==================== writeback_stage
Figure 1. Routed metal per tile (writeback_stage).
The bar under the picture is 50 um long. The die is cut into 27 by 27 equal tiles; black is low, pale yellow is high, scaled to the fullest tile. Values are wire area over tile area, all layers added.
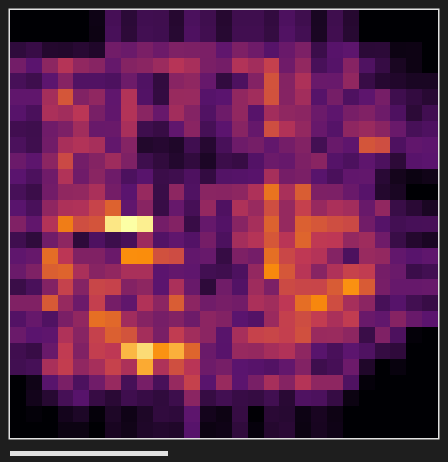

==> config.mk <==
export PLATFORM = sky130hd
export DESIGN_NAME = writeback_stage
export DESIGN_NICKNAME = d
export VERILOG_FILES = /design/src/rtl/writeback_stage_pkg.sv /design/src/rtl/writeback_stage_load_extend.sv /design/src/rtl/writeback_stage.sv
export SDC_FILE = /design/constraint.sdc
export NUM_CORES = 1
export LEC_CHECK = 0
export ABC_AREA = 1
export ABC_CLOCK_PERIOD_IN_PS = 4600
export CAP_MARGIN = 20
export CORE_MARGIN = 8
export CORE_UTILIZATION = 52
export DETAILED_ROUTE_END_ITERATION = 10
export PLACE_DENSITY_LB_ADDON = 0.25
export SLEW_MARGIN = 20
export SYNTH_ARGS = -nofsm -noshare
export SYNTH_HDL_FRONTEND = slang
export SYNTH_SLANG_ARGS = --single-unit
==> constraint.sdc <==
create_clock -name clk_i -period 4.6 [get_ports clk_i]
set_input_delay 0.46 -clock clk_i [delete_from_list [all_inputs] [get_ports clk_i]]
set_output_delay 0.46 -clock clk_i [all_outputs]
set_load 0.01 [all_outputs]
==> src/rtl/writeback_stage_pkg.sv <==
// Shared pipeline definitions for the writeback stage.
// Load encodings, width defaults and the MEM/WB register bundle.
package writeback_stage_pkg;

    localparam int XLEN_DEF = 64;
    localparam int MEMW_DEF = 32;

    localparam logic [2:0] F3_LB  = 3'b000;
    localparam logic [2:0] F3_LH  = 3'b001;
    localparam logic [2:0] F3_LW  = 3'b010;
    localparam logic [2:0] F3_LD  = 3'b011;
    localparam logic [2:0] F3_LBU = 3'b100;
    localparam logic [2:0] F3_LHU = 3'b101;
    localparam logic [2:0] F3_LWU = 3'b110;
    localparam logic [2:0] F3_RSV = 3'b111;

    // ALU result is kept beside this bundle so XLEN stays a free parameter.
    typedef struct packed {
        logic       valid;
        logic       mem_to_reg;
        logic       reg_write;
        logic [4:0] rd;
        logic [2:0] funct3;
        logic [1:0] off;
    } mem_wb_t;

endpackage

==> src/rtl/writeback_stage_load_extend.sv <==
// Combinational load lane select and sign/zero extension.
// Word-sized and reserved encodings return a sign-extended word.
module load_extend
    import writeback_stage_pkg::*;
#(
    parameter int XLEN = XLEN_DEF,
    parameter int MEMW = MEMW_DEF
) (
    input  logic [MEMW-1:0] data,
    input  logic [2:0]      funct3,
    input  logic [1:0]      off,
    output logic [XLEN-1:0] ext
);

    logic [7:0]  b;
    logic [15:0] h;
    logic [31:0] w;

    assign b = data[{off, 3'b000} +: 8];
    assign h = data[{off[1], 4'b0000} +: 16];
    assign w = data[31:0];

    always_comb begin
        ext = '0;
        unique case (funct3)
            F3_LB:  ext = {{(XLEN-8){b[7]}}, b};
            F3_LH:  ext = {{(XLEN-16){h[15]}}, h};
            F3_LW, F3_LD, F3_RSV:
                    ext = {{(XLEN-32){w[31]}}, w};
            F3_LBU: ext = {{(XLEN-8){1'b0}}, b};
            F3_LHU: ext = {{(XLEN-16){1'b0}}, h};
            F3_LWU: ext = {{(XLEN-32){1'b0}}, w};
        endcase
    end

endmodule

==> src/rtl/writeback_stage.sv <==
// MEM/WB pipeline register, load data hold buffer and retire counter.
// Drives the register-file write port.
module writeback_stage
    import writeback_stage_pkg::*;
#(
    parameter int XLEN = XLEN_DEF,
    parameter int MEMW = MEMW_DEF
) (
    input  logic            clk_i,
    input  logic            reset_i,
    input  logic            mem_valid_i,
    input  logic [XLEN-1:0] alu_result_i,
    input  logic            mem_to_reg_i,
    input  logic            reg_write_i,
    input  logic [4:0]      rd_i,
    input  logic [2:0]      funct3_i,
    input  logic [MEMW-1:0] mem_data_i,
    input  logic            stall_i,
    input  logic            flush_i,
    output logic            wb_valid_o,
    output logic            wb_we_o,
    output logic [4:0]      wb_rd_o,
    output logic [XLEN-1:0] wb_data_o,
    output logic [31:0]     retire_cnt_o
);

    mem_wb_t         wb_q;
    logic [XLEN-1:0] alu_q;
    logic            hold_valid;
    logic [MEMW-1:0] hold_data;
    logic [31:0]     retire_cnt;
    logic [MEMW-1:0] load_data;
    logic [XLEN-1:0] load_ext;

    always_ff @(posedge clk_i) begin
        if (reset_i) begin
            wb_q  <= '0;
            alu_q <= '0;
        end else begin
            if (!stall_i) begin
                wb_q.valid      <= mem_valid_i;
                wb_q.mem_to_reg <= mem_to_reg_i;
                wb_q.reg_write  <= reg_write_i;
                wb_q.rd         <= rd_i;
                wb_q.funct3     <= funct3_i;
                wb_q.off        <= alu_result_i[1:0];
                alu_q           <= alu_result_i;
            end
            if (flush_i) begin
                wb_q.valid <= 1'b0;
            end
        end
    end

    // Memory output moves on during a stall, so the load word is latched once.
    always_ff @(posedge clk_i) begin
        if (reset_i) begin
            hold_valid <= 1'b0;
            hold_data  <= '0;
        end else if (stall_i && !flush_i) begin
            if (!hold_valid && wb_q.valid && wb_q.mem_to_reg) begin
                hold_valid <= 1'b1;
                hold_data  <= mem_data_i;
            end
        end else begin
            hold_valid <= 1'b0;
        end
    end

    always_ff @(posedge clk_i) begin
        if (reset_i) begin
            retire_cnt <= '0;
        end else if (wb_q.valid && !stall_i) begin
            retire_cnt <= retire_cnt + 32'd1;
        end
    end

    assign load_data = hold_valid ? hold_data : mem_data_i;

    load_extend #(
        .XLEN (XLEN),
        .MEMW (MEMW)
    ) u_load_extend (
        .data   (load_data),
        .funct3 (wb_q.funct3),
        .off    (wb_q.off),
        .ext    (load_ext)
    );

    assign wb_valid_o   = wb_q.valid;
    assign wb_rd_o      = wb_q.rd;
    assign wb_data_o    = wb_q.mem_to_reg ? load_ext : alu_q;
    assign retire_cnt_o = retire_cnt;
    assign wb_we_o      = wb_q.valid & wb_q.reg_write
                        & (wb_q.rd != 5'd0)
                        & ~stall_i & ~reset_i;

endmodule

==================== cnn_layer_sequencer
$ cat src/rtl/cnn_layer_sequencer.sv
// rtl/cnn_layer_sequencer.sv - AHB-programmed CNN layer frame sequencer
// Walks VSYNC/HSYNC/DATA timing per layer and optionally chains through layer descriptors.
module cnn_layer_sequencer #(
   parameter int W_ADDR         = 32,
   parameter int W_DATA         = 32,
   parameter int W_SIZE         = 12,
   parameter int W_DELAY        = 12,
   parameter int N_LAYER        = 8,
   parameter int WIDTH          = 128,
   parameter int HEIGHT         = 128,
   parameter int START_UP_DELAY = 200,
   parameter int HSYNC_DELAY    = 160
) (
   input  logic                       HCLK,
   input  logic                       HRESETn,
   input  logic                       sl_HSEL,
   input  logic                       sl_HREADY,
   input  logic [1:0]                 sl_HTRANS,
   input  logic [W_ADDR-1:0]          sl_HADDR,
   input  logic                       sl_HWRITE,
   input  logic [W_DATA-1:0]          sl_HWDATA,
   output logic                       out_sl_HREADY,
   output logic [1:0]                 out_sl_HRESP,
   output logic [W_DATA-1:0]          out_sl_HRDATA,
   output logic                       o_ctrl_data_run,
   output logic [W_SIZE-1:0]          o_row,
   output logic [W_SIZE-1:0]          o_col,
   output logic [$clog2(N_LAYER)-1:0] o_layer_idx,
   output logic [9:0]                 o_layer_cfg,
   output logic                       o_layer_start,
   output logic                       o_irq
);

   localparam int               W_LI    = $clog2(N_LAYER);
   localparam logic [4:0]       C_NL    = 5'(N_LAYER);
   localparam logic [W_DELAY:0] C_D_ONE = 1;
   localparam logic [W_SIZE-1:0] C_S_ONE = 1;
   localparam logic [W_LI-1:0]  C_L_ONE = 1;

   typedef enum logic [2:0] {S_IDLE, S_VSYNC, S_HSYNC, S_DATA, S_LEND} state_t;

   state_t               r_state, w_next;
   logic                 r_wr_pend;
   logic [4:0]           r_idx;
   logic                 r_auto, r_irq_en, r_done;
   logic [W_SIZE-1:0]    r_width, r_height, r_sw, r_sh;
   logic [W_DELAY-1:0]   r_su, r_hs, r_ssu, r_shs, r_cnt;
   logic [4:0]           r_num;
   logic [9:0]           r_cfg [N_LAYER];
   logic [9:0]           r_lcfg;
   logic [W_SIZE-1:0]    r_row, r_col;
   logic [W_LI-1:0]      r_layer;

   logic                 w_sel, w_wr, w_start, w_abort, w_w1c;
   logic [4:0]           w_cfg_off, w_nl_eff;
   logic                 w_cfg_hit;
   logic [W_LI-1:0]      w_cfg_sel, w_layer_nxt;
   logic [W_DELAY-1:0]   w_dly;
   logic                 w_dly_end, w_col_end, w_row_last, w_geo_zero, w_more, w_enter_vs, w_busy;
   logic [31:0]          w_rd;
   logic                 w_unused;

   assign w_unused = ^{sl_HADDR, sl_HWDATA, sl_HTRANS[0]};

   // Address phase is captured here; the write commits one cycle later with HWDATA.
   assign w_sel = sl_HSEL & sl_HREADY & sl_HTRANS[1];

   always_ff @(posedge HCLK or negedge HRESETn) begin
      if (!HRESETn) begin
         r_wr_pend <= 1'b0;
         r_idx     <= 5'd0;
      end else begin
         r_wr_pend <= w_sel & sl_HWRITE;
         if (w_sel) r_idx <= sl_HADDR[6:2];
      end
   end

   assign w_wr      = r_wr_pend;
   assign w_start   = w_wr && (r_idx == 5'd0) && sl_HWDATA[0];
   assign w_abort   = w_wr && (r_idx == 5'd0) && sl_HWDATA[2];
   assign w_w1c     = w_wr && (r_idx == 5'd1) && sl_HWDATA[1];
   assign w_cfg_off = r_idx - 5'd8;
   assign w_cfg_hit = (r_idx >= 5'd8) && (w_cfg_off < C_NL);
   assign w_cfg_sel = w_cfg_off[W_LI-1:0];
   assign w_nl_eff  = (r_num == 5'd0) ? 5'd1 : (r_num > C_NL) ? C_NL : r_num;

   always_ff @(posedge HCLK or negedge HRESETn) begin
      if (!HRESETn) begin
         r_auto   <= 1'b0;
         r_irq_en <= 1'b0;
         r_width  <= W_SIZE'(WIDTH);
         r_height <= W_SIZE'(HEIGHT);
         r_su     <= W_DELAY'(START_UP_DELAY);
         r_hs     <= W_DELAY'(HSYNC_DELAY);
         r_num    <= 5'd1;
         for (int k = 0; k < N_LAYER; k++) r_cfg[k] <= 10'd0;
      end else if (w_wr) begin
         case (r_idx)
            5'd0: r_auto <= sl_HWDATA[1];
            5'd2: begin
               r_width  <= sl_HWDATA[W_SIZE-1:0];
               r_height <= sl_HWDATA[16 +: W_SIZE];
            end
            5'd3: begin
               r_su <= sl_HWDATA[W_DELAY-1:0];
               r_hs <= sl_HWDATA[12 +: W_DELAY];
            end
            5'd4: r_num    <= sl_HWDATA[4:0];
            5'd5: r_irq_en <= sl_HWDATA[0];
            default: if (w_cfg_hit) r_cfg[w_cfg_sel] <= sl_HWDATA[9:0];
         endcase
      end
   end

   assign w_busy     = (r_state != S_IDLE);
   assign w_dly      = (r_state == S_VSYNC) ? r_ssu : r_shs;
   assign w_dly_end  = ({1'b0, r_cnt} + C_D_ONE) >= {1'b0, w_dly};
   assign w_col_end  = (r_col == r_sw - C_S_ONE);
   assign w_row_last = (r_row == r_sh - C_S_ONE);
   assign w_geo_zero = (r_sw == '0) || (r_sh == '0);
   assign w_more     = r_auto && (5'(r_layer) < w_nl_eff - 5'd1);

   always_comb begin
      w_next = r_state;
      case (r_state)
         S_IDLE:  if (w_start) w_next = S_VSYNC;
         S_VSYNC: if (w_dly_end) w_next = w_geo_zero ? S_LEND : S_HSYNC;
         S_HSYNC: if (w_dly_end) w_next = S_DATA;
         S_DATA:  if (w_col_end) w_next = w_row_last ? S_LEND : S_HSYNC;
         S_LEND:  w_next = w_more ? S_VSYNC : S_IDLE;
         default: w_next = S_IDLE;
      endcase
      if (w_abort) w_next = S_IDLE;
   end

   assign w_enter_vs  = (w_next == S_VSYNC) && (r_state != S_VSYNC);
   assign w_layer_nxt = (r_state == S_IDLE) ? '0 : r_layer + C_L_ONE;

   // Geometry, delays and the descriptor are frozen at each layer entry.
   always_ff @(posedge HCLK or negedge HRESETn) begin
      if (!HRESETn) begin
         r_state <= S_IDLE;
         r_cnt   <= '0;
         r_col   <= '0;
         r_row   <= '0;
         r_layer <= '0;
         r_sw    <= '0;
         r_sh    <= '0;
         r_ssu   <= '0;
         r_shs   <= '0;
         r_lcfg  <= 10'd0;
         r_done  <= 1'b0;
      end else begin
         r_state <= w_next;
         r_cnt   <= (w_next != r_state) ? '0 : r_cnt + W_DELAY'(1);
         r_col   <= (r_state == S_DATA && w_next == S_DATA) ? r_col + C_S_ONE : '0;
         if (w_enter_vs) begin
            r_row   <= '0;
            r_layer <= w_layer_nxt;
            r_sw    <= r_width;
            r_sh    <= r_height;
            r_ssu   <= r_su;
            r_shs   <= r_hs;
            r_lcfg  <= r_cfg[w_layer_nxt];
         end else if (r_state == S_DATA && w_col_end && !w_abort) begin
            r_row <= r_row + C_S_ONE;
         end
         if (r_state == S_LEND && !w_more && !w_abort) r_done <= 1'b1;
         else if (w_w1c) r_done <= 1'b0;
      end
   end

   always_comb begin
      w_rd = 32'd0;
      case (r_idx)
         5'd0: w_rd[1] = r_auto;
         5'd1: begin
            w_rd[0]   = w_busy;
            w_rd[1]   = r_done;
            w_rd[7:4] = 4'(r_layer);
         end
         5'd2: begin
            w_rd[W_SIZE-1:0]   = r_width;
            w_rd[16 +: W_SIZE] = r_height;
         end
         5'd3: begin
            w_rd[W_DELAY-1:0]   = r_su;
            w_rd[12 +: W_DELAY] = r_hs;
         end
         5'd4: w_rd[4:0] = r_num;
         5'd5: w_rd[0]   = r_irq_en;
         default: if (w_cfg_hit) w_rd[9:0] = r_cfg[w_cfg_sel];
      endcase
   end

   assign out_sl_HREADY   = 1'b1;
   assign out_sl_HRESP    = 2'b00;
   assign out_sl_HRDATA   = W_DATA'(w_rd);
   assign o_ctrl_data_run = (r_state == S_DATA);
   assign o_row           = r_row;
   assign o_col           = r_col;
   assign o_layer_idx     = r_layer;
   assign o_layer_cfg     = r_lcfg;
   assign o_layer_start   = (r_state == S_VSYNC) && (r_cnt == '0);
   assign o_irq           = r_done & r_irq_en;

endmodule

$ cat config.mk
export PLATFORM = sky130hd
export DESIGN_NAME = cnn_layer_sequencer
export DESIGN_NICKNAME = d
export VERILOG_FILES = /design/src/rtl/cnn_layer_sequencer.sv
export SDC_FILE = /design/constraint.sdc
export NUM_CORES = 1
export LEC_CHECK = 0
export CAP_MARGIN = 0
export CORE_UTILIZATION = 60
export CTS_CLUSTER_DIAMETER = 80
export DETAILED_ROUTE_END_ITERATION = 16
export DONT_BUFFER_PORTS = 1
export GPL_TIMING_DRIVEN = 1
export PLACE_DENSITY = 0.85
export SLEW_MARGIN = 25
export SYNTH_ARGS = -nofsm -noshare
export SYNTH_HDL_FRONTEND = slang
export SYNTH_SLANG_ARGS = --single-unit
export TNS_END_PERCENT = 5
$ cat constraint.sdc
create_clock -name HCLK -period 4 [get_ports HCLK]
set_input_delay 0.8 -clock HCLK [delete_from_list [all_inputs] [get_ports HCLK]]
set_output_delay 0.8 -clock HCLK [all_outputs]
set_load 0.01 [all_outputs]
==================== seq_state_monitor
--- src/rtl/seq_state_monitor.sv ---
// seq_state_monitor
// Receive-side checker for the 2-bit free-running generator sequence
// 00->01->10->11->00 and its registered wrap pulse. It captures one sample
// after reset and then judges one transition per clock. It acquires lock
// after LOCK_COUNT consecutive good transitions and drops lock after
// LOSS_COUNT consecutive bad ones. While tracking, it flags and counts wraps
// and errors in saturating counters.
//
// Optional feature macro: SEQ_MON_PULSE_CHECK_EN
//   defined   -> in_pulse must equal (previous state == 11) for a good judgement
//   undefined -> in_pulse is ignored; only the state sequence is judged

module seq_state_monitor #(
  parameter int LOCK_COUNT = 4,
  parameter int LOSS_COUNT = 2,
  parameter int CNT_W      = 16
) (
  input  logic             clk,
  input  logic             reset,
  input  logic             clear,
  input  logic [1:0]       in_state,
  input  logic             in_pulse,
  output logic             locked,
  output logic [1:0]       mon_state,
  output logic             err,
  output logic             wrap,
  output logic [CNT_W-1:0] wrap_count,
  output logic [CNT_W-1:0] err_count
);

  localparam int GOOD_W = (LOCK_COUNT > 1) ? $clog2(LOCK_COUNT + 1) : 1;
  localparam int BAD_W  = (LOSS_COUNT > 1) ? $clog2(LOSS_COUNT + 1) : 1;

  typedef enum logic [1:0] {
    HUNT   = 2'b00,
    SYNC   = 2'b01,
    LOCKED = 2'b10,
    LOSS   = 2'b11
  } mon_state_e;

  mon_state_e        state_q, state_d;
  logic [1:0]        prevState_q;
  logic              prevValid_q;
  logic [GOOD_W-1:0] goodCnt_q, goodCnt_d;
  logic [BAD_W-1:0]  badCnt_q, badCnt_d;
  logic              err_q, err_d;
  logic              wrap_q, wrap_d;
  logic [CNT_W-1:0]  wrapCount_q, wrapCount_d;
  logic [CNT_W-1:0]  errCount_q, errCount_d;

  logic [1:0] expectState;
  logic       stateOk;
  logic       pulseOk;
  logic       judge;
  logic       isGood;
  logic       tracking;

  // The successor of the previous sample is the only acceptable next state.
  assign expectState = prevState_q + 2'd1;
  assign stateOk     = (in_state == expectState);

`ifdef SEQ_MON_PULSE_CHECK_EN
  // The generator registers its pulse from the old state, so the pulse
  // accompanies the 00 that follows 11 and must be low everywhere else.
  assign pulseOk = (in_pulse == (prevState_q == 2'b11));
`else
  logic unusedPulse;
  assign unusedPulse = in_pulse;
  assign pulseOk     = 1'b1;
`endif

  // No judgement is made until one sample has been captured after reset.
  assign judge    = prevValid_q;
  assign isGood   = stateOk & pulseOk;
  assign tracking = (state_q == LOCKED) || (state_q == LOSS);

  // State register: FSM, hysteresis counters, sample history and event flags.
  always_ff @(posedge clk or posedge reset) begin
    if (reset) begin
      state_q     <= HUNT;
      goodCnt_q   <= '0;
      badCnt_q    <= '0;
      prevState_q <= 2'b00;
      prevValid_q <= 1'b0;
      err_q       <= 1'b0;
      wrap_q      <= 1'b0;
    end else begin
      state_q     <= state_d;
      goodCnt_q   <= goodCnt_d;
      badCnt_q    <= badCnt_d;
      prevState_q <= in_state;
      prevValid_q <= 1'b1;
      err_q       <= err_d;
      wrap_q      <= wrap_d;
    end
  end

  // Next-state logic: lock acquisition in HUNT/SYNC, hysteresis in LOCKED/LOSS.
  always_comb begin
    state_d   = state_q;
    goodCnt_d = goodCnt_q;
    badCnt_d  = badCnt_q;
    if (judge) begin
      unique case (state_q)
        HUNT: begin
          if (isGood) begin
            goodCnt_d = GOOD_W'(1);
            state_d   = (LOCK_COUNT == 1) ? LOCKED : SYNC;
          end else begin
            goodCnt_d = '0;
          end
        end
        SYNC: begin
          if (isGood) begin
            goodCnt_d = goodCnt_q + GOOD_W'(1);
            if (goodCnt_d == GOOD_W'(LOCK_COUNT)) begin
              state_d = LOCKED;
            end
          end else begin
            goodCnt_d = '0;
            state_d   = HUNT;
          end
        end
        LOCKED: begin
          if (isGood) begin
            badCnt_d = '0;
          end else if (LOSS_COUNT == 1) begin
            badCnt_d  = '0;
            goodCnt_d = '0;
            state_d   = HUNT;
          end else begin
            badCnt_d = BAD_W'(1);
            state_d  = LOSS;
          end
        end
        LOSS: begin
          if (isGood) begin
            badCnt_d = '0;
            state_d  = LOCKED;
          end else begin
            badCnt_d = badCnt_q + BAD_W'(1);
            if (badCnt_d == BAD_W'(LOSS_COUNT)) begin
              badCnt_d  = '0;
              goodCnt_d = '0;
              state_d   = HUNT;
            end
          end
        end
        default: state_d = HUNT;
      endcase
    end
  end

  // Output logic: events are qualified by the FSM state before this update.
  always_comb begin
    err_d  = judge & tracking & ~isGood;
    wrap_d = judge & tracking & isGood & (prevState_q == 2'b11);
  end

  // Saturating event counters; clear wins over a same-cycle increment.
  always_comb begin
    wrapCount_d = wrapCount_q;
    errCount_d  = errCount_q;
    if (clear) begin
      wrapCount_d = '0;
      errCount_d  = '0;
    end else begin
      if (wrap_d && (wrapCount_q != {CNT_W{1'b1}})) begin
        wrapCount_d = wrapCount_q + CNT_W'(1);
      end
      if (err_d && (errCount_q != {CNT_W{1'b1}})) begin
        errCount_d = errCount_q + CNT_W'(1);
      end
    end
  end

  // Counter registers.
  always_ff @(posedge clk or posedge reset) begin
    if (reset) begin
      wrapCount_q <= '0;
      errCount_q  <= '0;
    end else begin
      wrapCount_q <= wrapCount_d;
      errCount_q  <= errCount_d;
    end
  end

  assign locked     = tracking;
  assign mon_state  = state_q;
  assign err        = err_q;
  assign wrap       = wrap_q;
  assign wrap_count = wrapCount_q;
  assign err_count  = errCount_q;

endmodule
--- config.mk ---
export PLATFORM = sky130hd
export DESIGN_NAME = seq_state_monitor
export DESIGN_NICKNAME = d
export VERILOG_FILES = /design/src/rtl/seq_state_monitor.sv
export SDC_FILE = /design/constraint.sdc
export NUM_CORES = 1
export LEC_CHECK = 0
export ABC_AREA = 1
export CAP_MARGIN = 10
export CORE_AREA = 2 2 72 74
export DETAILED_ROUTE_END_ITERATION = 8
export DIE_AREA = 0 0 74 76
export GPL_TIMING_DRIVEN = 1
export PLACE_DENSITY = 0.83
export SLEW_MARGIN = 30
export SYNTH_ARGS = -nofsm -noshare
export SYNTH_HDL_FRONTEND = slang
export SYNTH_SLANG_ARGS = --single-unit
--- constraint.sdc ---
create_clock -name clk -period 4.6 [get_ports clk]
set_clock_uncertainty 0.05 [all_clocks]
set_input_delay 0.92 -clock clk [delete_from_list [all_inputs] [get_ports clk]]
set_output_delay 0.92 -clock clk [all_outputs]
set_load 0.01 [all_outputs]
==================== uart_rx_deserializer
### src/rtl/uart_pkg.sv
// Shared UART definitions: receiver state encoding and oversampling constants.
// Used by the baud tick generator and the receive deserializer.
package uart_pkg;

  // Receiver frame-tracking states.
  typedef enum logic [2:0] {
    IDLE      = 3'd0,
    START     = 3'd1,
    DATA      = 3'd2,
    PARITY    = 3'd3,
    STOP      = 3'd4,
    WAIT_HIGH = 3'd5
  } rx_state_t;

  // Ticks per bit time, and the tick that lands in the middle of the start bit.
  localparam int OVERSAMPLE = 16;
  localparam int MID_SAMPLE = 8;

endpackage

### src/rtl/uart_baud_tick.sv
// Oversample tick generator: free-running 0..BAUD_DIV-1 divider that pulses
// `tick` for one clk on each wrap. `restart` forces the divider back to 0 so the
// next tick phase is referenced to the caller's event (e.g. a detected start edge).
// Ports:
//   clk     in  system clock
//   rst     in  asynchronous active-high reset
//   restart in  resynchronise divider to 0 (suppresses tick this cycle)
//   tick    out one-clk oversample strobe
module uart_baud_tick #(
  parameter int BAUD_DIV = 27
) (
  input  logic clk,
  input  logic rst,
  input  logic restart,
  output logic tick
);

  localparam int              CW   = (BAUD_DIV > 1) ? $clog2(BAUD_DIV) : 1;
  localparam logic [CW-1:0]   LAST = CW'(BAUD_DIV - 1);

  logic [CW-1:0] cnt;

  // NOTE: sequential state is written with non-blocking (<=) so every flop
  // samples pre-edge values; blocking here would create order-dependent races.
  always_ff @(posedge clk or posedge rst) begin
    if (rst) begin
      cnt <= '0;
    end else if (restart || (cnt == LAST)) begin
      cnt <= '0;
    end else begin
      cnt <= cnt + CW'(1);
    end
  end

  assign tick = (cnt == LAST) && !restart;

endmodule

### src/rtl/uart_rx_deserializer.sv
// UART receive stage: synchronises the async Rx line, frames start/data/
// parity/stop at 16x oversampling and presents each good byte on Rx_Data with
// a one-clk Data_Rdy pulse. Parity and framing errors drop the frame and are
// reported as separate one-clk pulses.
// Ports:
//   clk        in   system clock
//   rst        in   asynchronous active-high reset
//   Rx_In      in   asynchronous serial line, idle high
//   Rx_Data    out  last good received word, held until next good frame
//   Data_Rdy   out  one-clk pulse, Rx_Data valid
//   Parity_Err out  one-clk pulse, frame dropped on parity mismatch
//   Frame_Err  out  one-clk pulse, frame dropped on low stop bit
//   Rx_Busy    out  high whenever the receiver is not IDLE
module uart_rx_deserializer
  import uart_pkg::*;
#(
  parameter int DATA_BITS  = 8,
  parameter int BAUD_DIV   = 27,
  parameter int PARITY_EN  = 1,
  parameter int PARITY_ODD = 0
) (
  input  logic                 clk,
  input  logic                 rst,
  input  logic                 Rx_In,
  output logic [DATA_BITS-1:0] Rx_Data,
  output logic                 Data_Rdy,
  output logic                 Parity_Err,
  output logic                 Frame_Err,
  output logic                 Rx_Busy
);

  localparam int   BW  = $clog2(DATA_BITS);
  localparam logic ODD = 1'(PARITY_ODD);

  rx_state_t            state, next_state;
  logic                 sync1, rxs;
  logic [3:0]           tick_cnt;
  logic [BW-1:0]        bit_idx;
  logic [DATA_BITS-1:0] shift;
  logic                 perr;
  logic                 tick, restart;
  logic                 shift_en, par_sample, stop_sample;
  logic                 mid_tick, bit_tick, last_bit;

  uart_baud_tick #(.BAUD_DIV(BAUD_DIV)) u_tick (
    .clk     (clk),
    .rst     (rst),
    .restart (restart),
    .tick    (tick)
  );

  // Two-flop synchroniser; resets to the idle-high line level so reset release
  // never looks like a start edge.
  always_ff @(posedge clk or posedge rst) begin
    if (rst) begin
      sync1 <= 1'b1;
      rxs   <= 1'b1;
    end else begin
      sync1 <= Rx_In;
      rxs   <= sync1;
    end
  end

  assign mid_tick = tick && (tick_cnt == 4'(MID_SAMPLE - 1));
  assign bit_tick = tick && (tick_cnt == 4'(OVERSAMPLE - 1));
  assign last_bit = (bit_idx == BW'(DATA_BITS - 1));

  // State register.
  always_ff @(posedge clk or posedge rst) begin
    if (rst) state <= IDLE;
    else     state <= next_state;
  end

  // Next-state logic.
  // NOTE: every always_comb output gets a default first; a path that leaves a
  // signal unassigned would otherwise infer a latch.
  always_comb begin
    next_state = state;
    unique case (state)
      IDLE:      if (!rxs) next_state = START;
      START:     if (mid_tick) next_state = rxs ? IDLE : DATA;
      DATA:      if (bit_tick && last_bit) next_state = (PARITY_EN != 0) ? PARITY : STOP;
      PARITY:    if (bit_tick) next_state = STOP;
      STOP:      if (bit_tick) next_state = rxs ? IDLE : WAIT_HIGH;
      WAIT_HIGH: if (rxs) next_state = IDLE;
      default:   next_state = IDLE;
    endcase
  end

  // Output / strobe decode.
  always_comb begin
    restart     = 1'b0;
    shift_en    = 1'b0;
    par_sample  = 1'b0;
    stop_sample = 1'b0;
    Rx_Busy     = (state != IDLE);
    unique case (state)
      IDLE:    restart     = !rxs;
      DATA:    shift_en    = bit_tick;
      PARITY:  par_sample  = bit_tick;
      STOP:    stop_sample = bit_tick;
      default: ;
    endcase
  end

  // Datapath: tick counter, shift register, parity accumulator, output pulses.
  // NOTE: the shift register is reset along with the control flops; it is only
  // a few bits and keeps Rx_Data deterministic after a mid-frame abort.
  always_ff @(posedge clk or posedge rst) begin
    if (rst) begin
      tick_cnt   <= '0;
      bit_idx    <= '0;
      shift      <= '0;
      perr       <= 1'b0;
      Rx_Data    <= '0;
      Data_Rdy   <= 1'b0;
      Parity_Err <= 1'b0;
      Frame_Err  <= 1'b0;
    end else begin
      Data_Rdy   <= 1'b0;
      Parity_Err <= 1'b0;
      Frame_Err  <= 1'b0;

      // Re-zero at the start-bit midpoint so every later 16th tick is mid-bit.
      if ((state == IDLE) || ((state == START) && mid_tick)) begin
        tick_cnt <= '0;
      end else if (tick) begin
        tick_cnt <= tick_cnt + 4'd1;
      end

      if (restart) begin
        bit_idx <= '0;
        perr    <= 1'b0;
      end

      // LSB arrives first, so shift in from the top.
      if (shift_en) begin
        shift   <= {rxs, shift[DATA_BITS-1:1]};
        bit_idx <= bit_idx + BW'(1);
      end

      if (par_sample) begin
        perr <= (((^shift) ^ rxs) != ODD);
      end

      // A low stop bit wins over a parity mismatch.
      if (stop_sample) begin
        if (!rxs) begin
          Frame_Err <= 1'b1;
        end else if (perr) begin
          Parity_Err <= 1'b1;
        end else begin
          Rx_Data  <= shift;
          Data_Rdy <= 1'b1;
        end
      end
    end
  end

endmodule

### config.mk
export PLATFORM = sky130hd
export DESIGN_NAME = uart_rx_deserializer
export DESIGN_NICKNAME = d
export VERILOG_FILES = /design/src/rtl/uart_pkg.sv /design/src/rtl/uart_baud_tick.sv /design/src/rtl/uart_rx_deserializer.sv
export SDC_FILE = /design/constraint.sdc
export NUM_CORES = 1
export LEC_CHECK = 0
export ABC_AREA = 0
export CORE_MARGIN = 8
export CORE_UTILIZATION = 40
export CTS_BUF_LIST = sky130_fd_sc_hd__clkbuf_4
export CTS_CLUSTER_SIZE = 28
export DETAILED_ROUTE_END_ITERATION = 8
export GPL_TIMING_DRIVEN = 0
export SLEW_MARGIN = 20
export SYNTH_ARGS = -nofsm -noshare
export SYNTH_HDL_FRONTEND = slang
export SYNTH_HIERARCHICAL = 1
export SYNTH_SLANG_ARGS = --single-unit
### constraint.sdc
create_clock -name clk -period 4.1 [get_ports clk]
set_clock_uncertainty 0.05 [all_clocks]
set_input_delay 0.41 -clock clk [delete_from_list [all_inputs] [get_ports clk]]
set_output_delay 0.41 -clock clk [all_outputs]
set_load 0.05 [all_outputs]
Figure 2. Cell density map (seq_state_monitor).
The bar under the picture is 20 um long. The die is cut into 7 by 8 equal tiles; black is low, pale yellow is high, 0 to 100% covered.
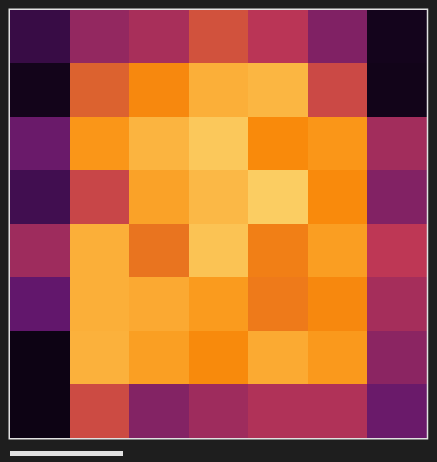
- tiles over 75% full: 34%
- densest ninth of the die: middle
- mean over tiles: 56%
- fullest tile: 89%
core area: 4910 um2
Pre-Place Util: 55.2%

==> CHANGELOG.md, seq_state_monitor <==
### Metrics

* Setup TNS at 0 ns
* Final hold vios at 0
* Overall power at 873 uW
* Tightest Pin Transition at 0.740 ns
* Depth of the CTS H-tree at 2
* Kind of critical path: input pin to flip-flop
* Root Buffer: clkbuf_8
* Switch Pwr at 276 uW
* Critical Path, Cell by Cell: clkdlybuf4s50_1, nand2_1, nand2_1, nand3_2, nor2_1, nand4_1, nand2_1
* Hold buffer count at CTS at 0
* Met1 Usage GRT at 32.0%
* Final Non-Filler Cells at 487
* Flop share of the area at 33.8%
* Outcome: complete, no violations
* Largest net degree at the start of global routing at 45
* Clk buf depth at 2
* FF-to-FF End: wrap_count[9]
* GR met3 Demand/Resource at 3.84%
* Clock-pin slew on the worst setup and hold paths at 0.08 ns
* WL final at 6.21 mm
* Levels on crit path at 7
* Area-dominant class: logic gates
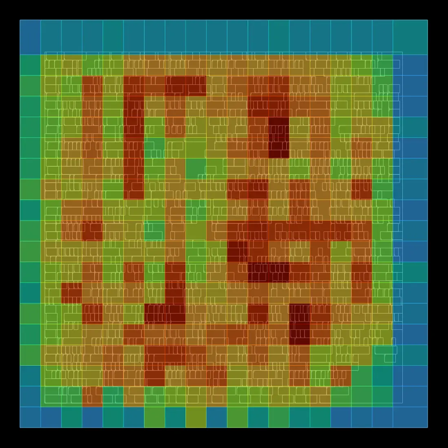
Figure 3: writeback_stage, routing congestion.
utilization after layout: 72.2%
All-Layer GR Usage: 25.4%
met1 Usage GRT: 28.0%
WL per Instance: 15.1 um

## Picture notes: Figure 1
- tiles over half the peak: 12%
- densest ninth of the die: left middle
- fullest tile: 0.77
WL final: 23.7 mm
detailed-route via count: 8105

==> CHANGELOG.md, writeback_stage <==
### Metrics

* Outcome: complete, no violations
* Met2 usage at 42.8%
* CP max stage cell: dfxtp_1
* Clock share of power at 42.1%
* Non-clk invs at 75
* Worst path required time at 4.14 ns
* Flop share of the area at 27.8%
* Drt first pass iters at 5
* Hold slack final at 0.452 ns
* Post-synth ARST share at 0%
* Critical Path, Cell by Cell: inv_4, o21ai_1, nand2_1, nand3_1, nand2_2, nand2_4, nand2_2, nand2_4, nand2_1, clkdlybuf4s50_1
* Simple share at 39.5%
* EDFF count, synth at 0
* PnR worst setup slack at 0.997 ns
* Startpoint Class: flip-flop
* Routability cong. at 0.935
* Largest register by flop count: alu_q
* Clk buf depth at 2
* Max FFs per register at 63
* Most frequent logic cells in the routed design: 377 x nand2_1, 256 x nor2_1, 212 x clkdlybuf4s50_1
* Post-synth top cells: 377 x nand2_1, 256 x nor2_1, 142 x o21ai_0
* Area-dominant class: logic gates
* Synth top cell by count: nand2_1
* Final hold vios at 0
* Overflow after GRT at 0
* Post-route ant nets at 0
* Uppermost layer routed: met5
* Via/cell ratio at 5.18
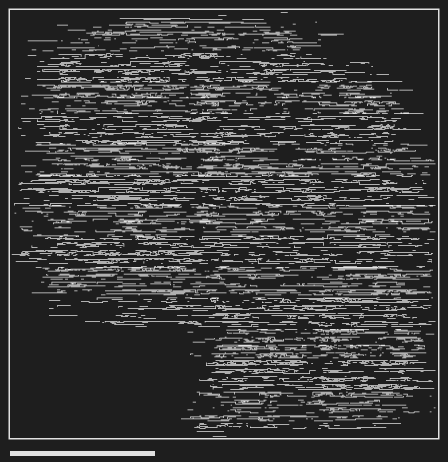
Figure 4: cnn_layer_sequencer, M1 wires.
The bar under the picture is 50 um long.
- longest straight run: 30.4 um
- share of all routed wire: 38%
- nets with wire on the layer: 1140
met1 Usage GRT: 36.1%
detailed-route via count: 9631
WL final: 32.0 mm

==> CHANGELOG.md, cnn_layer_sequencer <==
### Metrics

* Delay-heaviest family, CP: simple AND/OR/NAND/NOR gates
* Antenna cells at 0
* Worst-case reg-to-reg path depth at 9
* Seq power at 2.98 mW
* Comb area leader: multiplexers
* Clock buffer cells at 41
* Levels on crit path at 3
* Hold slack final at -0.0434 ns
* Final hold vios at 37
* Max FFs per register at 80
* Reg-to-Reg Start: r_sw[0]
* EDFF count, synth at 0
* Violated checks: hold timing
* Outcome: finished, violations left
* Tightest Pin Transition at 0.898 ns
Figure 5. Routing congestion (uart_rx_deserializer).
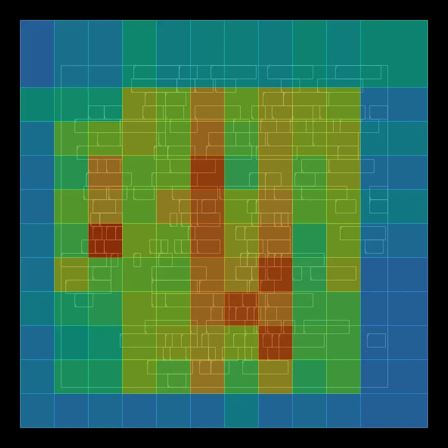
utilization after layout: 47.6%
GRT busiest layer: met2
All-Layer GR Usage: 10.2%
met2 usage: 17.5%
GR met3 Demand/Resource: 3.79%

==> CHANGELOG.md, uart_rx_deserializer <==
### Metrics

* Dominant Register Cell: dfrtp_1
* Outcome: complete, no violations
* Final hold vios at 0
* Tightest Pin Transition at 0.659 ns
* Number of global-route vias before repair at 1184
* Combinational share of power at 1.8%
* Simple share at 16.6%
* Post-Syn Area per Cell at 12.5 um2
* Met1 Wirelength at 1.32 mm
* Top Ports at 15
* Uppermost layer routed: met4
* Post-route ant nets at 0
* Sequential fraction of the synthesis area at 52.3%
* Levels on crit path at 10
* Most frequent logic cells in the routed design: 35 x dfrtp_1, 14 x clkdlybuf4s50_1, 11 x mux2_2
* Reg-to-Reg Start: state[2]
* Switch Pwr at 132 uW
* Overflow after GRT at 0
* # DRC at 0

==> gallery <==
Routed metal per tile.
Plate I
The bar under the picture is 20 um long. The die is cut into 17 by 17 equal tiles; black is low, pale yellow is high, scaled to the fullest tile. Values are wire area over tile area, all layers added.
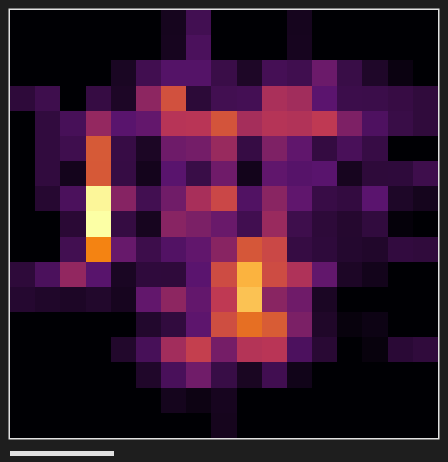
Plate II
The bar under the picture is 50 um long. The die is cut into 30 by 30 equal tiles; black is low, pale yellow is high, scaled to the fullest tile. Values are wire area over tile area, all layers added.
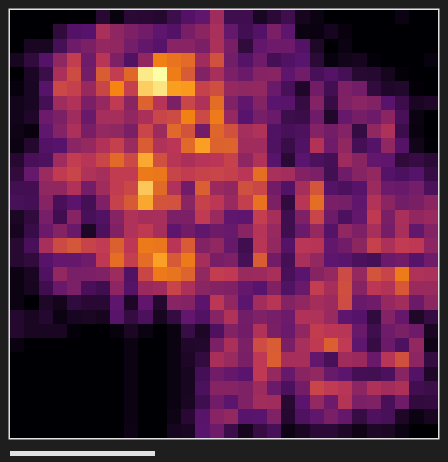
Plate III
The bar under the picture is 20 um long. The die is cut into 15 by 15 equal tiles; black is low, pale yellow is high, scaled to the fullest tile. Values are wire area over tile area, all layers added.
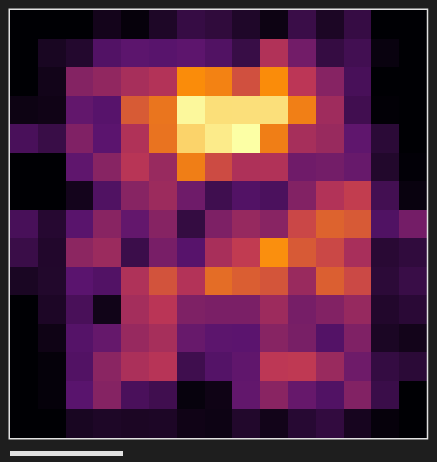
Of these, smallest die: Plate III
cnn_layer_sequencer: Plate II
uart_rx_deserializer: Plate I
seq_state_monitor: Plate III


==================== time_counter_bcd
File: src/rtl/time_cnt_pkg.sv
// time_cnt_pkg: shared types, BCD limits and helpers for the
// hh:mm:ss BCD timekeeping core.
package time_cnt_pkg;

  typedef enum logic [1:0] {
    FIELD_SEC = 2'b00,
    FIELD_MIN = 2'b01,
    FIELD_HR  = 2'b10,
    FIELD_RSV = 2'b11
  } field_e;

  typedef enum logic [1:0] {
    OP_LOAD = 2'b00,
    OP_INC  = 2'b01,
    OP_DEC  = 2'b10,
    OP_ZERO = 2'b11
  } op_e;

  localparam logic [7:0] BCD_MAX_MS = 8'h59;
  localparam logic [7:0] BCD_MAX_HR = 8'h23;

  // Both digits decimal and value no larger than max.
  // Valid BCD compares correctly as plain binary.
  function automatic logic bcd_valid(
    input logic [7:0] v,
    input logic [7:0] max
  );
    return (v[7:4] <= 4'd9) &&
           (v[3:0] <= 4'd9) &&
           (v <= max);
  endfunction

  function automatic logic [7:0] bin2bcd(
    input logic [6:0] b
  );
    return {4'(b / 7'd10), 4'(b % 7'd10)};
  endfunction

  // 24-hour BCD in, {pm, 12-hour BCD} out.
  function automatic logic [8:0] to_12h(
    input logic [7:0] h
  );
    logic [4:0] b;
    b = 5'(h[7:4]) * 5'd10 + 5'(h[3:0]);
    if (b == 5'd0)
      return {1'b0, 8'h12};
    else if (b < 5'd12)
      return {1'b0, bin2bcd(7'(b))};
    else if (b == 5'd12)
      return {1'b1, 8'h12};
    else
      return {1'b1, bin2bcd(7'(b - 5'd12))};
  endfunction

endpackage

File: src/rtl/time_counter_bcd_bcd_mod_counter.sv
// bcd_mod_counter: two-digit BCD counter modulo MOD with load,
// field-local inc/dec and a chained carry for the tick path.
// Ports: clk, rst (sync, high), inc, dec, load, carry_in,
//   data[7:0] in; value[7:0], nxt[7:0], carry_out out.
//   nxt is the value the next edge will store.
module bcd_mod_counter
  import time_cnt_pkg::*;
#(
  parameter int MOD = 60
) (
  input  logic       clk,
  input  logic       rst,
  input  logic       inc,
  input  logic       dec,
  input  logic       load,
  input  logic       carry_in,
  input  logic [7:0] data,
  output logic [7:0] value,
  output logic [7:0] nxt,
  output logic       carry_out
);

  localparam logic [7:0] MAXV = bin2bcd(7'(MOD - 1));

  logic [7:0] up;
  logic [7:0] dn;

  always_comb begin
    up = 8'h00;
    if (value == MAXV)
      up = 8'h00;
    else if (value[3:0] == 4'd9)
      up = {value[7:4] + 4'd1, 4'd0};
    else
      up = {value[7:4], value[3:0] + 4'd1};
  end

  always_comb begin
    dn = MAXV;
    if (value == 8'h00)
      dn = MAXV;
    else if (value[3:0] == 4'd0)
      dn = {value[7:4] - 4'd1, 4'd9};
    else
      dn = {value[7:4], value[3:0] - 4'd1};
  end

  // Commands and the tick path never coincide at the top,
  // so the order here only matters among command strobes.
  always_comb begin
    nxt = value;
    if (load)
      nxt = data;
    else if (inc || carry_in)
      nxt = up;
    else if (dec)
      nxt = dn;
  end

  assign carry_out = carry_in && (value == MAXV);

  always_ff @(posedge clk) begin
    if (rst)
      value <= 8'h00;
    else
      value <= nxt;
  end

endmodule

File: src/rtl/time_counter_bcd.sv
// time_counter_bcd: prescaled hh:mm:ss BCD clock with a
// valid/ready command port for field load and adjust.
// Ports: clk, rst (sync, high), tick_en, cmd_valid/cmd_ready,
//   cmd_op[1:0], cmd_field[1:0], cmd_data[7:0] -> cmd_err,
//   sec_bcd, min_bcd, hr_bcd[7:0], pm, sec_pulse.
// Build option TIME_CNT_ALARM_EN adds alarm_hr_bcd[7:0],
//   alarm_min_bcd[7:0] inputs and the alarm_match output.
module time_counter_bcd
  import time_cnt_pkg::*;
#(
  parameter int TICK_DIV = 10_000_000,
  parameter bit HOUR_12  = 1'b0
) (
  input  logic       clk,
  input  logic       rst,
  input  logic       tick_en,
  input  logic       cmd_valid,
  output logic       cmd_ready,
  input  logic [1:0] cmd_op,
  input  logic [1:0] cmd_field,
  input  logic [7:0] cmd_data,
  output logic       cmd_err,
  output logic [7:0] sec_bcd,
  output logic [7:0] min_bcd,
  output logic [7:0] hr_bcd,
  output logic       pm,
  output logic       sec_pulse
`ifdef TIME_CNT_ALARM_EN
  ,
  input  logic [7:0] alarm_hr_bcd,
  input  logic [7:0] alarm_min_bcd,
  output logic       alarm_match
`endif
);

  localparam int PW =
    (TICK_DIV > 1) ? $clog2(TICK_DIV) : 1;
  localparam logic [PW-1:0] PMAX = PW'(TICK_DIV - 1);

  logic [PW-1:0] presc;
  logic          tick_pend;
  logic          tick_raw;
  logic          fire;
  logic          apply;

  op_e    op;
  field_e fld;

  logic       rej;
  logic       ld_s, ld_m, ld_h;
  logic       inc_s, inc_m, inc_h;
  logic       dec_s, dec_m, dec_h;
  logic [7:0] ld_val;

  logic       c_s, c_m;
  logic [7:0] sec_nxt, min_nxt;
  logic [7:0] hr24, hr_nxt;
  logic       day_wrap;

  assign op  = op_e'(cmd_op);
  assign fld = field_e'(cmd_field);

  assign cmd_ready = !tick_pend;
  assign fire      = cmd_valid && cmd_ready;
  assign tick_raw  = tick_en && (presc == PMAX);

  // A pending tick blocks commands, so at most one of the
  // two tick sources is ever live when a command is applied.
  assign apply = tick_pend || (tick_raw && !fire);

  always_comb begin
    rej    = 1'b0;
    ld_s   = 1'b0;
    ld_m   = 1'b0;
    ld_h   = 1'b0;
    inc_s  = 1'b0;
    inc_m  = 1'b0;
    inc_h  = 1'b0;
    dec_s  = 1'b0;
    dec_m  = 1'b0;
    dec_h  = 1'b0;
    ld_val = cmd_data;
    if (fire) begin
      if (fld == FIELD_RSV) begin
        rej = 1'b1;
      end else begin
        unique case (op)
          OP_LOAD: begin
            if (!bcd_valid(cmd_data,
                  (fld == FIELD_HR) ? BCD_MAX_HR
                                    : BCD_MAX_MS)) begin
              rej = 1'b1;
            end else begin
              ld_s = (fld == FIELD_SEC);
              ld_m = (fld == FIELD_MIN);
              ld_h = (fld == FIELD_HR);
            end
          end
          OP_INC: begin
            inc_s = (fld == FIELD_SEC);
            inc_m = (fld == FIELD_MIN);
            inc_h = (fld == FIELD_HR);
          end
          OP_DEC: begin
            dec_s = (fld == FIELD_SEC);
            dec_m = (fld == FIELD_MIN);
            dec_h = (fld == FIELD_HR);
          end
          OP_ZERO: begin
            ld_s   = 1'b1;
            ld_val = 8'h00;
          end
        endcase
      end
    end
  end

  // ld_s covers both a good seconds load and op ZERO: both
  // restart the second and swallow a coincident tick.
  always_ff @(posedge clk) begin
    if (rst)
      presc <= '0;
    else if (ld_s)
      presc <= '0;
    else if (tick_en)
      presc <= tick_raw ? '0 : presc + PW'(1);
  end

  always_ff @(posedge clk) begin
    if (rst)
      tick_pend <= 1'b0;
    else
      tick_pend <= tick_raw && fire && !ld_s;
  end

  bcd_mod_counter #(.MOD(60)) u_sec (
    .clk       (clk),
    .rst       (rst),
    .inc       (inc_s),
    .dec       (dec_s),
    .load      (ld_s),
    .carry_in  (apply),
    .data      (ld_val),
    .value     (sec_bcd),
    .nxt       (sec_nxt),
    .carry_out (c_s)
  );

  bcd_mod_counter #(.MOD(60)) u_min (
    .clk       (clk),
    .rst       (rst),
    .inc       (inc_m),
    .dec       (dec_m),
    .load      (ld_m),
    .carry_in  (c_s),
    .data      (ld_val),
    .value     (min_bcd),
    .nxt       (min_nxt),
    .carry_out (c_m)
  );

  bcd_mod_counter #(.MOD(24)) u_hr (
    .clk       (clk),
    .rst       (rst),
    .inc       (inc_h),
    .dec       (dec_h),
    .load      (ld_h),
    .carry_in  (c_m),
    .data      (ld_val),
    .value     (hr24),
    .nxt       (hr_nxt),
    .carry_out (day_wrap)
  );

  // Hour view is formed from the counter's next value so the
  // displayed hour changes on the same edge as the count.
  always_ff @(posedge clk) begin
    if (rst) begin
      hr_bcd    <= HOUR_12 ? 8'h12 : 8'h00;
      pm        <= 1'b0;
      sec_pulse <= 1'b0;
      cmd_err   <= 1'b0;
    end else begin
      {pm, hr_bcd} <= HOUR_12 ? to_12h(hr_nxt)
                              : {1'b0, hr_nxt};
      sec_pulse    <= apply;
      cmd_err      <= rej;
    end
  end

`ifdef TIME_CNT_ALARM_EN
  // Only tick-driven updates can match; loads never set apply.
  always_ff @(posedge clk) begin
    if (rst)
      alarm_match <= 1'b0;
    else
      alarm_match <= apply &&
                     (sec_nxt == 8'h00) &&
                     (min_nxt == alarm_min_bcd) &&
                     (hr_nxt == alarm_hr_bcd);
  end

  logic unused_sig;
  assign unused_sig = ^{hr24, day_wrap};
`else
  logic unused_sig;
  assign unused_sig = ^{hr24, day_wrap, sec_nxt, min_nxt};
`endif

endmodule

File: config.mk
export PLATFORM = sky130hd
export DESIGN_NAME = time_counter_bcd
export DESIGN_NICKNAME = d
export VERILOG_FILES = /design/src/rtl/time_cnt_pkg.sv /design/src/rtl/time_counter_bcd_bcd_mod_counter.sv /design/src/rtl/time_counter_bcd.sv
export SDC_FILE = /design/constraint.sdc
export NUM_CORES = 1
export LEC_CHECK = 0
export ABC_AREA = 1
export CAP_MARGIN = 15
export CORE_MARGIN = 8
export CORE_UTILIZATION = 64
export DETAILED_ROUTE_END_ITERATION = 10
export GPL_TIMING_DRIVEN = 0
export HOLD_SLACK_MARGIN = 0.1
export PLACE_DENSITY = 0.87
export SLEW_MARGIN = 20
export SYNTH_ARGS = -nofsm -noshare
export SYNTH_HDL_FRONTEND = slang
export SYNTH_HIERARCHICAL = 1
export SYNTH_SLANG_ARGS = --single-unit
File: constraint.sdc
create_clock -name clk -period 4.8 [get_ports clk]
set_input_delay 1.44 -clock clk [delete_from_list [all_inputs] [get_ports clk]]
set_output_delay 1.44 -clock clk [all_outputs]
set_load 0.02 [all_outputs]
==================== bb_stream_source
==> src/rtl/bb_stream_source.sv <==
// Baseband sample stream source: buffers locally produced samples and sends each frame
// out as one CYC_O/STB_O burst with ACK_I backpressure and a forced CYC_O gap between frames.
//
//   state | meaning
//   IDLE  | no frame open; enter BURST once the output register holds a sample
//   BURST | CYC_O high; present output register whenever valid
//   GAP   | single CYC_O-low cycle after a frame's last sample is accepted
module bb_stream_source #(
    parameter int ADDR_W = 4
) (
    input  logic              CLK_I,
    input  logic              RST_I,
    input  logic              SRC_WE,
    input  logic [31:0]       SRC_DAT,
    input  logic              SRC_LAST,
    output logic              SRC_FULL,
    output logic              SRC_OVF,
    output logic [ADDR_W:0]   LEVEL,
    output logic [31:0]       DAT_O,
    output logic              CYC_O,
    output logic              STB_O,
    output logic              WE_O,
    input  logic              ACK_I,
    output logic [15:0]       FRM_CNT
);

    localparam int DEPTH = 2 ** ADDR_W;
    localparam logic [ADDR_W:0] DEPTH_L = (ADDR_W + 1)'(DEPTH);

    typedef enum logic [1:0] {
        IDLE  = 2'd0,
        BURST = 2'd1,
        GAP   = 2'd2
    } state_t;

    state_t          state;
    logic [32:0]     mem [DEPTH];
    logic [ADDR_W:0] wr_ptr;
    logic [ADDR_W:0] rd_ptr;
    logic [ADDR_W:0] level;
    logic            fifo_empty;
    logic            push;
    logic            pop;
    logic            xfer;
    logic            ovalid;
    logic            olast;
    logic            ovalid_nxt;
    logic            cyc_r;
    logic            stb_r;
    logic [31:0]     dat_r;
    logic            ovf_r;
    logic [15:0]     frm_cnt_r;
    logic [32:0]     head;

    assign level      = wr_ptr - rd_ptr;
    assign fifo_empty = (level == '0);
    assign SRC_FULL   = (level == DEPTH_L);
    assign push       = SRC_WE & ~SRC_FULL;
    assign xfer       = stb_r & ACK_I;
    assign pop        = ~fifo_empty & (~ovalid | xfer);
    assign head       = mem[rd_ptr[ADDR_W-1:0]];

    // Output register validity after this edge; drives STB_O's registered value.
    always_comb begin
        ovalid_nxt = ovalid;
        if (pop) begin
            ovalid_nxt = 1'b1;
        end else if (xfer) begin
            ovalid_nxt = 1'b0;
        end
    end

    always_ff @(posedge CLK_I) begin
        if (push) begin
            mem[wr_ptr[ADDR_W-1:0]] <= {SRC_LAST, SRC_DAT};
        end
    end

    always_ff @(posedge CLK_I) begin
        if (RST_I) begin
            wr_ptr <= '0;
            rd_ptr <= '0;
            ovf_r  <= 1'b0;
            ovalid <= 1'b0;
            olast  <= 1'b0;
            dat_r  <= '0;
        end else begin
            if (push) begin
                wr_ptr <= wr_ptr + 1'b1;
            end
            if (SRC_WE & SRC_FULL) begin
                ovf_r <= 1'b1;
            end
            if (pop) begin
                rd_ptr <= rd_ptr + 1'b1;
                olast  <= head[32];
                dat_r  <= head[31:0];
            end
            ovalid <= ovalid_nxt;
        end
    end

    always_ff @(posedge CLK_I) begin
        if (RST_I) begin
            state     <= IDLE;
            cyc_r     <= 1'b0;
            stb_r     <= 1'b0;
            frm_cnt_r <= '0;
        end else begin
            case (state)
                IDLE: begin
                    if (ovalid) begin
                        state <= BURST;
                        cyc_r <= 1'b1;
                        stb_r <= ovalid_nxt;
                    end else begin
                        cyc_r <= 1'b0;
                        stb_r <= 1'b0;
                    end
                end
                BURST: begin
                    // A sample preloaded on the closing transfer waits for the next frame.
                    if (xfer & olast) begin
                        state     <= GAP;
                        cyc_r     <= 1'b0;
                        stb_r     <= 1'b0;
                        frm_cnt_r <= frm_cnt_r + 16'd1;
                    end else begin
                        cyc_r <= 1'b1;
                        stb_r <= ovalid_nxt;
                    end
                end
                GAP: begin
                    state <= IDLE;
                    cyc_r <= 1'b0;
                    stb_r <= 1'b0;
                end
                default: begin
                    state <= IDLE;
                    cyc_r <= 1'b0;
                    stb_r <= 1'b0;
                end
            endcase
        end
    end

    assign LEVEL   = level;
    assign SRC_OVF = ovf_r;
    assign DAT_O   = dat_r;
    assign CYC_O   = cyc_r;
    assign WE_O    = cyc_r;
    assign STB_O   = stb_r;
    assign FRM_CNT = frm_cnt_r;

endmodule

==> config.mk <==
export PLATFORM = sky130hd
export DESIGN_NAME = bb_stream_source
export DESIGN_NICKNAME = d
export VERILOG_FILES = /design/src/rtl/bb_stream_source.sv
export SDC_FILE = /design/constraint.sdc
export NUM_CORES = 1
export LEC_CHECK = 0
export ABC_AREA = 1
export CAP_MARGIN = 5
export CELL_PAD_IN_SITES_DETAIL_PLACEMENT = 1
export CELL_PAD_IN_SITES_GLOBAL_PLACEMENT = 1
export CORE_UTILIZATION = 51
export DETAILED_ROUTE_END_ITERATION = 10
export DONT_BUFFER_PORTS = 1
export GPL_TIMING_DRIVEN = 0
export PLACE_DENSITY_LB_ADDON = 0.1
export SLEW_MARGIN = 20
export SYNTH_ARGS = -nofsm -noshare
export SYNTH_HDL_FRONTEND = slang
export SYNTH_SLANG_ARGS = --single-unit
==> constraint.sdc <==
create_clock -name CLK_I -period 6.6 [get_ports CLK_I]
set_clock_uncertainty 0.2 [all_clocks]
set_input_delay 0.99 -clock CLK_I [delete_from_list [all_inputs] [get_ports CLK_I]]
set_output_delay 0.99 -clock CLK_I [all_outputs]
set_load 0.01 [all_outputs]
==================== stream_dword_packer
**src/rtl/stream_dword_packer.sv**
```systemverilog
// Packs a byte stream little-endian into LANES-byte words with keep/last, one-word output register.
// Latency: word visible one cycle after its final byte is accepted; upstream stalls whenever the held word is not taken.
module stream_dword_packer #(
    parameter int          LANES     = 4,
    parameter logic [7:0]  PAD_BYTE  = 8'h00,
    parameter int          CNT_WIDTH = 16
) (
    input  logic                  clk,
    input  logic                  reset_n,
    input  logic                  s_valid,
    output logic                  s_ready,
    input  logic [7:0]            s_data,
    input  logic                  s_last,
    output logic                  m_valid,
    input  logic                  m_ready,
    output logic [8*LANES-1:0]    m_data,
    output logic [LANES-1:0]      m_keep,
    output logic                  m_last,
    output logic [CNT_WIDTH-1:0]  word_count
);

    localparam int              IW       = $clog2(LANES);
    localparam logic [IW-1:0]   LAST_IDX = IW'(LANES - 1);

    logic [IW-1:0]        idx;
    logic [8*LANES-1:0]   acc;
    logic [8*LANES-1:0]   word_nxt;
    logic [LANES-1:0]     keep_nxt;
    logic                 accept;
    logic                 complete;

    assign s_ready  = reset_n && (!m_valid || m_ready);
    assign accept   = s_valid && s_ready;
    assign complete = accept && ((idx == LAST_IDX) || s_last);

    // Untouched lanes above idx still hold PAD_BYTE from the last refill.
    always_comb begin
        word_nxt = acc;
        keep_nxt = '0;
        for (int k = 0; k < LANES; k++) begin
            if (IW'(k) == idx)
                word_nxt[8*k +: 8] = s_data;
            keep_nxt[k] = (IW'(k) <= idx);
        end
    end

    always_ff @(posedge clk or negedge reset_n) begin
        if (!reset_n) begin
            idx        <= '0;
            acc        <= {LANES{PAD_BYTE}};
            m_valid    <= 1'b0;
            m_data     <= '0;
            m_keep     <= '0;
            m_last     <= 1'b0;
            word_count <= '0;
        end else begin
            if (accept) begin
                if (complete) begin
                    idx <= '0;
                    acc <= {LANES{PAD_BYTE}};
                end else begin
                    idx <= idx + 1'b1;
                    acc <= word_nxt;
                end
            end

            // A completion can only occur when the output slot is free or being drained this cycle.
            if (complete) begin
                m_valid <= 1'b1;
                m_data  <= word_nxt;
                m_keep  <= keep_nxt;
                m_last  <= s_last;
            end else if (m_ready) begin
                m_valid <= 1'b0;
            end

            if (m_valid && m_ready)
                word_count <= word_count + 1'b1;
        end
    end

endmodule
```
**config.mk**
```make
export PLATFORM = sky130hd
export DESIGN_NAME = stream_dword_packer
export DESIGN_NICKNAME = d
export VERILOG_FILES = /design/src/rtl/stream_dword_packer.sv
export SDC_FILE = /design/constraint.sdc
export NUM_CORES = 1
export LEC_CHECK = 0
export ABC_CLOCK_PERIOD_IN_PS = 3200
export CAP_MARGIN = 10
export CORE_MARGIN = 10
export CORE_UTILIZATION = 40
export DETAILED_ROUTE_END_ITERATION = 8
export SLEW_MARGIN = 10
export SYNTH_ARGS = -nofsm -noshare
export SYNTH_HDL_FRONTEND = slang
export SYNTH_SLANG_ARGS = --single-unit
```
**constraint.sdc**
```tcl
create_clock -name clk -period 3.2 [get_ports clk]
set_clock_uncertainty 0.05 [all_clocks]
set_input_delay 0.32 -clock clk [delete_from_list [all_inputs] [get_ports clk]]
set_output_delay 0.32 -clock clk [all_outputs]
set_load 0.1 [all_outputs]
```
Figure 6. Cell density map (bb_stream_source).
The bar under the picture is 50 um long. The die is cut into 22 by 22 equal tiles; black is low, pale yellow is high, 0 to 100% covered.
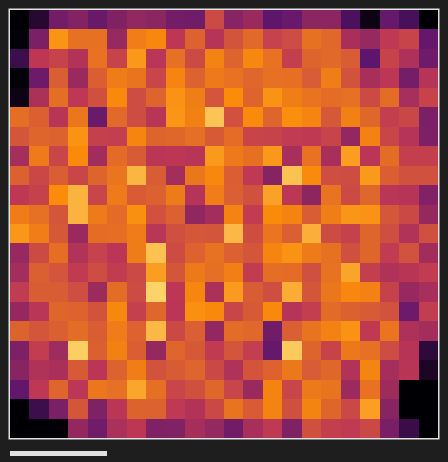
- mean over tiles: 56%
- nearly empty tiles: 2.7%
- tiles over 75% full: 7.6%
- fullest tile: 90%
Pre-Place Util: 52.2%
core area: 47000 um2
utilization after layout: 59.4%

==> CHANGELOG.md, bb_stream_source <==
### Metrics

* Comb area share at 22.5%
* Outcome: complete, no violations
* Met1 Usage GRT at 41.1%
* Total CTS buffers at 61
* Hold Crit Class: input pin to flip-flop
* Routability cong. at 0.827
* Post-route ant nets at 0
* All-Layer GR Usage at 32.0%
* GR met3 Demand/Resource at 4.63%
* GRT busiest layer: met2
* Setup TNS at 0 ns
* Detailed-route via count at 17800
* Clock Power at 3.48 mW
* Mux frac, synth at 0%
* Met2 usage at 54.2%
* Overflow after GRT at 0
* Hpwl dp at 51.5 mm
* Die area at 48900 um2
* Cell Area, Synth at 24500 um2
* CP max stage cell: nor2_4
* FF-to-FF End: mem[12][19]
* Static Leak at 10.4 nW
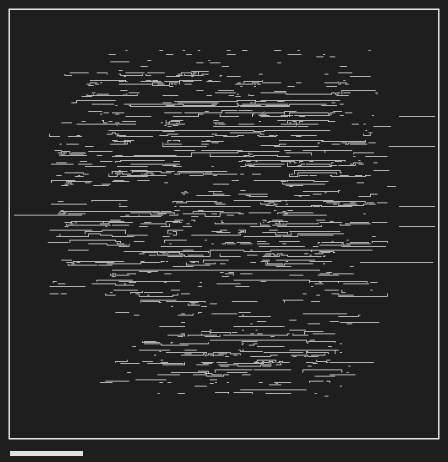
Figure 7: stream_dword_packer, M1 wires.
The bar under the picture is 20 um long.
- longest straight run: 56.6 um
- nets with wire on the layer: 345
- share of all routed wire: 45%
- wire length on this layer: 3760 um
- main direction: horizontal
detailed-route via count: 2507
met1 Usage GRT: 15.9%

Figure 8. Signal wires on met2 (stream_dword_packer).
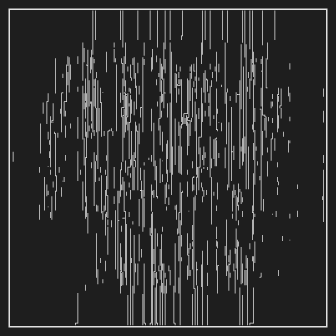
- longest straight run: 53.4 um
- wire length on this layer: 4210 um
- share of all routed wire: 50%
WL final: 8.42 mm
met2 usage: 21.9%

==> CHANGELOG.md, stream_dword_packer <==
### Metrics

* CTS tree: built
* Delay-heaviest family, CP: buffers and inverters
* Core area at 9150 um2
* Clk tree area frac at 5.29%
* Period Utilization, post-route at 72.1%
* Initial antenna violation count at 0
* Outcome: complete, no violations
* EDFF count, synth at 0
* Die area at 13600 um2
* Clock-pin slew on the worst setup and hold paths at 0.09 ns
* # DRC at 0
* Yosys Instances at 311
* Comb area share at 30.5%
* Number of global-route vias before repair at 2594
* Clock buffer cells at 10
* Clock Power at 941 uW
* CTS sink cnt at 88
Figure 9. Routing congestion (time_counter_bcd).
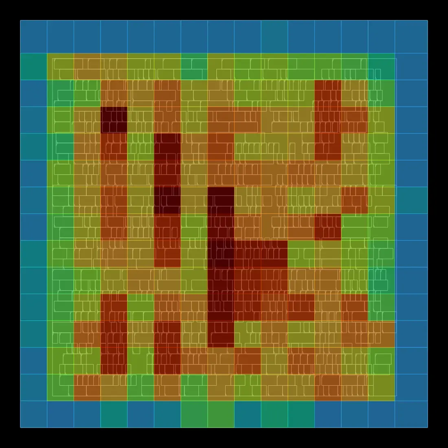
met2 usage: 41.6%
WL per Instance: 13.5 um
GR met3 Demand/Resource: 5.41%

Figure 10. Signal wires on met2 (time_counter_bcd).
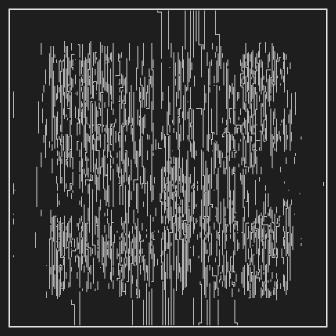
- wire length on this layer: 6370 um
- longest straight run: 27.9 um
- nets with wire on the layer: 711
WL final: 12.9 mm
detailed-route via count: 5170

==> CHANGELOG.md, time_counter_bcd <==
### Metrics

* Outcome: complete, no violations
* Area-dominant class: logic gates
* Core area at 7730 um2
* Hpwl dp at 9.96 mm
* Cells after synthesis at 798
* Die H at 105 um
* Overflow after GRT at 0
* Nets at 896
* Comb gate area at 3270 um2
* Sw Share at 27.0%
* Flop share of the area at 20.1%
* Largest register by flop count: presc
* Worst path required time at 5.03 ns
* Kind of critical path: input pin to flip-flop
* Mapped Nets at 844
* Input/output buffers at 41
* Clock-pin slew on the worst setup and hold paths at 0.07 ns
* Top power group: clock
* Largest net degree at the start of global routing at 12
* Placed Area at 5610 um2
* Depth of the CTS H-tree at 3
* Cell Area, Synth at 5080 um2
* Hold Crit Class: flip-flop to flip-flop
* Delay-heaviest family, CP: simple AND/OR/NAND/NOR gates
* Clock buffer cells at 9

==> gallery <==
Routed metal per tile.
picture 1
The bar under the picture is 20 um long. The die is cut into 23 by 23 equal tiles; black is low, pale yellow is high, scaled to the fullest tile. Values are wire area over tile area, all layers added.
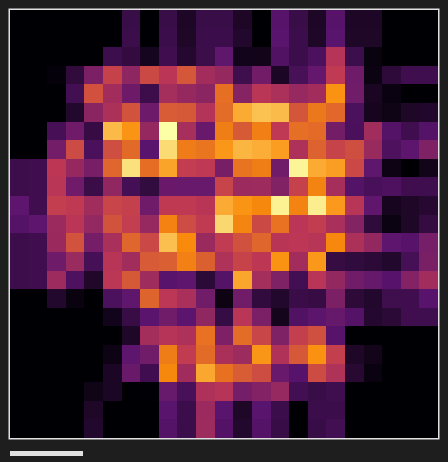
picture 2
The bar under the picture is 20 um long. The die is cut into 21 by 21 equal tiles; black is low, pale yellow is high, scaled to the fullest tile. Values are wire area over tile area, all layers added.
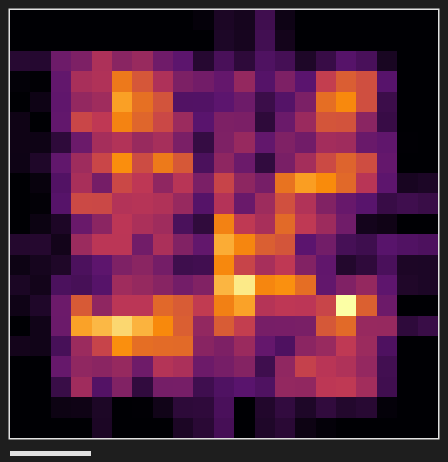
picture 3
The bar under the picture is 50 um long. The die is cut into 22 by 22 equal tiles; black is low, pale yellow is high, scaled to the fullest tile. Values are wire area over tile area, all layers added.
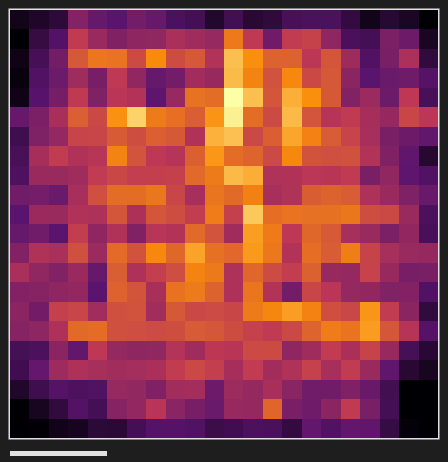
stream_dword_packer: picture 1
time_counter_bcd: picture 2
bb_stream_source: picture 3


==================== ov7670_cfg_sequencer
**config.mk**
```make
export PLATFORM = sky130hd
export DESIGN_NAME = ov7670_cfg_sequencer
export DESIGN_NICKNAME = d
export VERILOG_FILES = /design/src/rtl/ov7670_pkg.sv /design/src/rtl/ov7670_cfg_sequencer_delay_timer.sv /design/src/rtl/ov7670_cfg_sequencer.sv
export SDC_FILE = /design/constraint.sdc
export NUM_CORES = 1
export LEC_CHECK = 0
export ABC_CLOCK_PERIOD_IN_PS = 6400
export CORE_ASPECT_RATIO = 1.25
export CORE_MARGIN = 4
export CORE_UTILIZATION = 40
export CTS_CLUSTER_DIAMETER = 30
export DETAILED_ROUTE_END_ITERATION = 8
export PLACE_DENSITY_LB_ADDON = 0.1
export RECOVER_POWER = 25
export SETUP_SLACK_MARGIN = 0.02
export SLEW_MARGIN = 0
export SYNTH_ARGS = -nofsm -noshare
export SYNTH_HDL_FRONTEND = slang
export SYNTH_SLANG_ARGS = --single-unit
```
**constraint.sdc**
```tcl
create_clock -name clk -period 6.4 [get_ports clk]
set_input_delay 1.92 -clock clk [delete_from_list [all_inputs] [get_ports clk]]
set_output_delay 1.92 -clock clk [all_outputs]
set_load 0.02 [all_outputs]
```
**src/rtl/ov7670_pkg.sv**
```systemverilog
// Shared definitions for the OV7670 configuration sequencer:
// ROM control tokens, sequencer state encoding and common sensor register addresses.
package ov7670_pkg;

    localparam logic [15:0] TOK_END   = 16'hFFFF;
    localparam logic [15:0] TOK_DELAY = 16'hFFF0;

    localparam logic [7:0] CLKRC = 8'h11;
    localparam logic [7:0] COM7  = 8'h12;
    localparam logic [7:0] COM10 = 8'h15;
    localparam logic [7:0] TSLB  = 8'h3A;
    localparam logic [7:0] COM15 = 8'h40;

    typedef enum logic [3:0] {
        IDLE,
        FETCH,
        DECODE,
        WRITE,
        WAIT_ACK,
        DELAY,
        ADVANCE,
        DONE,
        ERROR
    } state_t;

    function automatic logic is_token(input logic [15:0] word);
        return (word == TOK_END) || (word == TOK_DELAY);
    endfunction

endpackage

```
**src/rtl/ov7670_cfg_sequencer_delay_timer.sv**
```systemverilog
// Loadable down-counter for ROM delay tokens. A load sets the count to
// DELAY_CYCLES-1; while enabled it counts down and stops at zero.
module cfg_delay_timer
    import ov7670_pkg::*;
#(
    parameter int DELAY_CYCLES = 240000
) (
    input  logic clk,
    input  logic rst,
    input  logic load,
    input  logic en,
    output logic zero
);

    localparam int CNT_W = (DELAY_CYCLES > 1) ? $clog2(DELAY_CYCLES) : 1;
    localparam logic [CNT_W-1:0] LOAD_VAL = CNT_W'(DELAY_CYCLES - 1);

    logic [CNT_W-1:0] count;

    // Count register: load has priority, then decrement until zero.
    always_ff @(posedge clk) begin
        if (rst) begin
            count <= '0;
        end else if (load) begin
            count <= LOAD_VAL;
        end else if (en && (count != '0)) begin
            count <= count - CNT_W'(1);
        end
    end

    assign zero = (count == '0);

endmodule

```
**src/rtl/ov7670_cfg_sequencer.sv**
```systemverilog
// OV7670 configuration sequencer: walks the external config ROM for the
// selected profile and issues one SCCB write per {reg, value} word.
// Optional build macro SEQ_RETRY_EN: retry NACKed writes up to MAX_RETRY
// times before flagging an error; without it a NACK counts as an ACK.
//
// state    | meaning
// ---------+-----------------------------------------------------------
// IDLE     | waiting for start after reset
// FETCH    | rom_addr presented, ROM read in flight
// DECODE   | examine ROM word: end token, delay token or register write
// WRITE    | wr_valid held until the SCCB master accepts
// WAIT_ACK | waiting for wr_done from the bus transaction
// DELAY    | timing out a delay token
// ADVANCE  | step to the next entry, or flag a table overrun
// DONE     | table finished cleanly, waiting for a new start
// ERROR    | overrun or retries exhausted, waiting for a new start
module ov7670_cfg_sequencer
    import ov7670_pkg::*;
#(
    parameter int IDX_W        = 8,
    parameter int MODE_W       = 2,
    parameter int DELAY_CYCLES = 240000,
    parameter int MAX_RETRY    = 3
) (
    input  logic                    clk,
    input  logic                    rst,
    input  logic                    start,
    input  logic [MODE_W-1:0]       mode,
    output logic [MODE_W+IDX_W-1:0] rom_addr,
    input  logic [15:0]             rom_data,
    output logic                    wr_valid,
    input  logic                    wr_ready,
    output logic [7:0]              wr_reg,
    output logic [7:0]              wr_data,
    input  logic                    wr_done,
    input  logic                    wr_nack,
    output logic                    busy,
    output logic                    done,
    output logic                    error,
    output logic [IDX_W:0]          wr_count
);

    localparam logic [IDX_W-1:0] IDX_LAST = '1;

    state_t            state;
    state_t            state_n;
    logic [MODE_W-1:0] mode_q;
    logic [IDX_W-1:0]  idx;
    logic              run_init;
    logic              latch_wr;
    logic              idx_inc;
    logic              cnt_inc;
    logic              timer_load;
    logic              timer_zero;

`ifdef SEQ_RETRY_EN
    localparam int RETRY_W = (MAX_RETRY > 0) ? $clog2(MAX_RETRY + 1) : 1;
    logic [RETRY_W-1:0] retry_cnt;
    logic               retry_inc;
    logic               retry_clr;
`else
    // NACK status and retry limit have no effect in the fire-and-forget build.
    logic unused_cfg;
    assign unused_cfg = wr_nack ^ MAX_RETRY[0];
`endif

    // State register.
    always_ff @(posedge clk) begin
        if (rst) begin
            state <= IDLE;
        end else begin
            state <= state_n;
        end
    end

    // Next-state logic and datapath strobes.
    always_comb begin
        state_n    = state;
        run_init   = 1'b0;
        latch_wr   = 1'b0;
        idx_inc    = 1'b0;
        cnt_inc    = 1'b0;
        timer_load = 1'b0;
`ifdef SEQ_RETRY_EN
        retry_inc  = 1'b0;
        retry_clr  = 1'b0;
`endif
        unique case (state)
            IDLE, DONE, ERROR: begin
                if (start) begin
                    run_init = 1'b1;
                    state_n  = FETCH;
                end
            end
            FETCH: state_n = DECODE;
            DECODE: begin
                if (rom_data == TOK_END) begin
                    state_n = DONE;
                end else if (rom_data == TOK_DELAY) begin
                    timer_load = 1'b1;
                    state_n    = DELAY;
                end else begin
                    latch_wr = 1'b1;
                    state_n  = WRITE;
                end
            end
            WRITE: begin
                if (wr_ready) begin
                    state_n = WAIT_ACK;
                end
            end
            WAIT_ACK: begin
                if (wr_done) begin
`ifdef SEQ_RETRY_EN
                    if (wr_nack) begin
                        if (retry_cnt == RETRY_W'(MAX_RETRY)) begin
                            state_n = ERROR;
                        end else begin
                            retry_inc = 1'b1;
                            state_n   = WRITE;
                        end
                    end else begin
                        cnt_inc   = 1'b1;
                        retry_clr = 1'b1;
                        state_n   = ADVANCE;
                    end
`else
                    cnt_inc = 1'b1;
                    state_n = ADVANCE;
`endif
                end
            end
            DELAY: begin
                if (timer_zero) begin
                    state_n = ADVANCE;
                end
            end
            ADVANCE: begin
                if (idx == IDX_LAST) begin
                    state_n = ERROR;
                end else begin
                    idx_inc = 1'b1;
                    state_n = FETCH;
                end
            end
            default: state_n = IDLE;
        endcase
    end

    // Run context: profile, table index, latched write word and write count.
    always_ff @(posedge clk) begin
        if (rst) begin
            mode_q   <= '0;
            idx      <= '0;
            wr_reg   <= '0;
            wr_data  <= '0;
            wr_count <= '0;
        end else begin
            if (run_init) begin
                mode_q   <= mode;
                idx      <= '0;
                wr_count <= '0;
            end
            if (idx_inc) begin
                idx <= idx + IDX_W'(1);
            end
            if (latch_wr) begin
                wr_reg  <= rom_data[15:8];
                wr_data <= rom_data[7:0];
            end
            if (cnt_inc) begin
                wr_count <= wr_count + (IDX_W+1)'(1);
            end
        end
    end

`ifdef SEQ_RETRY_EN
    // Consecutive NACKs on the current entry; cleared by an ACK or a new run.
    always_ff @(posedge clk) begin
        if (rst) begin
            retry_cnt <= '0;
        end else if (run_init || retry_clr) begin
            retry_cnt <= '0;
        end else if (retry_inc) begin
            retry_cnt <= retry_cnt + RETRY_W'(1);
        end
    end
`endif

    cfg_delay_timer #(
        .DELAY_CYCLES(DELAY_CYCLES)
    ) u_delay_timer (
        .clk  (clk),
        .rst  (rst),
        .load (timer_load),
        .en   (state == DELAY),
        .zero (timer_zero)
    );

    assign rom_addr = {mode_q, idx};
    assign wr_valid = (state == WRITE);
    assign busy     = !((state == IDLE) || (state == DONE) || (state == ERROR));
    assign done     = (state == DONE);
    assign error    = (state == ERROR);

endmodule

```
==================== quad_decoder_flat
File: src/rtl/quad_decoder_pkg.sv
// quad_pkg: shared phase encoding, FSM states and gray-sequence helper for the quadrature decoder.
package quad_pkg;
    typedef logic [1:0] phase_t;
    localparam phase_t PH0 = 2'b00;
    localparam phase_t PH1 = 2'b01;
    localparam phase_t PH2 = 2'b11;
    localparam phase_t PH3 = 2'b10;
    typedef enum logic {INIT, RUN} qstate_t;
    function automatic phase_t next_fwd(input phase_t p);
        return p == PH0 ? PH1 : p == PH1 ? PH2 : p == PH2 ? PH3 : PH0;
    endfunction
endpackage

File: src/rtl/quad_decoder_if.sv
// quad_decoder_if: encoder channels and error clear in, step/direction/error out.
interface quad_decoder_if;
    logic a_in;
    logic b_in;
    logic err_clr;
    logic step;
    logic up;
    logic err;
    modport master(output a_in, b_in, err_clr, input step, up, err);
    modport slave(input a_in, b_in, err_clr, output step, up, err);
endinterface

File: src/rtl/quad_decoder_chan_filter.sv
// chan_filter: 2-FF synchroniser plus hold-time debounce for one encoder channel.
module chan_filter #(
    parameter int FILT_LEN = 4
) (
    input  logic clk,
    input  logic rst_n,
    input  logic raw,
    input  logic load,
    output logic s2,
    output logic filt
);
    localparam int FW = FILT_LEN > 1 ? $clog2(FILT_LEN) : 1;
    logic s1;
    logic [FW-1:0] fcnt;
    always_ff @(posedge clk or negedge rst_n) begin
        if (!rst_n) begin
            s1   <= 1'b0;
            s2   <= 1'b0;
            filt <= 1'b0;
            fcnt <= '0;
        end else begin
            s1 <= raw;
            s2 <= s1;
            // load forces the accepted level straight from the synchroniser at start-up
            if (load) begin
                filt <= s2;
                fcnt <= '0;
            end else if (s2 != filt) begin
                if (fcnt == FW'(FILT_LEN - 1)) begin
                    filt <= s2;
                    fcnt <= '0;
                end else begin
                    fcnt <= fcnt + 1'b1;
                end
            end else begin
                fcnt <= '0;
            end
        end
    end
endmodule

File: src/rtl/quad_decoder.sv
// quad_decoder: debounced quadrature decode into one-cycle detent steps with direction and sticky error.
module quad_decoder
    import quad_pkg::*;
#(
    parameter int FILT_LEN       = 4,
    parameter int CNT_PER_DETENT = 4
) (
    input  logic clk,
    input  logic rst_n,
    quad_decoder_if.slave bus
);
    localparam int AW = $clog2(CNT_PER_DETENT) + 2;
    localparam logic signed [AW-1:0] DET = AW'(CNT_PER_DETENT);
    qstate_t state;
    logic [1:0] icnt;
    phase_t prev, cur, sync;
    logic signed [AW-1:0] acc, acc_nx;
    logic fwd, rev, bad, load;
    assign load = state == INIT && icnt == 2'd2;
    chan_filter #(.FILT_LEN(FILT_LEN)) u_a (
        .clk(clk), .rst_n(rst_n), .raw(bus.a_in), .load(load), .s2(sync[1]), .filt(cur[1])
    );
    chan_filter #(.FILT_LEN(FILT_LEN)) u_b (
        .clk(clk), .rst_n(rst_n), .raw(bus.b_in), .load(load), .s2(sync[0]), .filt(cur[0])
    );
    // one-bit moves are always fwd or rev in gray order; anything else changed both bits
    always_comb begin
        fwd    = cur == next_fwd(prev);
        rev    = prev == next_fwd(cur);
        bad    = cur != prev && !fwd && !rev;
        acc_nx = fwd ? acc + 1'b1 : rev ? acc - 1'b1 : acc;
    end
    always_ff @(posedge clk or negedge rst_n) begin
        if (!rst_n) begin
            state    <= INIT;
            icnt     <= 2'd0;
            prev     <= PH0;
            acc      <= '0;
            bus.step <= 1'b0;
            bus.up   <= 1'b1;
            bus.err  <= 1'b0;
        end else begin
            bus.step <= 1'b0;
            bus.err  <= (state == RUN && bad) || (bus.err && !bus.err_clr);
            if (state == INIT) begin
                icnt <= icnt + 1'b1;
                if (load) begin
                    prev  <= sync;
                    state <= RUN;
                end
            end else begin
                prev <= cur;
                if (bad) begin
                    acc <= '0;
                end else if (acc_nx == DET || acc_nx == -DET) begin
                    acc      <= '0;
                    bus.step <= 1'b1;
                    bus.up   <= acc_nx == DET;
                end else begin
                    acc <= acc_nx;
                end
            end
        end
    end
endmodule
File: src/flat_wrapper.sv
// flat-port wrapper written by rule: the top's interface ports become plain ports
module quad_decoder_flat import quad_pkg::*;
#(
    parameter int FILT_LEN       = 4,
    parameter int CNT_PER_DETENT = 4
)
  (clk, rst_n, bus_a_in, bus_b_in, bus_err_clr, bus_step, bus_up, bus_err);
  quad_decoder_if bus_i ();
  input  logic clk;
  input  logic rst_n;
  input wire logic [$bits(bus_i.a_in)-1:0] bus_a_in;
  input wire logic [$bits(bus_i.b_in)-1:0] bus_b_in;
  input wire logic [$bits(bus_i.err_clr)-1:0] bus_err_clr;
  output wire logic [$bits(bus_i.step)-1:0] bus_step;
  output wire logic [$bits(bus_i.up)-1:0] bus_up;
  output wire logic [$bits(bus_i.err)-1:0] bus_err;
  assign bus_i.a_in = bus_a_in;
  assign bus_i.b_in = bus_b_in;
  assign bus_i.err_clr = bus_err_clr;
  assign bus_step = bus_i.step;
  assign bus_up = bus_i.up;
  assign bus_err = bus_i.err;
  quad_decoder #(.FILT_LEN(FILT_LEN), .CNT_PER_DETENT(CNT_PER_DETENT)) u_core (.clk(clk), .rst_n(rst_n), .bus(bus_i));
endmodule
File: config.mk
export PLATFORM = sky130hd
export DESIGN_NAME = quad_decoder_flat
export DESIGN_NICKNAME = d
export VERILOG_FILES = /design/src/rtl/quad_decoder_pkg.sv /design/src/rtl/quad_decoder_if.sv /design/src/rtl/quad_decoder_chan_filter.sv /design/src/rtl/quad_decoder.sv /design/src/flat_wrapper.sv
export SDC_FILE = /design/constraint.sdc
export NUM_CORES = 1
export LEC_CHECK = 0
export CORE_MARGIN = 8
export CORE_UTILIZATION = 30
export CTS_BUF_LIST = sky130_fd_sc_hd__clkbuf_8
export DETAILED_ROUTE_END_ITERATION = 8
export GPL_ROUTABILITY_DRIVEN = 0
export GPL_TIMING_DRIVEN = 0
export MAX_ROUTING_LAYER = met4
export PLACE_DENSITY = 0.51
export SYNTH_ARGS = -nofsm -noshare
export SYNTH_HDL_FRONTEND = slang
export SYNTH_HIERARCHICAL = 1
export SYNTH_SLANG_ARGS = --single-unit
File: constraint.sdc
create_clock -name clk -period 3.05 [get_ports clk]
set_clock_uncertainty 0.2 [all_clocks]
set_input_delay 0.305 -clock clk [delete_from_list [all_inputs] [get_ports clk]]
set_output_delay 0.305 -clock clk [all_outputs]
set_load 0.02 [all_outputs]
==================== delay_fanout
### src/rtl/delay_fanout.sv
// rtl/delay_fanout.sv - tapped delay line with per-channel selectable output taps
//
// Parameters: WIDTH (sample width), DEPTH (stages), CH (output channels).
// Optional feature macro: DELAY_CASCADE_EN (each channel's tap counts on top of
// the previous channel's effective index instead of being independent).
//
// Ports:
//   clk, rst_n         clock, asynchronous active-low reset
//   en                 advance enable for the delay line and fill counter
//   din, din_vld       sample and qualifier captured into stage 0
//   tap_sel, tap_ld    per-channel tap request, loaded when tap_ld=1
//   dout, dout_vld     per-channel data and valid read from the selected stage
//   busy               high until DEPTH advances have occurred since reset
module delay_fanout #(
    parameter int WIDTH = 1,
    parameter int DEPTH = 8,
    parameter int CH    = 3,
    localparam int TW   = $clog2(DEPTH)
) (
    input  logic                clk,
    input  logic                rst_n,
    input  logic                en,
    input  logic [WIDTH-1:0]    din,
    input  logic                din_vld,
    input  logic [CH*TW-1:0]    tap_sel,
    input  logic                tap_ld,
    output logic [CH*WIDTH-1:0] dout,
    output logic [CH-1:0]       dout_vld,
    output logic                busy
);

    localparam int FW = $clog2(DEPTH + 1);

    logic [WIDTH-1:0] stage_data [DEPTH];
    logic [DEPTH-1:0] stage_vld;
    logic [TW-1:0]    tap_q      [CH];
    logic [TW-1:0]    eff        [CH];
    logic [FW-1:0]    fill_cnt;

    // Requests beyond the last stage are pinned to the last stage at load time,
    // so the tap registers never hold an out-of-range index.
    function automatic logic [TW-1:0] clamp_tap(input logic [TW-1:0] req);
        if ({1'b0, req} >= (TW+1)'(DEPTH))
            return TW'(DEPTH - 1);
        else
            return req;
    endfunction

    always_ff @(posedge clk or negedge rst_n) begin
        if (!rst_n) begin
            for (int i = 0; i < DEPTH; i++)
                stage_data[i] <= '0;
            stage_vld <= '0;
        end else if (en) begin
            stage_data[0] <= din;
            for (int i = 1; i < DEPTH; i++)
                stage_data[i] <= stage_data[i-1];
            // vld shifts unconditionally so bubbles keep their position
            stage_vld <= {stage_vld[DEPTH-2:0], din_vld};
        end
    end

    always_ff @(posedge clk or negedge rst_n) begin
        if (!rst_n) begin
            for (int k = 0; k < CH; k++)
                tap_q[k] <= '0;
        end else if (tap_ld) begin
            for (int k = 0; k < CH; k++)
                tap_q[k] <= clamp_tap(tap_sel[k*TW +: TW]);
        end
    end

    always_ff @(posedge clk or negedge rst_n) begin
        if (!rst_n)
            fill_cnt <= '0;
        else if (en && (fill_cnt < FW'(DEPTH)))
            fill_cnt <= fill_cnt + FW'(1);
    end

    assign busy = (fill_cnt < FW'(DEPTH));

`ifdef DELAY_CASCADE_EN
    // Channel k sits t_k+1 stages behind channel k-1, saturating at the last stage.
    function automatic logic [TW-1:0] cascade_step(input logic [TW-1:0] prev,
                                                   input logic [TW-1:0] t);
        logic [TW+1:0] s;
        s = {2'b00, prev} + {2'b00, t} + (TW+2)'(1);
        if (s > (TW+2)'(DEPTH - 1))
            return TW'(DEPTH - 1);
        else
            return s[TW-1:0];
    endfunction

    always_comb begin
        eff[0] = tap_q[0];
        for (int k = 1; k < CH; k++)
            eff[k] = cascade_step(eff[k-1], tap_q[k]);
    end
`else
    always_comb begin
        for (int k = 0; k < CH; k++)
            eff[k] = tap_q[k];
    end
`endif

    always_comb begin
        dout     = '0;
        dout_vld = '0;
        for (int k = 0; k < CH; k++) begin
            dout[k*WIDTH +: WIDTH] = stage_data[eff[k]];
            dout_vld[k]            = stage_vld[eff[k]];
        end
    end

endmodule

### config.mk
export PLATFORM = sky130hd
export DESIGN_NAME = delay_fanout
export DESIGN_NICKNAME = d
export VERILOG_FILES = /design/src/rtl/delay_fanout.sv
export SDC_FILE = /design/constraint.sdc
export NUM_CORES = 1
export LEC_CHECK = 0
export ABC_AREA = 1
export CORE_MARGIN = 2
export CORE_UTILIZATION = 49
export CTS_CLUSTER_DIAMETER = 120
export DETAILED_ROUTE_END_ITERATION = 8
export GPL_ROUTABILITY_DRIVEN = 1
export PLACE_DENSITY = 0.81
export SETUP_SLACK_MARGIN = 0.15
export SLEW_MARGIN = 40
export SYNTH_ARGS = -nofsm -noshare
export SYNTH_HDL_FRONTEND = slang
export SYNTH_SLANG_ARGS = --single-unit
### constraint.sdc
create_clock -name clk -period 0.93 [get_ports clk]
set_input_delay 0.093 -clock clk [delete_from_list [all_inputs] [get_ports clk]]
set_output_delay 0.093 -clock clk [all_outputs]
set_load 0.01 [all_outputs]
Figure 11. Cell density map (quad_decoder_flat).
The bar under the picture is 20 um long. The die is cut into 8 by 8 equal tiles; black is low, pale yellow is high, 0 to 100% covered.
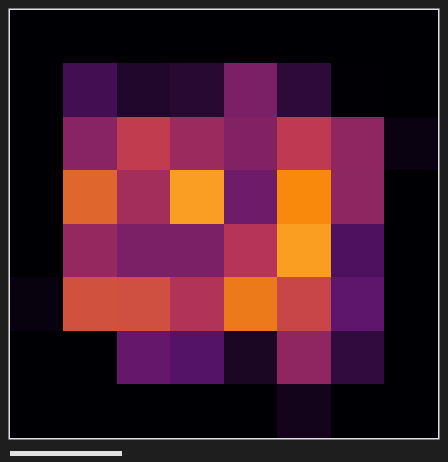
- mean over tiles: 21%
- emptiest ninth of the die: top right
- tiles over 75% full: 3.1%
- nearly empty tiles: 42%
- densest ninth of the die: middle
- fullest tile: 79%
utilization after layout: 35.9%
core area: 3580 um2

==> CHANGELOG.md, quad_decoder_flat <==
### Metrics

* DR iter-0 viols at 30
* Tool warnings at 27
* Delay-heaviest family, CP: simple AND/OR/NAND/NOR gates
* Clock-pin slew on the worst setup and hold paths at 0.08 ns
* Pre-Place Util at 30.3%
* Overall power at 1.48 mW
* Post-synth top area share at 48.4%
* EDFF count, synth at 0
* Outcome: complete, no violations
* Met1 Wirelength at 855 um
* Synth area leaders: dfrtp_1 48%, ha_1 5.8%, xnor2_1 4.8%
* Largest net degree at the start of global routing at 23
* Via/cell ratio at 4.75
* WL per Instance at 12.1 um
* Clock Power at 273 uW
* Static Leak at 0.546 nW
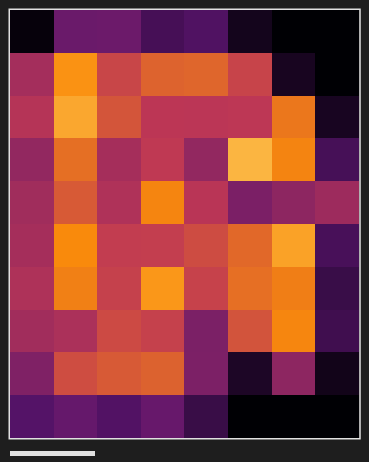
Figure 12: ov7670_cfg_sequencer, cell density map.
The bar under the picture is 20 um long. The die is cut into 8 by 10 equal tiles; black is low, pale yellow is high, 0 to 100% covered.
- tiles over 75% full: 6.2%
- nearly empty tiles: 8.7%
- fullest tile: 84%
- mean over tiles: 42%
core area: 6650 um2
Pre-Place Util: 41.5%
utilization after layout: 54.2%

==> CHANGELOG.md, ov7670_cfg_sequencer <==
### Metrics

* Outcome: complete, no violations
* Clk tree area frac at 5.24%
* Top flop regs: u_delay_timer.count: 18 flops, wr_count: 9 flops
* Static Leak at 1.26 nW
* Max FFs per register at 18
* Final hold vios at 0
* Routability cong. at 0.780
* Layout fillers at 644
* Reg-to-Reg Start: state[0]
* Largest net degree at the start of global routing at 55
* Layout cell share with drive strength beyond 1 at 7.87%
* Die width at 82.3 um
* Placed cell count at 452
* Largest register by flop count: u_delay_timer.count
* Number of global-route vias before repair at 2544
* P_comb at 271 uW
* GRT busiest layer: met2
* Worst path required time at 6.59 ns
* Detailed-route via count at 2544
* Comb area leader: simple AND/OR/NAND/NOR gates
* Clock buffer cells at 13
* Depth of the CTS H-tree at 3
Figure 13. Cell density map (delay_fanout).
The bar under the picture is 20 um long. The die is cut into 6 by 6 equal tiles; black is low, pale yellow is high, 0 to 100% covered.
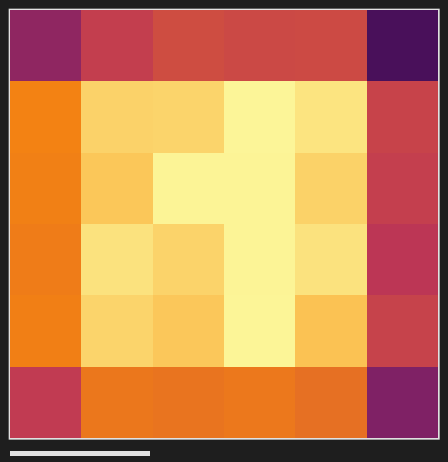
- mean over tiles: 73%
- fullest tile: 98%
- tiles over 75% full: 44%
utilization after layout: 90.4%
Pre-Place Util: 52.2%
core area: 3080 um2

Figure 14. Signal wires on met2 (delay_fanout).
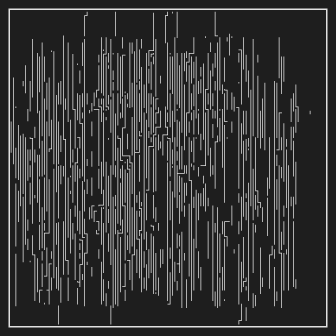
- longest straight run: 39.4 um
- share of all routed wire: 49%
- nets with wire on the layer: 292
- wire length on this layer: 3060 um
met2 usage: 44.1%
WL final: 6.29 mm

==> CHANGELOG.md, delay_fanout <==
### Metrics

* Outcome: finished, violations left
* Uppermost layer routed: met4
* PnR worst setup slack at -0.683 ns
* Final hold vios at 0
* Post-synth ARST share at 100%
* Tightest Pin Transition at 0.389 ns
* First-pass GRT wire length at 7.77 mm
* Worst endpoint data arrival time at 1.52 ns
* Setup crit end kind: primary output
* Number of global-route vias before repair at 1719
* R2R Setup Slk at -0.16 ns
* Mux frac, synth at 0%
* All-Layer GR Usage at 28.9%
* Routability cong. at 0.813
* Placed Area at 2110 um2
* DR iter-0 viols at 146
* Max Freq at 0.620 GHz
* Overall power at 4.38 mW
* Cells after synthesis at 226
* Synth top cell by count: nand2_1
* Static Leak at 1.37 nW
* Clock buffer cells at 6
* Simple share at 33.6%
* WL per Instance at 18.3 um
* Setup violators final at 9
* # DRC at 0
* Violated checks: setup timing
* Synthesis area per yosys at 1610 um2
* Seq power at 1.49 mW
* Combinational Gates at 162

==================== keypad_debounce
Figure 15. Cell density map (keypad_debounce).
The bar under the picture is 20 um long. The die is cut into 8 by 10 equal tiles; black is low, pale yellow is high, 0 to 100% covered.
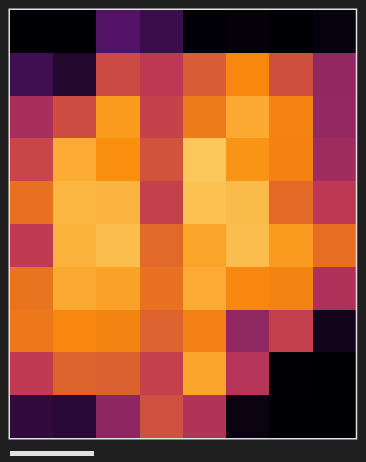

### src/rtl/keypad_debounce.sv
// Keypad debouncer: synchronises 10 digit keys plus '#', debounces a single key
// press and reports it once, flags multi-key presses, and debounces the release.
module keypad_debounce #(
   parameter int unsigned DB_CYCLES = 500000
) (
   input  logic       clock,
   input  logic       reset,
   input  logic [9:0] keypad,
   input  logic       sharp,
   output logic       key_valid,
   output logic [3:0] key_code,
   output logic       sharp_pulse,
   output logic       key_held,
   output logic       multi_key
);

   typedef enum logic [1:0] {IDLE, WAIT, HELD, REL} state_t;

   localparam logic [19:0] DB = 20'(DB_CYCLES);

   state_t      state, state_n;
   logic [10:0] s1, s;
   logic [10:0] cap, cap_n;
   logic [19:0] count, count_n, count_inc;
   logic        valid_n, sharp_n, multi_n, held_n;
   logic [3:0]  code_n, enc;
   logic        s_zero, s_onehot;

   always_ff @(posedge clock) begin
      if (reset) begin
         s1          <= '0;
         s           <= '0;
         state       <= REL;
         cap         <= '0;
         count       <= '0;
         key_valid   <= 1'b0;
         sharp_pulse <= 1'b0;
         multi_key   <= 1'b0;
         key_held    <= 1'b0;
         key_code    <= 4'hF;
      end else begin
         s1          <= {sharp, keypad};
         s           <= s1;
         state       <= state_n;
         cap         <= cap_n;
         count       <= count_n;
         key_valid   <= valid_n;
         sharp_pulse <= sharp_n;
         multi_key   <= multi_n;
         key_held    <= held_n;
         key_code    <= code_n;
      end
   end

   assign s_zero    = (s == '0);
   assign s_onehot  = !s_zero && ((s & (s - 11'd1)) == '0);
   assign count_inc = (count == '1) ? count : count + 20'd1;

   // cap is one-hot here, so its bit index is the key code ('#' is bit 10 = 4'hA)
   always_comb begin
      enc = '0;
      for (int unsigned i = 0; i < 11; i++) begin
         if (cap[i]) enc = 4'(i);
      end
   end

   always_comb begin
      state_n = state;
      cap_n   = cap;
      count_n = count;
      valid_n = 1'b0;
      sharp_n = 1'b0;
      multi_n = 1'b0;
      held_n  = key_held;
      code_n  = key_code;
      case (state)
         IDLE: begin
            if (s_onehot) begin
               cap_n   = s;
               count_n = 20'd1;
               state_n = WAIT;
            end else if (!s_zero) begin
               multi_n = 1'b1;
               held_n  = 1'b0;
               state_n = HELD;
            end
         end
         WAIT: begin
            if (s != cap) begin
               count_n = '0;
               state_n = IDLE;
            end else if (count < DB) begin
               count_n = count_inc;
            end else begin
               valid_n = 1'b1;
               sharp_n = cap[10];
               code_n  = enc;
               held_n  = 1'b1;
               state_n = HELD;
            end
         end
         HELD: begin
            if (s_zero) begin
               count_n = 20'd1;
               state_n = REL;
            end
         end
         REL: begin
            // any activity during release restarts the hold, never a new press
            if (!s_zero) begin
               count_n = '0;
               state_n = HELD;
            end else if (count < DB) begin
               count_n = count_inc;
            end else begin
               count_n = '0;
               held_n  = 1'b0;
               state_n = IDLE;
            end
         end
         default: state_n = REL;
      endcase
   end

endmodule

### config.mk
export PLATFORM = sky130hd
export DESIGN_NAME = keypad_debounce
export DESIGN_NICKNAME = d
export VERILOG_FILES = /design/src/rtl/keypad_debounce.sv
export SDC_FILE = /design/constraint.sdc
export NUM_CORES = 1
export LEC_CHECK = 0
export ABC_AREA = 1
export CAP_MARGIN = 20
export CORE_ASPECT_RATIO = 1.25
export CORE_MARGIN = 2
export CORE_UTILIZATION = 50
export CTS_CLUSTER_DIAMETER = 40
export DETAILED_ROUTE_END_ITERATION = 6
export PLACE_DENSITY = 0.79
export SYNTH_ARGS = -nofsm -noshare
export SYNTH_HDL_FRONTEND = slang
export SYNTH_SLANG_ARGS = --single-unit
### constraint.sdc
create_clock -name clock -period 1.9 [get_ports clock]
set_input_delay 0.285 -clock clock [delete_from_list [all_inputs] [get_ports clock]]
set_output_delay 0.285 -clock clock [all_outputs]
set_load 0.05 [all_outputs]
==================== cop0_exc_unit
`config.mk`:
```
export PLATFORM = sky130hd
export DESIGN_NAME = cop0_exc_unit
export DESIGN_NICKNAME = d
export VERILOG_FILES = /design/src/rtl/cop0_pkg.sv /design/src/rtl/cop0_irq_sync.sv /design/src/rtl/cop0_exc_unit.sv
export SDC_FILE = /design/constraint.sdc
export NUM_CORES = 1
export LEC_CHECK = 0
export CAP_MARGIN = 20
export CORE_ASPECT_RATIO = 0.5
export CORE_MARGIN = 2
export CORE_UTILIZATION = 38
export DETAILED_ROUTE_END_ITERATION = 8
export PLACE_DENSITY = 0.71
export SLEW_MARGIN = 5
export SYNTH_ARGS = -nofsm -noshare
export SYNTH_HDL_FRONTEND = slang
export SYNTH_SLANG_ARGS = --single-unit
export TNS_END_PERCENT = 100
```
`constraint.sdc`:
```
create_clock -name i_clk -period 2.73 [get_ports i_clk]
set_input_delay 0.546 -clock i_clk [delete_from_list [all_inputs] [get_ports i_clk]]
set_output_delay 0.546 -clock i_clk [all_outputs]
set_load 0.1 [all_outputs]
```
`src/rtl/cop0_pkg.sv`:
```
// Shared CP0 definitions: register numbers, exception codes, Status/Cause bit positions.
// Latency: n/a (constants and one pure helper function).
// Backpressure: n/a.
package cop0_pkg;

  // CP0 register numbers (rd field of MFC0/MTC0)
  localparam logic [4:0] CP0_COUNT   = 5'd9;
  localparam logic [4:0] CP0_COMPARE = 5'd11;
  localparam logic [4:0] CP0_STATUS  = 5'd12;
  localparam logic [4:0] CP0_CAUSE   = 5'd13;
  localparam logic [4:0] CP0_EPC     = 5'd14;

  // Cause.ExcCode values
  localparam logic [4:0] EXC_INT = 5'd0;
  localparam logic [4:0] EXC_RI  = 5'd10;
  localparam logic [4:0] EXC_OV  = 5'd12;

  // Status bit positions
  localparam int ST_IE    = 0;
  localparam int ST_EXL   = 1;
  localparam int ST_IM_LO = 8;
  localparam int ST_IM_HI = 15;

  // Cause bit positions
  localparam int CA_EXC_LO   = 2;
  localparam int CA_EXC_HI   = 6;
  localparam int CA_IP_LO    = 8;
  localparam int CA_IP_HI    = 15;
  localparam int CA_IP_SW_LO = 8;
  localparam int CA_IP_SW_HI = 9;

  // Priority encode of the exception cause: interrupt beats reserved
  // instruction, which beats overflow.
  function automatic logic [4:0] exc_code(input logic intr, input logic ri);
    if (intr)    return EXC_INT;
    else if (ri) return EXC_RI;
    else         return EXC_OV;
  endfunction

endpackage

```
`src/rtl/cop0_irq_sync.sv`:
```
// Multi-flop synchronizer for the asynchronous hardware interrupt lines.
// Latency: STAGES clocks from i_async to o_sync.
// Backpressure: none; free-running every clock.
//
// Ports: i_clk, i_rst_n (async, active-low), i_async[WIDTH] raw lines,
//        o_sync[WIDTH] synchronized lines.
module cop0_irq_sync #(
  parameter int STAGES = 2,
  parameter int WIDTH  = 5
) (
  input  logic             i_clk,
  input  logic             i_rst_n,
  input  logic [WIDTH-1:0] i_async,
  output logic [WIDTH-1:0] o_sync
);

  logic [WIDTH-1:0] chain [STAGES];

  always_ff @(posedge i_clk or negedge i_rst_n) begin
    if (!i_rst_n) begin
      for (int s = 0; s < STAGES; s++) chain[s] <= '0;
    end else begin
      chain[0] <= i_async;
      for (int s = 1; s < STAGES; s++) chain[s] <= chain[s-1];
    end
  end

  assign o_sync = chain[STAGES-1];

endmodule

```
`src/rtl/cop0_exc_unit.sv`:
```
// CP0 register file (Status/Cause/EPC/Count/Compare) and exception/interrupt sequencer.
// Latency: kill/redirect/rdata combinational in the instruction's cycle; state updates at the edge.
// Backpressure: none; one instruction per i_instr_valid, timer and Count run every clock.
//
// Ports: i_clk/i_rst_n clock and async active-low reset; i_instr_valid, i_pc and the
//        decoder strobes (i_mfc0, i_mtc0, i_eret, i_unknown_func) plus i_overflow describe
//        the completing instruction; i_cp0_addr/i_wdata address and data for MFC0/MTC0;
//        i_irq raw interrupt lines (IP2..IP6). o_rdata MFC0 data, o_kill suppresses the
//        instruction's writes, o_redirect/o_redirect_pc override the next PC, o_exl = Status.EXL.
module cop0_exc_unit
  import cop0_pkg::*;
#(
  parameter logic [31:0] EXC_VECTOR  = 32'h0000_0180,
  parameter int          SYNC_STAGES = 2
) (
  input  logic        i_clk,
  input  logic        i_rst_n,
  input  logic        i_instr_valid,
  input  logic [31:0] i_pc,
  input  logic        i_mfc0,
  input  logic        i_mtc0,
  input  logic        i_eret,
  input  logic        i_unknown_func,
  input  logic        i_overflow,
  input  logic [4:0]  i_cp0_addr,
  input  logic [31:0] i_wdata,
  input  logic [4:0]  i_irq,
  output logic [31:0] o_rdata,
  output logic        o_kill,
  output logic        o_redirect,
  output logic [31:0] o_redirect_pc,
  output logic        o_exl
);

  // Architectural state
  logic [7:0]  im_q;
  logic        exl_q;
  logic        ie_q;
  logic [1:0]  sw_ip_q;
  logic        timer_ip_q;
  logic [4:0]  exc_code_q;
  logic [31:0] epc_q;
  logic [31:0] count_q;
  logic [31:0] compare_q;

  logic [4:0]  irq_sync;

  cop0_irq_sync #(
    .STAGES (SYNC_STAGES),
    .WIDTH  (5)
  ) u_irq_sync (
    .i_clk   (i_clk),
    .i_rst_n (i_rst_n),
    .i_async (i_irq),
    .o_sync  (irq_sync)
  );

  // Cause.IP: timer sticky flag, live hardware lines, software bits
  logic [7:0] ip;
  assign ip = {timer_ip_q, irq_sync, sw_ip_q};

  // Exception decode. Gating with i_rst_n keeps kill/redirect low while
  // reset is held even if the decoder strobes are active.
  logic        live;
  logic        exc_int;
  logic        exc_ri;
  logic        exc_ov;
  logic        take_exc;
  logic        eret_ok;
  logic        mtc0_we;
  logic [4:0]  exc_code_nxt;

  always_comb begin
    live         = i_instr_valid & i_rst_n;
    exc_int      = live & ie_q & ~exl_q & (|(ip & im_q));
    // ERET outside exception level is treated as a reserved instruction
    exc_ri       = live & (i_unknown_func | (i_eret & ~exl_q));
    exc_ov       = live & i_overflow;
    take_exc     = exc_int | exc_ri | exc_ov;
    eret_ok      = live & i_eret & exl_q & ~take_exc;
    // A faulting MTC0 must not modify any register
    mtc0_we      = live & i_mtc0 & ~take_exc;
    exc_code_nxt = exc_code(exc_int, exc_ri);
  end

  assign o_kill        = take_exc;
  assign o_redirect    = take_exc | eret_ok;
  assign o_redirect_pc = eret_ok ? epc_q : EXC_VECTOR;
  assign o_exl         = exl_q;

  // Count: MTC0 load replaces the increment for that cycle
  logic [31:0] count_nxt;
  logic        timer_hit;
  logic        compare_we;

  always_comb begin
    if (mtc0_we && i_cp0_addr == CP0_COUNT) count_nxt = i_wdata;
    else                                    count_nxt = count_q + 32'd1;
    timer_hit  = (count_nxt == compare_q);
    compare_we = mtc0_we && (i_cp0_addr == CP0_COMPARE);
  end

  // MFC0 read mux: pre-edge register images
  logic [31:0] status_rd;
  logic [31:0] cause_rd;

  always_comb begin
    status_rd                     = '0;
    status_rd[ST_IM_HI:ST_IM_LO]  = im_q;
    status_rd[ST_EXL]             = exl_q;
    status_rd[ST_IE]              = ie_q;
    cause_rd                      = '0;
    cause_rd[CA_IP_HI:CA_IP_LO]   = ip;
    cause_rd[CA_EXC_HI:CA_EXC_LO] = exc_code_q;
    o_rdata                       = '0;
    if (i_mfc0) begin
      case (i_cp0_addr)
        CP0_COUNT:   o_rdata = count_q;
        CP0_COMPARE: o_rdata = compare_q;
        CP0_STATUS:  o_rdata = status_rd;
        CP0_CAUSE:   o_rdata = cause_rd;
        CP0_EPC:     o_rdata = epc_q;
        default:     o_rdata = '0;
      endcase
    end
  end

  always_ff @(posedge i_clk or negedge i_rst_n) begin
    if (!i_rst_n) begin
      im_q       <= '0;
      exl_q      <= 1'b0;
      ie_q       <= 1'b0;
      sw_ip_q    <= '0;
      timer_ip_q <= 1'b0;
      exc_code_q <= '0;
      epc_q      <= '0;
      count_q    <= '0;
      compare_q  <= '0;
    end else begin
      count_q <= count_nxt;

      // Writing Compare acknowledges the timer; it wins over a same-edge match
      if (compare_we) begin
        compare_q  <= i_wdata;
        timer_ip_q <= 1'b0;
      end else if (timer_hit) begin
        timer_ip_q <= 1'b1;
      end

      if (mtc0_we) begin
        case (i_cp0_addr)
          CP0_STATUS: begin
            im_q  <= i_wdata[ST_IM_HI:ST_IM_LO];
            exl_q <= i_wdata[ST_EXL];
            ie_q  <= i_wdata[ST_IE];
          end
          CP0_CAUSE: sw_ip_q <= i_wdata[CA_IP_SW_HI:CA_IP_SW_LO];
          CP0_EPC:   epc_q   <= i_wdata;
          default: ;
        endcase
      end

      // A nested exception (EXL already set) keeps the original return
      // address but still records the newest cause.
      if (take_exc) begin
        exc_code_q <= exc_code_nxt;
        if (!exl_q) begin
          epc_q <= i_pc;
          exl_q <= 1'b1;
        end
      end else if (eret_ok) begin
        exl_q <= 1'b0;
      end
    end
  end

endmodule
```
==================== alu_muldiv_seq
==> src/rtl/mdu_pkg.sv <==
// Shared types and constants for the multi-cycle MULTU/DIVU sequencer.
package mdu_pkg;

  localparam int DATA_W = 32;
  localparam int ITERS  = DATA_W;

  typedef enum logic [1:0] {
    S_IDLE,
    S_ITER,
    S_DONE
  } state_e;

  localparam logic OP_MULTU = 1'b0;
  localparam logic OP_DIVU  = 1'b1;

endpackage

==> src/rtl/mdu_step.sv <==
// One iteration of shift-and-add multiply or restoring divide, built around
// the external add/sub ALU; purely combinational.
module mdu_step
  import mdu_pkg::*;
#(
  parameter int WIDTH = DATA_W
) (
  input  logic             op_i,
  input  logic [WIDTH-1:0] acc_i,
  input  logic [WIDTH-1:0] q_i,
  input  logic [WIDTH-1:0] m_i,
  input  logic [WIDTH-1:0] alu_result_i,
  output logic [WIDTH-1:0] alu_a_o,
  output logic [WIDTH-1:0] alu_b_o,
  output logic             alu_bneg_o,
  output logic [WIDTH-1:0] acc_o,
  output logic [WIDTH-1:0] q_o
);

  logic [WIDTH-1:0] shifted;
  logic             carry;
  logic             ok;

  assign shifted = {acc_i[WIDTH-2:0], q_i[WIDTH-1]};

  always_comb begin
    alu_a_o    = '0;
    alu_b_o    = '0;
    alu_bneg_o = 1'b0;
    acc_o      = acc_i;
    q_o        = q_i;
    carry      = 1'b0;
    ok         = 1'b0;
    if (op_i == OP_MULTU) begin
      alu_a_o    = acc_i;
      alu_b_o    = q_i[0] ? m_i : '0;
      alu_bneg_o = 1'b0;
      // The ALU has no carry-out; a wrapped sum is smaller than either addend.
      carry      = (alu_result_i < acc_i);
      acc_o      = {carry, alu_result_i[WIDTH-1:1]};
      q_o        = {alu_result_i[0], q_i[WIDTH-1:1]};
    end else begin
      alu_a_o    = shifted;
      alu_b_o    = m_i;
      alu_bneg_o = 1'b1;
      // A set MSB in rem means the shifted value exceeds WIDTH bits, so it always covers d.
      ok         = acc_i[WIDTH-1] | (shifted >= m_i);
      acc_o      = ok ? alu_result_i : shifted;
      q_o        = {q_i[WIDTH-2:0], ok};
    end
  end

endmodule

==> src/rtl/alu_muldiv_seq.sv <==
// Multi-cycle unsigned MULTU/DIVU sequencer that borrows the EX-stage ALU for
// one add or subtract per cycle and publishes results to HI/LO.
module alu_muldiv_seq
  import mdu_pkg::*;
#(
  parameter int WIDTH = DATA_W,
  parameter int CNT_W = 6
) (
  input  logic             clk,
  input  logic             rst,
  input  logic             start,
  input  logic             op,
  input  logic [WIDTH-1:0] opa,
  input  logic [WIDTH-1:0] opb,
  input  logic             flush,
  output logic [WIDTH-1:0] alu_a,
  output logic [WIDTH-1:0] alu_b,
  output logic             alu_bneg,
  input  logic [WIDTH-1:0] alu_result,
  output logic             busy,
  output logic             done,
  output logic             dbz,
  output logic [WIDTH-1:0] hi,
  output logic [WIDTH-1:0] lo
);

  state_e           state_q;
  logic [CNT_W-1:0] cnt_q;
  logic             op_q;
  logic [WIDTH-1:0] acc_q;
  logic [WIDTH-1:0] q_q;
  logic [WIDTH-1:0] m_q;
  logic [WIDTH-1:0] hi_q;
  logic [WIDTH-1:0] lo_q;
  logic             dbz_q;
  logic             done_q;

  logic [WIDTH-1:0] acc_d;
  logic [WIDTH-1:0] q_d;
  logic [WIDTH-1:0] step_a;
  logic [WIDTH-1:0] step_b;
  logic             step_bneg;
  logic             last_step;

  mdu_step #(
    .WIDTH(WIDTH)
  ) u_step (
    .op_i        (op_q),
    .acc_i       (acc_q),
    .q_i         (q_q),
    .m_i         (m_q),
    .alu_result_i(alu_result),
    .alu_a_o     (step_a),
    .alu_b_o     (step_b),
    .alu_bneg_o  (step_bneg),
    .acc_o       (acc_d),
    .q_o         (q_d)
  );

  assign last_step = (cnt_q == CNT_W'(WIDTH - 1));

  // The ALU is only borrowed while iterating; otherwise it sees a quiet 0+0.
  assign alu_a    = (state_q == S_ITER) ? step_a : '0;
  assign alu_b    = (state_q == S_ITER) ? step_b : '0;
  assign alu_bneg = (state_q == S_ITER) ? step_bneg : 1'b0;

  assign busy = (state_q != S_IDLE);
  assign done = done_q;
  assign dbz  = dbz_q;
  assign hi   = hi_q;
  assign lo   = lo_q;

  always_ff @(posedge clk or posedge rst) begin
    if (rst) begin
      state_q <= S_IDLE;
      cnt_q   <= '0;
      op_q    <= OP_MULTU;
      acc_q   <= '0;
      q_q     <= '0;
      m_q     <= '0;
      hi_q    <= '0;
      lo_q    <= '0;
      dbz_q   <= 1'b0;
      done_q  <= 1'b0;
    end else begin
      done_q <= 1'b0;
      unique case (state_q)
        S_IDLE: begin
          if (start && !flush) begin
            state_q <= S_ITER;
            cnt_q   <= '0;
            op_q    <= op;
            acc_q   <= '0;
            q_q     <= opa;
            m_q     <= opb;
          end
        end
        S_ITER: begin
          // flush beats completion: a flushed last step publishes nothing.
          if (flush) begin
            state_q <= S_IDLE;
            cnt_q   <= '0;
          end else begin
            acc_q <= acc_d;
            q_q   <= q_d;
            cnt_q <= cnt_q + CNT_W'(1);
            if (last_step) begin
              state_q <= S_DONE;
              cnt_q   <= '0;
              done_q  <= 1'b1;
              hi_q    <= acc_d;
              lo_q    <= q_d;
              dbz_q   <= (op_q == OP_DIVU) && (m_q == '0);
            end
          end
        end
        S_DONE: begin
          state_q <= S_IDLE;
        end
        default: begin
          state_q <= S_IDLE;
        end
      endcase
    end
  end

endmodule
==> config.mk <==
export PLATFORM = sky130hd
export DESIGN_NAME = alu_muldiv_seq
export DESIGN_NICKNAME = d
export VERILOG_FILES = /design/src/rtl/mdu_pkg.sv /design/src/rtl/mdu_step.sv /design/src/rtl/alu_muldiv_seq.sv
export SDC_FILE = /design/constraint.sdc
export NUM_CORES = 1
export LEC_CHECK = 0
export CORE_MARGIN = 4
export CORE_UTILIZATION = 40
export CTS_CLUSTER_DIAMETER = 100
export DETAILED_ROUTE_END_ITERATION = 7
export GPL_ROUTABILITY_DRIVEN = 0
export PLACE_DENSITY = 0.67
export SYNTH_ARGS = -nofsm -noshare
export SYNTH_HDL_FRONTEND = slang
export SYNTH_SLANG_ARGS = --single-unit
==> constraint.sdc <==
create_clock -name clk -period 5.05 [get_ports clk]
set_clock_uncertainty 0.05 [all_clocks]
set_input_delay 0.505 -clock clk [delete_from_list [all_inputs] [get_ports clk]]
set_output_delay 0.505 -clock clk [all_outputs]
set_load 0.02 [all_outputs]

==> notes/layouts.md <==
Pictures saved along the way, in no particular order.

Routing congestion.
shot_01.png
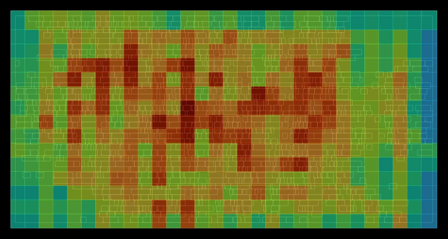
shot_02.png
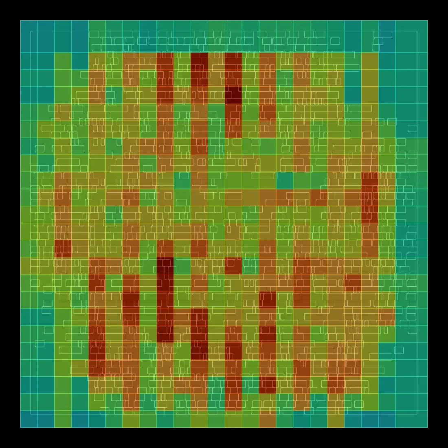
shot_03.png
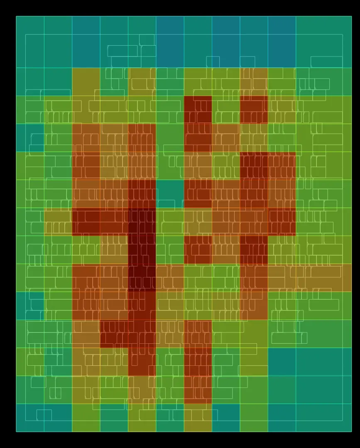
- least wire per cell: shot_03.png
For alu_muldiv_seq, see shot_02.png.
For keypad_debounce, see shot_03.png.
For cop0_exc_unit, see shot_01.png.

Figure 16. Signal wires on met2 (cop0_exc_unit).
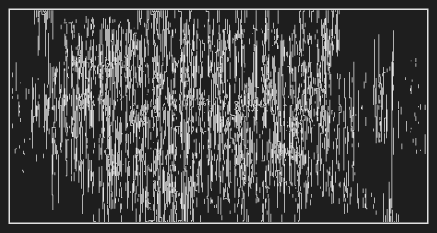
- main direction: vertical
- share of all routed wire: 45%
- nets with wire on the layer: 1062
detailed-route via count: 7948
WL final: 28.2 mm

==> CHANGELOG.md, cop0_exc_unit <==
### Metrics

* Overflow after GRT at 0
* Mux frac, synth at 15.0%
* Flop share of the area at 23.9%
* Violated checks: setup timing
* Period Utilization, post-route at 111%
* Non-clk invs at 17
* Post-route cell area at 12800 um2
* Power per standard cell area at 564 nW/um2
* Post-route ant nets at 0
* Clk buf depth at 2
* CP max stage cell: dfrtp_1
* Setup violators final at 32
* Max Freq at 0.330 GHz
* Synth Area in Adders at 0.159%
* Layout cell share with drive strength beyond 1 at 37.4%
* Outcome: finished, violations left
* PnR worst setup slack at -0.305 ns
* Top power group: sequential cells
* Area-dominant class: logic gates
* Depth of the CTS H-tree at 4
* CP Launch Point: timer_ip_q
* Seq power at 2.60 mW
* DR iter-0 viols at 779
* EDFF count, synth at 0
Figure 17. Signal wires on met2 (alu_muldiv_seq).
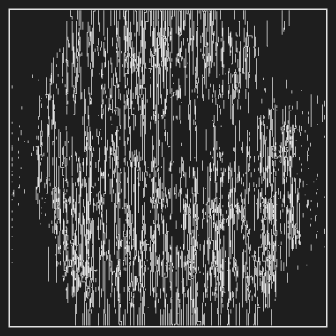
- nets with wire on the layer: 1170
- longest straight run: 66.8 um
- wire length on this layer: 13600 um
- share of all routed wire: 46%
- main direction: vertical
detailed-route via count: 8721
WL final: 29.8 mm
met2 usage: 33.7%

==> CHANGELOG.md, alu_muldiv_seq <==
### Metrics

* Outcome: complete, no violations
* R2R Setup Slk at 1.99 ns
* Core area at 24200 um2
* Most frequent logic cells in the routed design: 232 x clkdlybuf4s50_1, 211 x nand2_1, 170 x dfrtp_1
* Met1 Wirelength at 13.7 mm
* Worst hold endpoint: lo[2]
* DR iter-0 viols at 584
* Setup violators final at 0
* Antenna cells at 1
* Via/cell ratio at 5.36
* Input/output buffers at 232
* Root Buffer: clkbuf_16
* Clock share of power at 25.7%
* Maxcap violations at 0
* # Taps at 324
* Area-dominant class: logic gates
* RSZ-0062 raised after global routing: no
* Post-synth cell types at 50
* Clock-pin slew on the worst setup and hold paths at 0.06 ns
* Clk buf depth at 2
* Post-Syn Area per Cell at 8.95 um2
* CP endpoint: alu_b[8]
* Dominant Register Cell: dfrtp_1
* Number of global-route vias before repair at 8618
* Flop share of the area at 33.1%
* Setup TNS at 0 ns
* First-pass GRT wire length at 47.3 mm
Figure 18. M1 wires (keypad_debounce).
The bar under the picture is 20 um long.
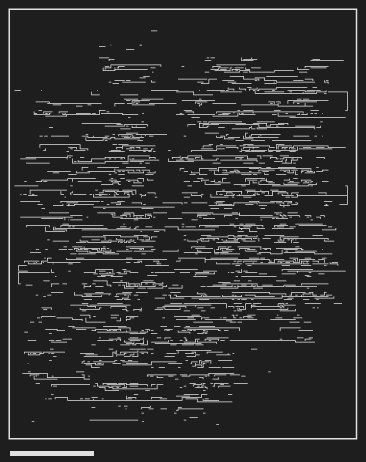
- main direction: horizontal
- longest straight run: 27.4 um
- share of all routed wire: 40%
detailed-route via count: 3609
met1 Usage GRT: 21.8%
WL final: 8.92 mm

Figure 19. Signal wires on met2 (keypad_debounce).
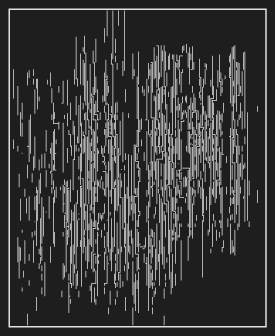
- nets with wire on the layer: 503
- main direction: vertical
- wire length on this layer: 4770 um
met2 usage: 42.2%

## Picture notes: Figure 15
- tiles over 75% full: 24%
- emptiest ninth of the die: bottom right
- nearly empty tiles: 11%
- mean over tiles: 52%
- fullest tile: 88%
core area: 7440 um2
utilization after layout: 60.8%
Pre-Place Util: 52.0%

==> CHANGELOG.md, keypad_debounce <==
### Metrics

* Worst Skew at 0.0117 ns
* # Taps at 92
* Post-route ant nets at 0
* PnR worst setup slack at 0.116 ns
* All-Layer GR Usage at 21.9%
* Post-CTS Setup Bufs at 0
* Initial antenna violation count at 0
* Combinational Gates at 415
* Late-Pin Clk Latency at 0.35 ns
* Die area at 8470 um2
* Worst endpoint data arrival time at 1.50 ns
* Mapped Nets at 592
* Worst hold endpoint: s[4]
* Area leader, netlist: dfxtp_1
* Post-route cell area at 4530 um2
* Synth top cell by count: nand2_1
* Critical Path, Cell by Cell: clkdlybuf4s50_1
* Non-clk invs at 80
* Met1 Wirelength at 3.60 mm
* Max Freq at 0.560 GHz
* Input/output buffers at 20
* Post-synth ARST share at 0%
* Outcome: complete, no violations
* Placed Area at 4160 um2
* Clock share of power at 28.2%


==> screenshots <==
Routed metal per tile.
panel A
The bar under the picture is 50 um long. The die is cut into 33 by 33 equal tiles; black is low, pale yellow is high, scaled to the fullest tile. Values are wire area over tile area, all layers added.
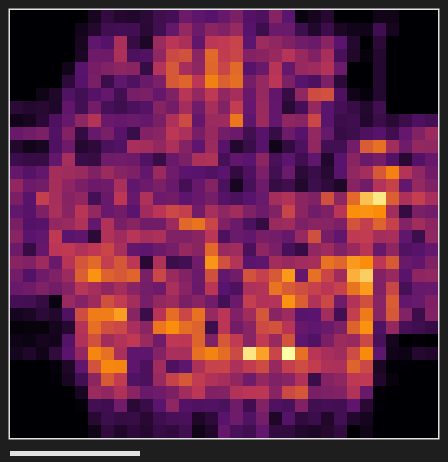
panel B
The bar under the picture is 20 um long. The die is cut into 15 by 15 equal tiles; black is low, pale yellow is high, scaled to the fullest tile. Values are wire area over tile area, all layers added.
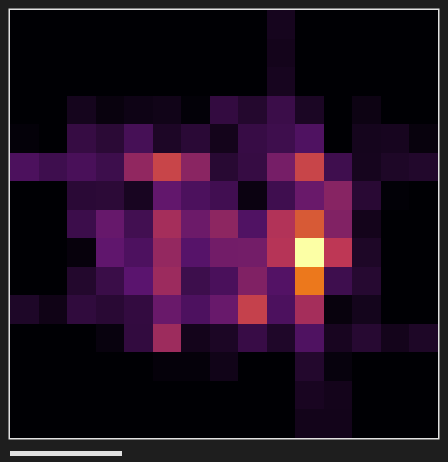
panel C
The bar under the picture is 20 um long. The die is cut into 17 by 20 equal tiles; black is low, pale yellow is high, scaled to the fullest tile. Values are wire area over tile area, all layers added.
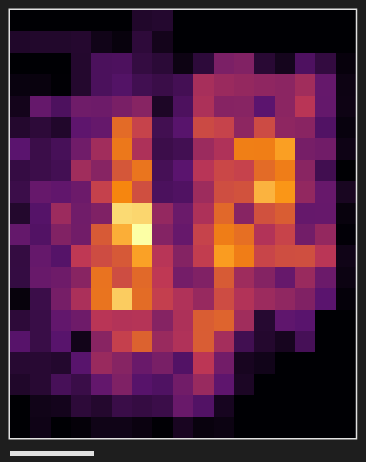
panel D
The bar under the picture is 20 um long. The die is cut into 12 by 12 equal tiles; black is low, pale yellow is high, scaled to the fullest tile. Values are wire area over tile area, all layers added.
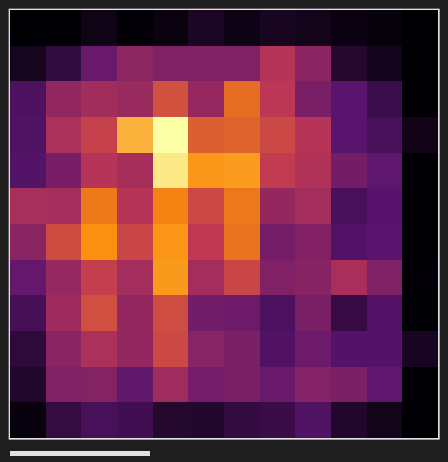
panel E
The bar under the picture is 20 um long. The die is cut into 16 by 20 equal tiles; black is low, pale yellow is high, scaled to the fullest tile. Values are wire area over tile area, all layers added.
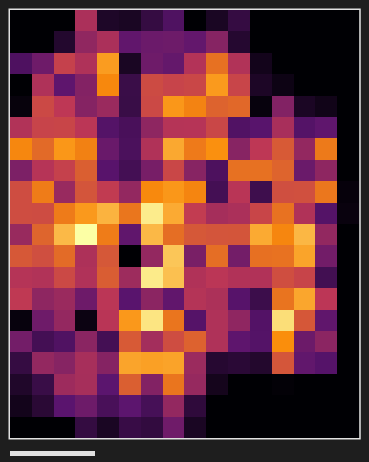
panel F
The bar under the picture is 50 um long. The die is cut into 21 by 11 equal tiles; black is low, pale yellow is high, scaled to the fullest tile. Values are wire area over tile area, all layers added.
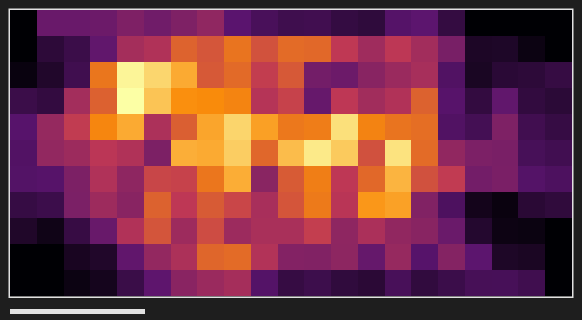
alu_muldiv_seq: panel A
ov7670_cfg_sequencer: panel E
quad_decoder_flat: panel B
cop0_exc_unit: panel F
delay_fanout: panel D
keypad_debounce: panel C
- largest die: panel A


## Gallery

Cell density map.
image #1
The bar under the picture is 50 um long. The die is cut into 21 by 11 equal tiles; black is low, pale yellow is high, 0 to 100% covered.
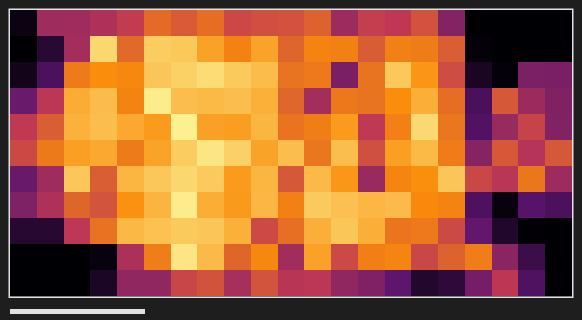
image #2
The bar under the picture is 20 um long. The die is cut into 8 by 8 equal tiles; black is low, pale yellow is high, 0 to 100% covered.
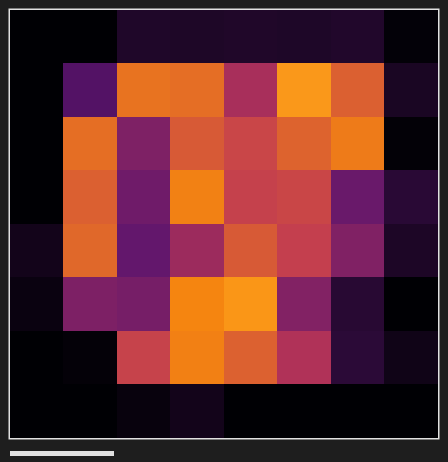
image #3
The bar under the picture is 50 um long. The die is cut into 14 by 14 equal tiles; black is low, pale yellow is high, 0 to 100% covered.
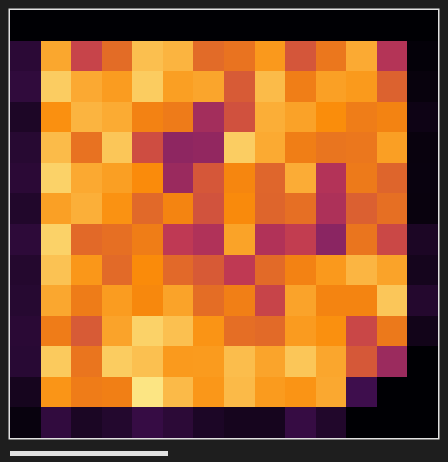
image #4
The bar under the picture is 50 um long. The die is cut into 16 by 16 equal tiles; black is low, pale yellow is high, 0 to 100% covered.
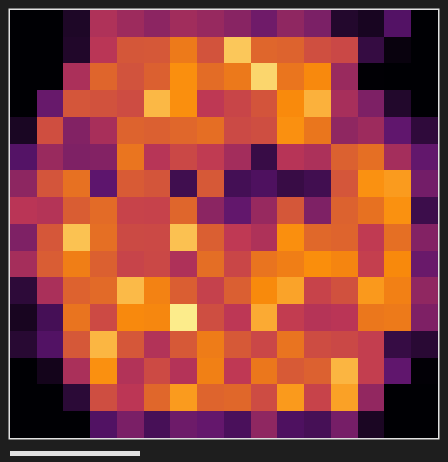
image #5
The bar under the picture is 20 um long. The die is cut into 12 by 12 equal tiles; black is low, pale yellow is high, 0 to 100% covered.
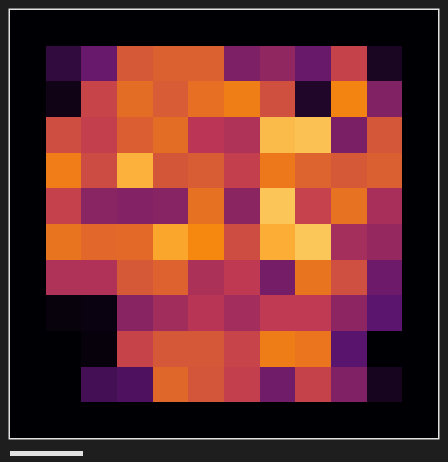
image #6
The bar under the picture is 20 um long. The die is cut into 11 by 11 equal tiles; black is low, pale yellow is high, 0 to 100% covered.
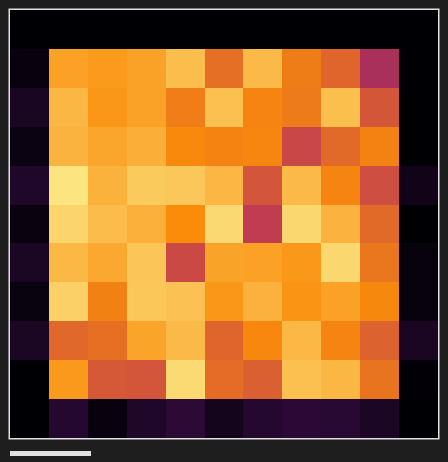
Of these, smallest die: image #2
Of these, largest die: image #4
For writeback_stage, see image #3.
For time_counter_bcd, see image #6.
For cop0_exc_unit, see image #1.
For stream_dword_packer, see image #5.
For uart_rx_deserializer, see image #2.
For alu_muldiv_seq, see image #4.

No activity file was given, so power comes from the tool's default toggle rates.
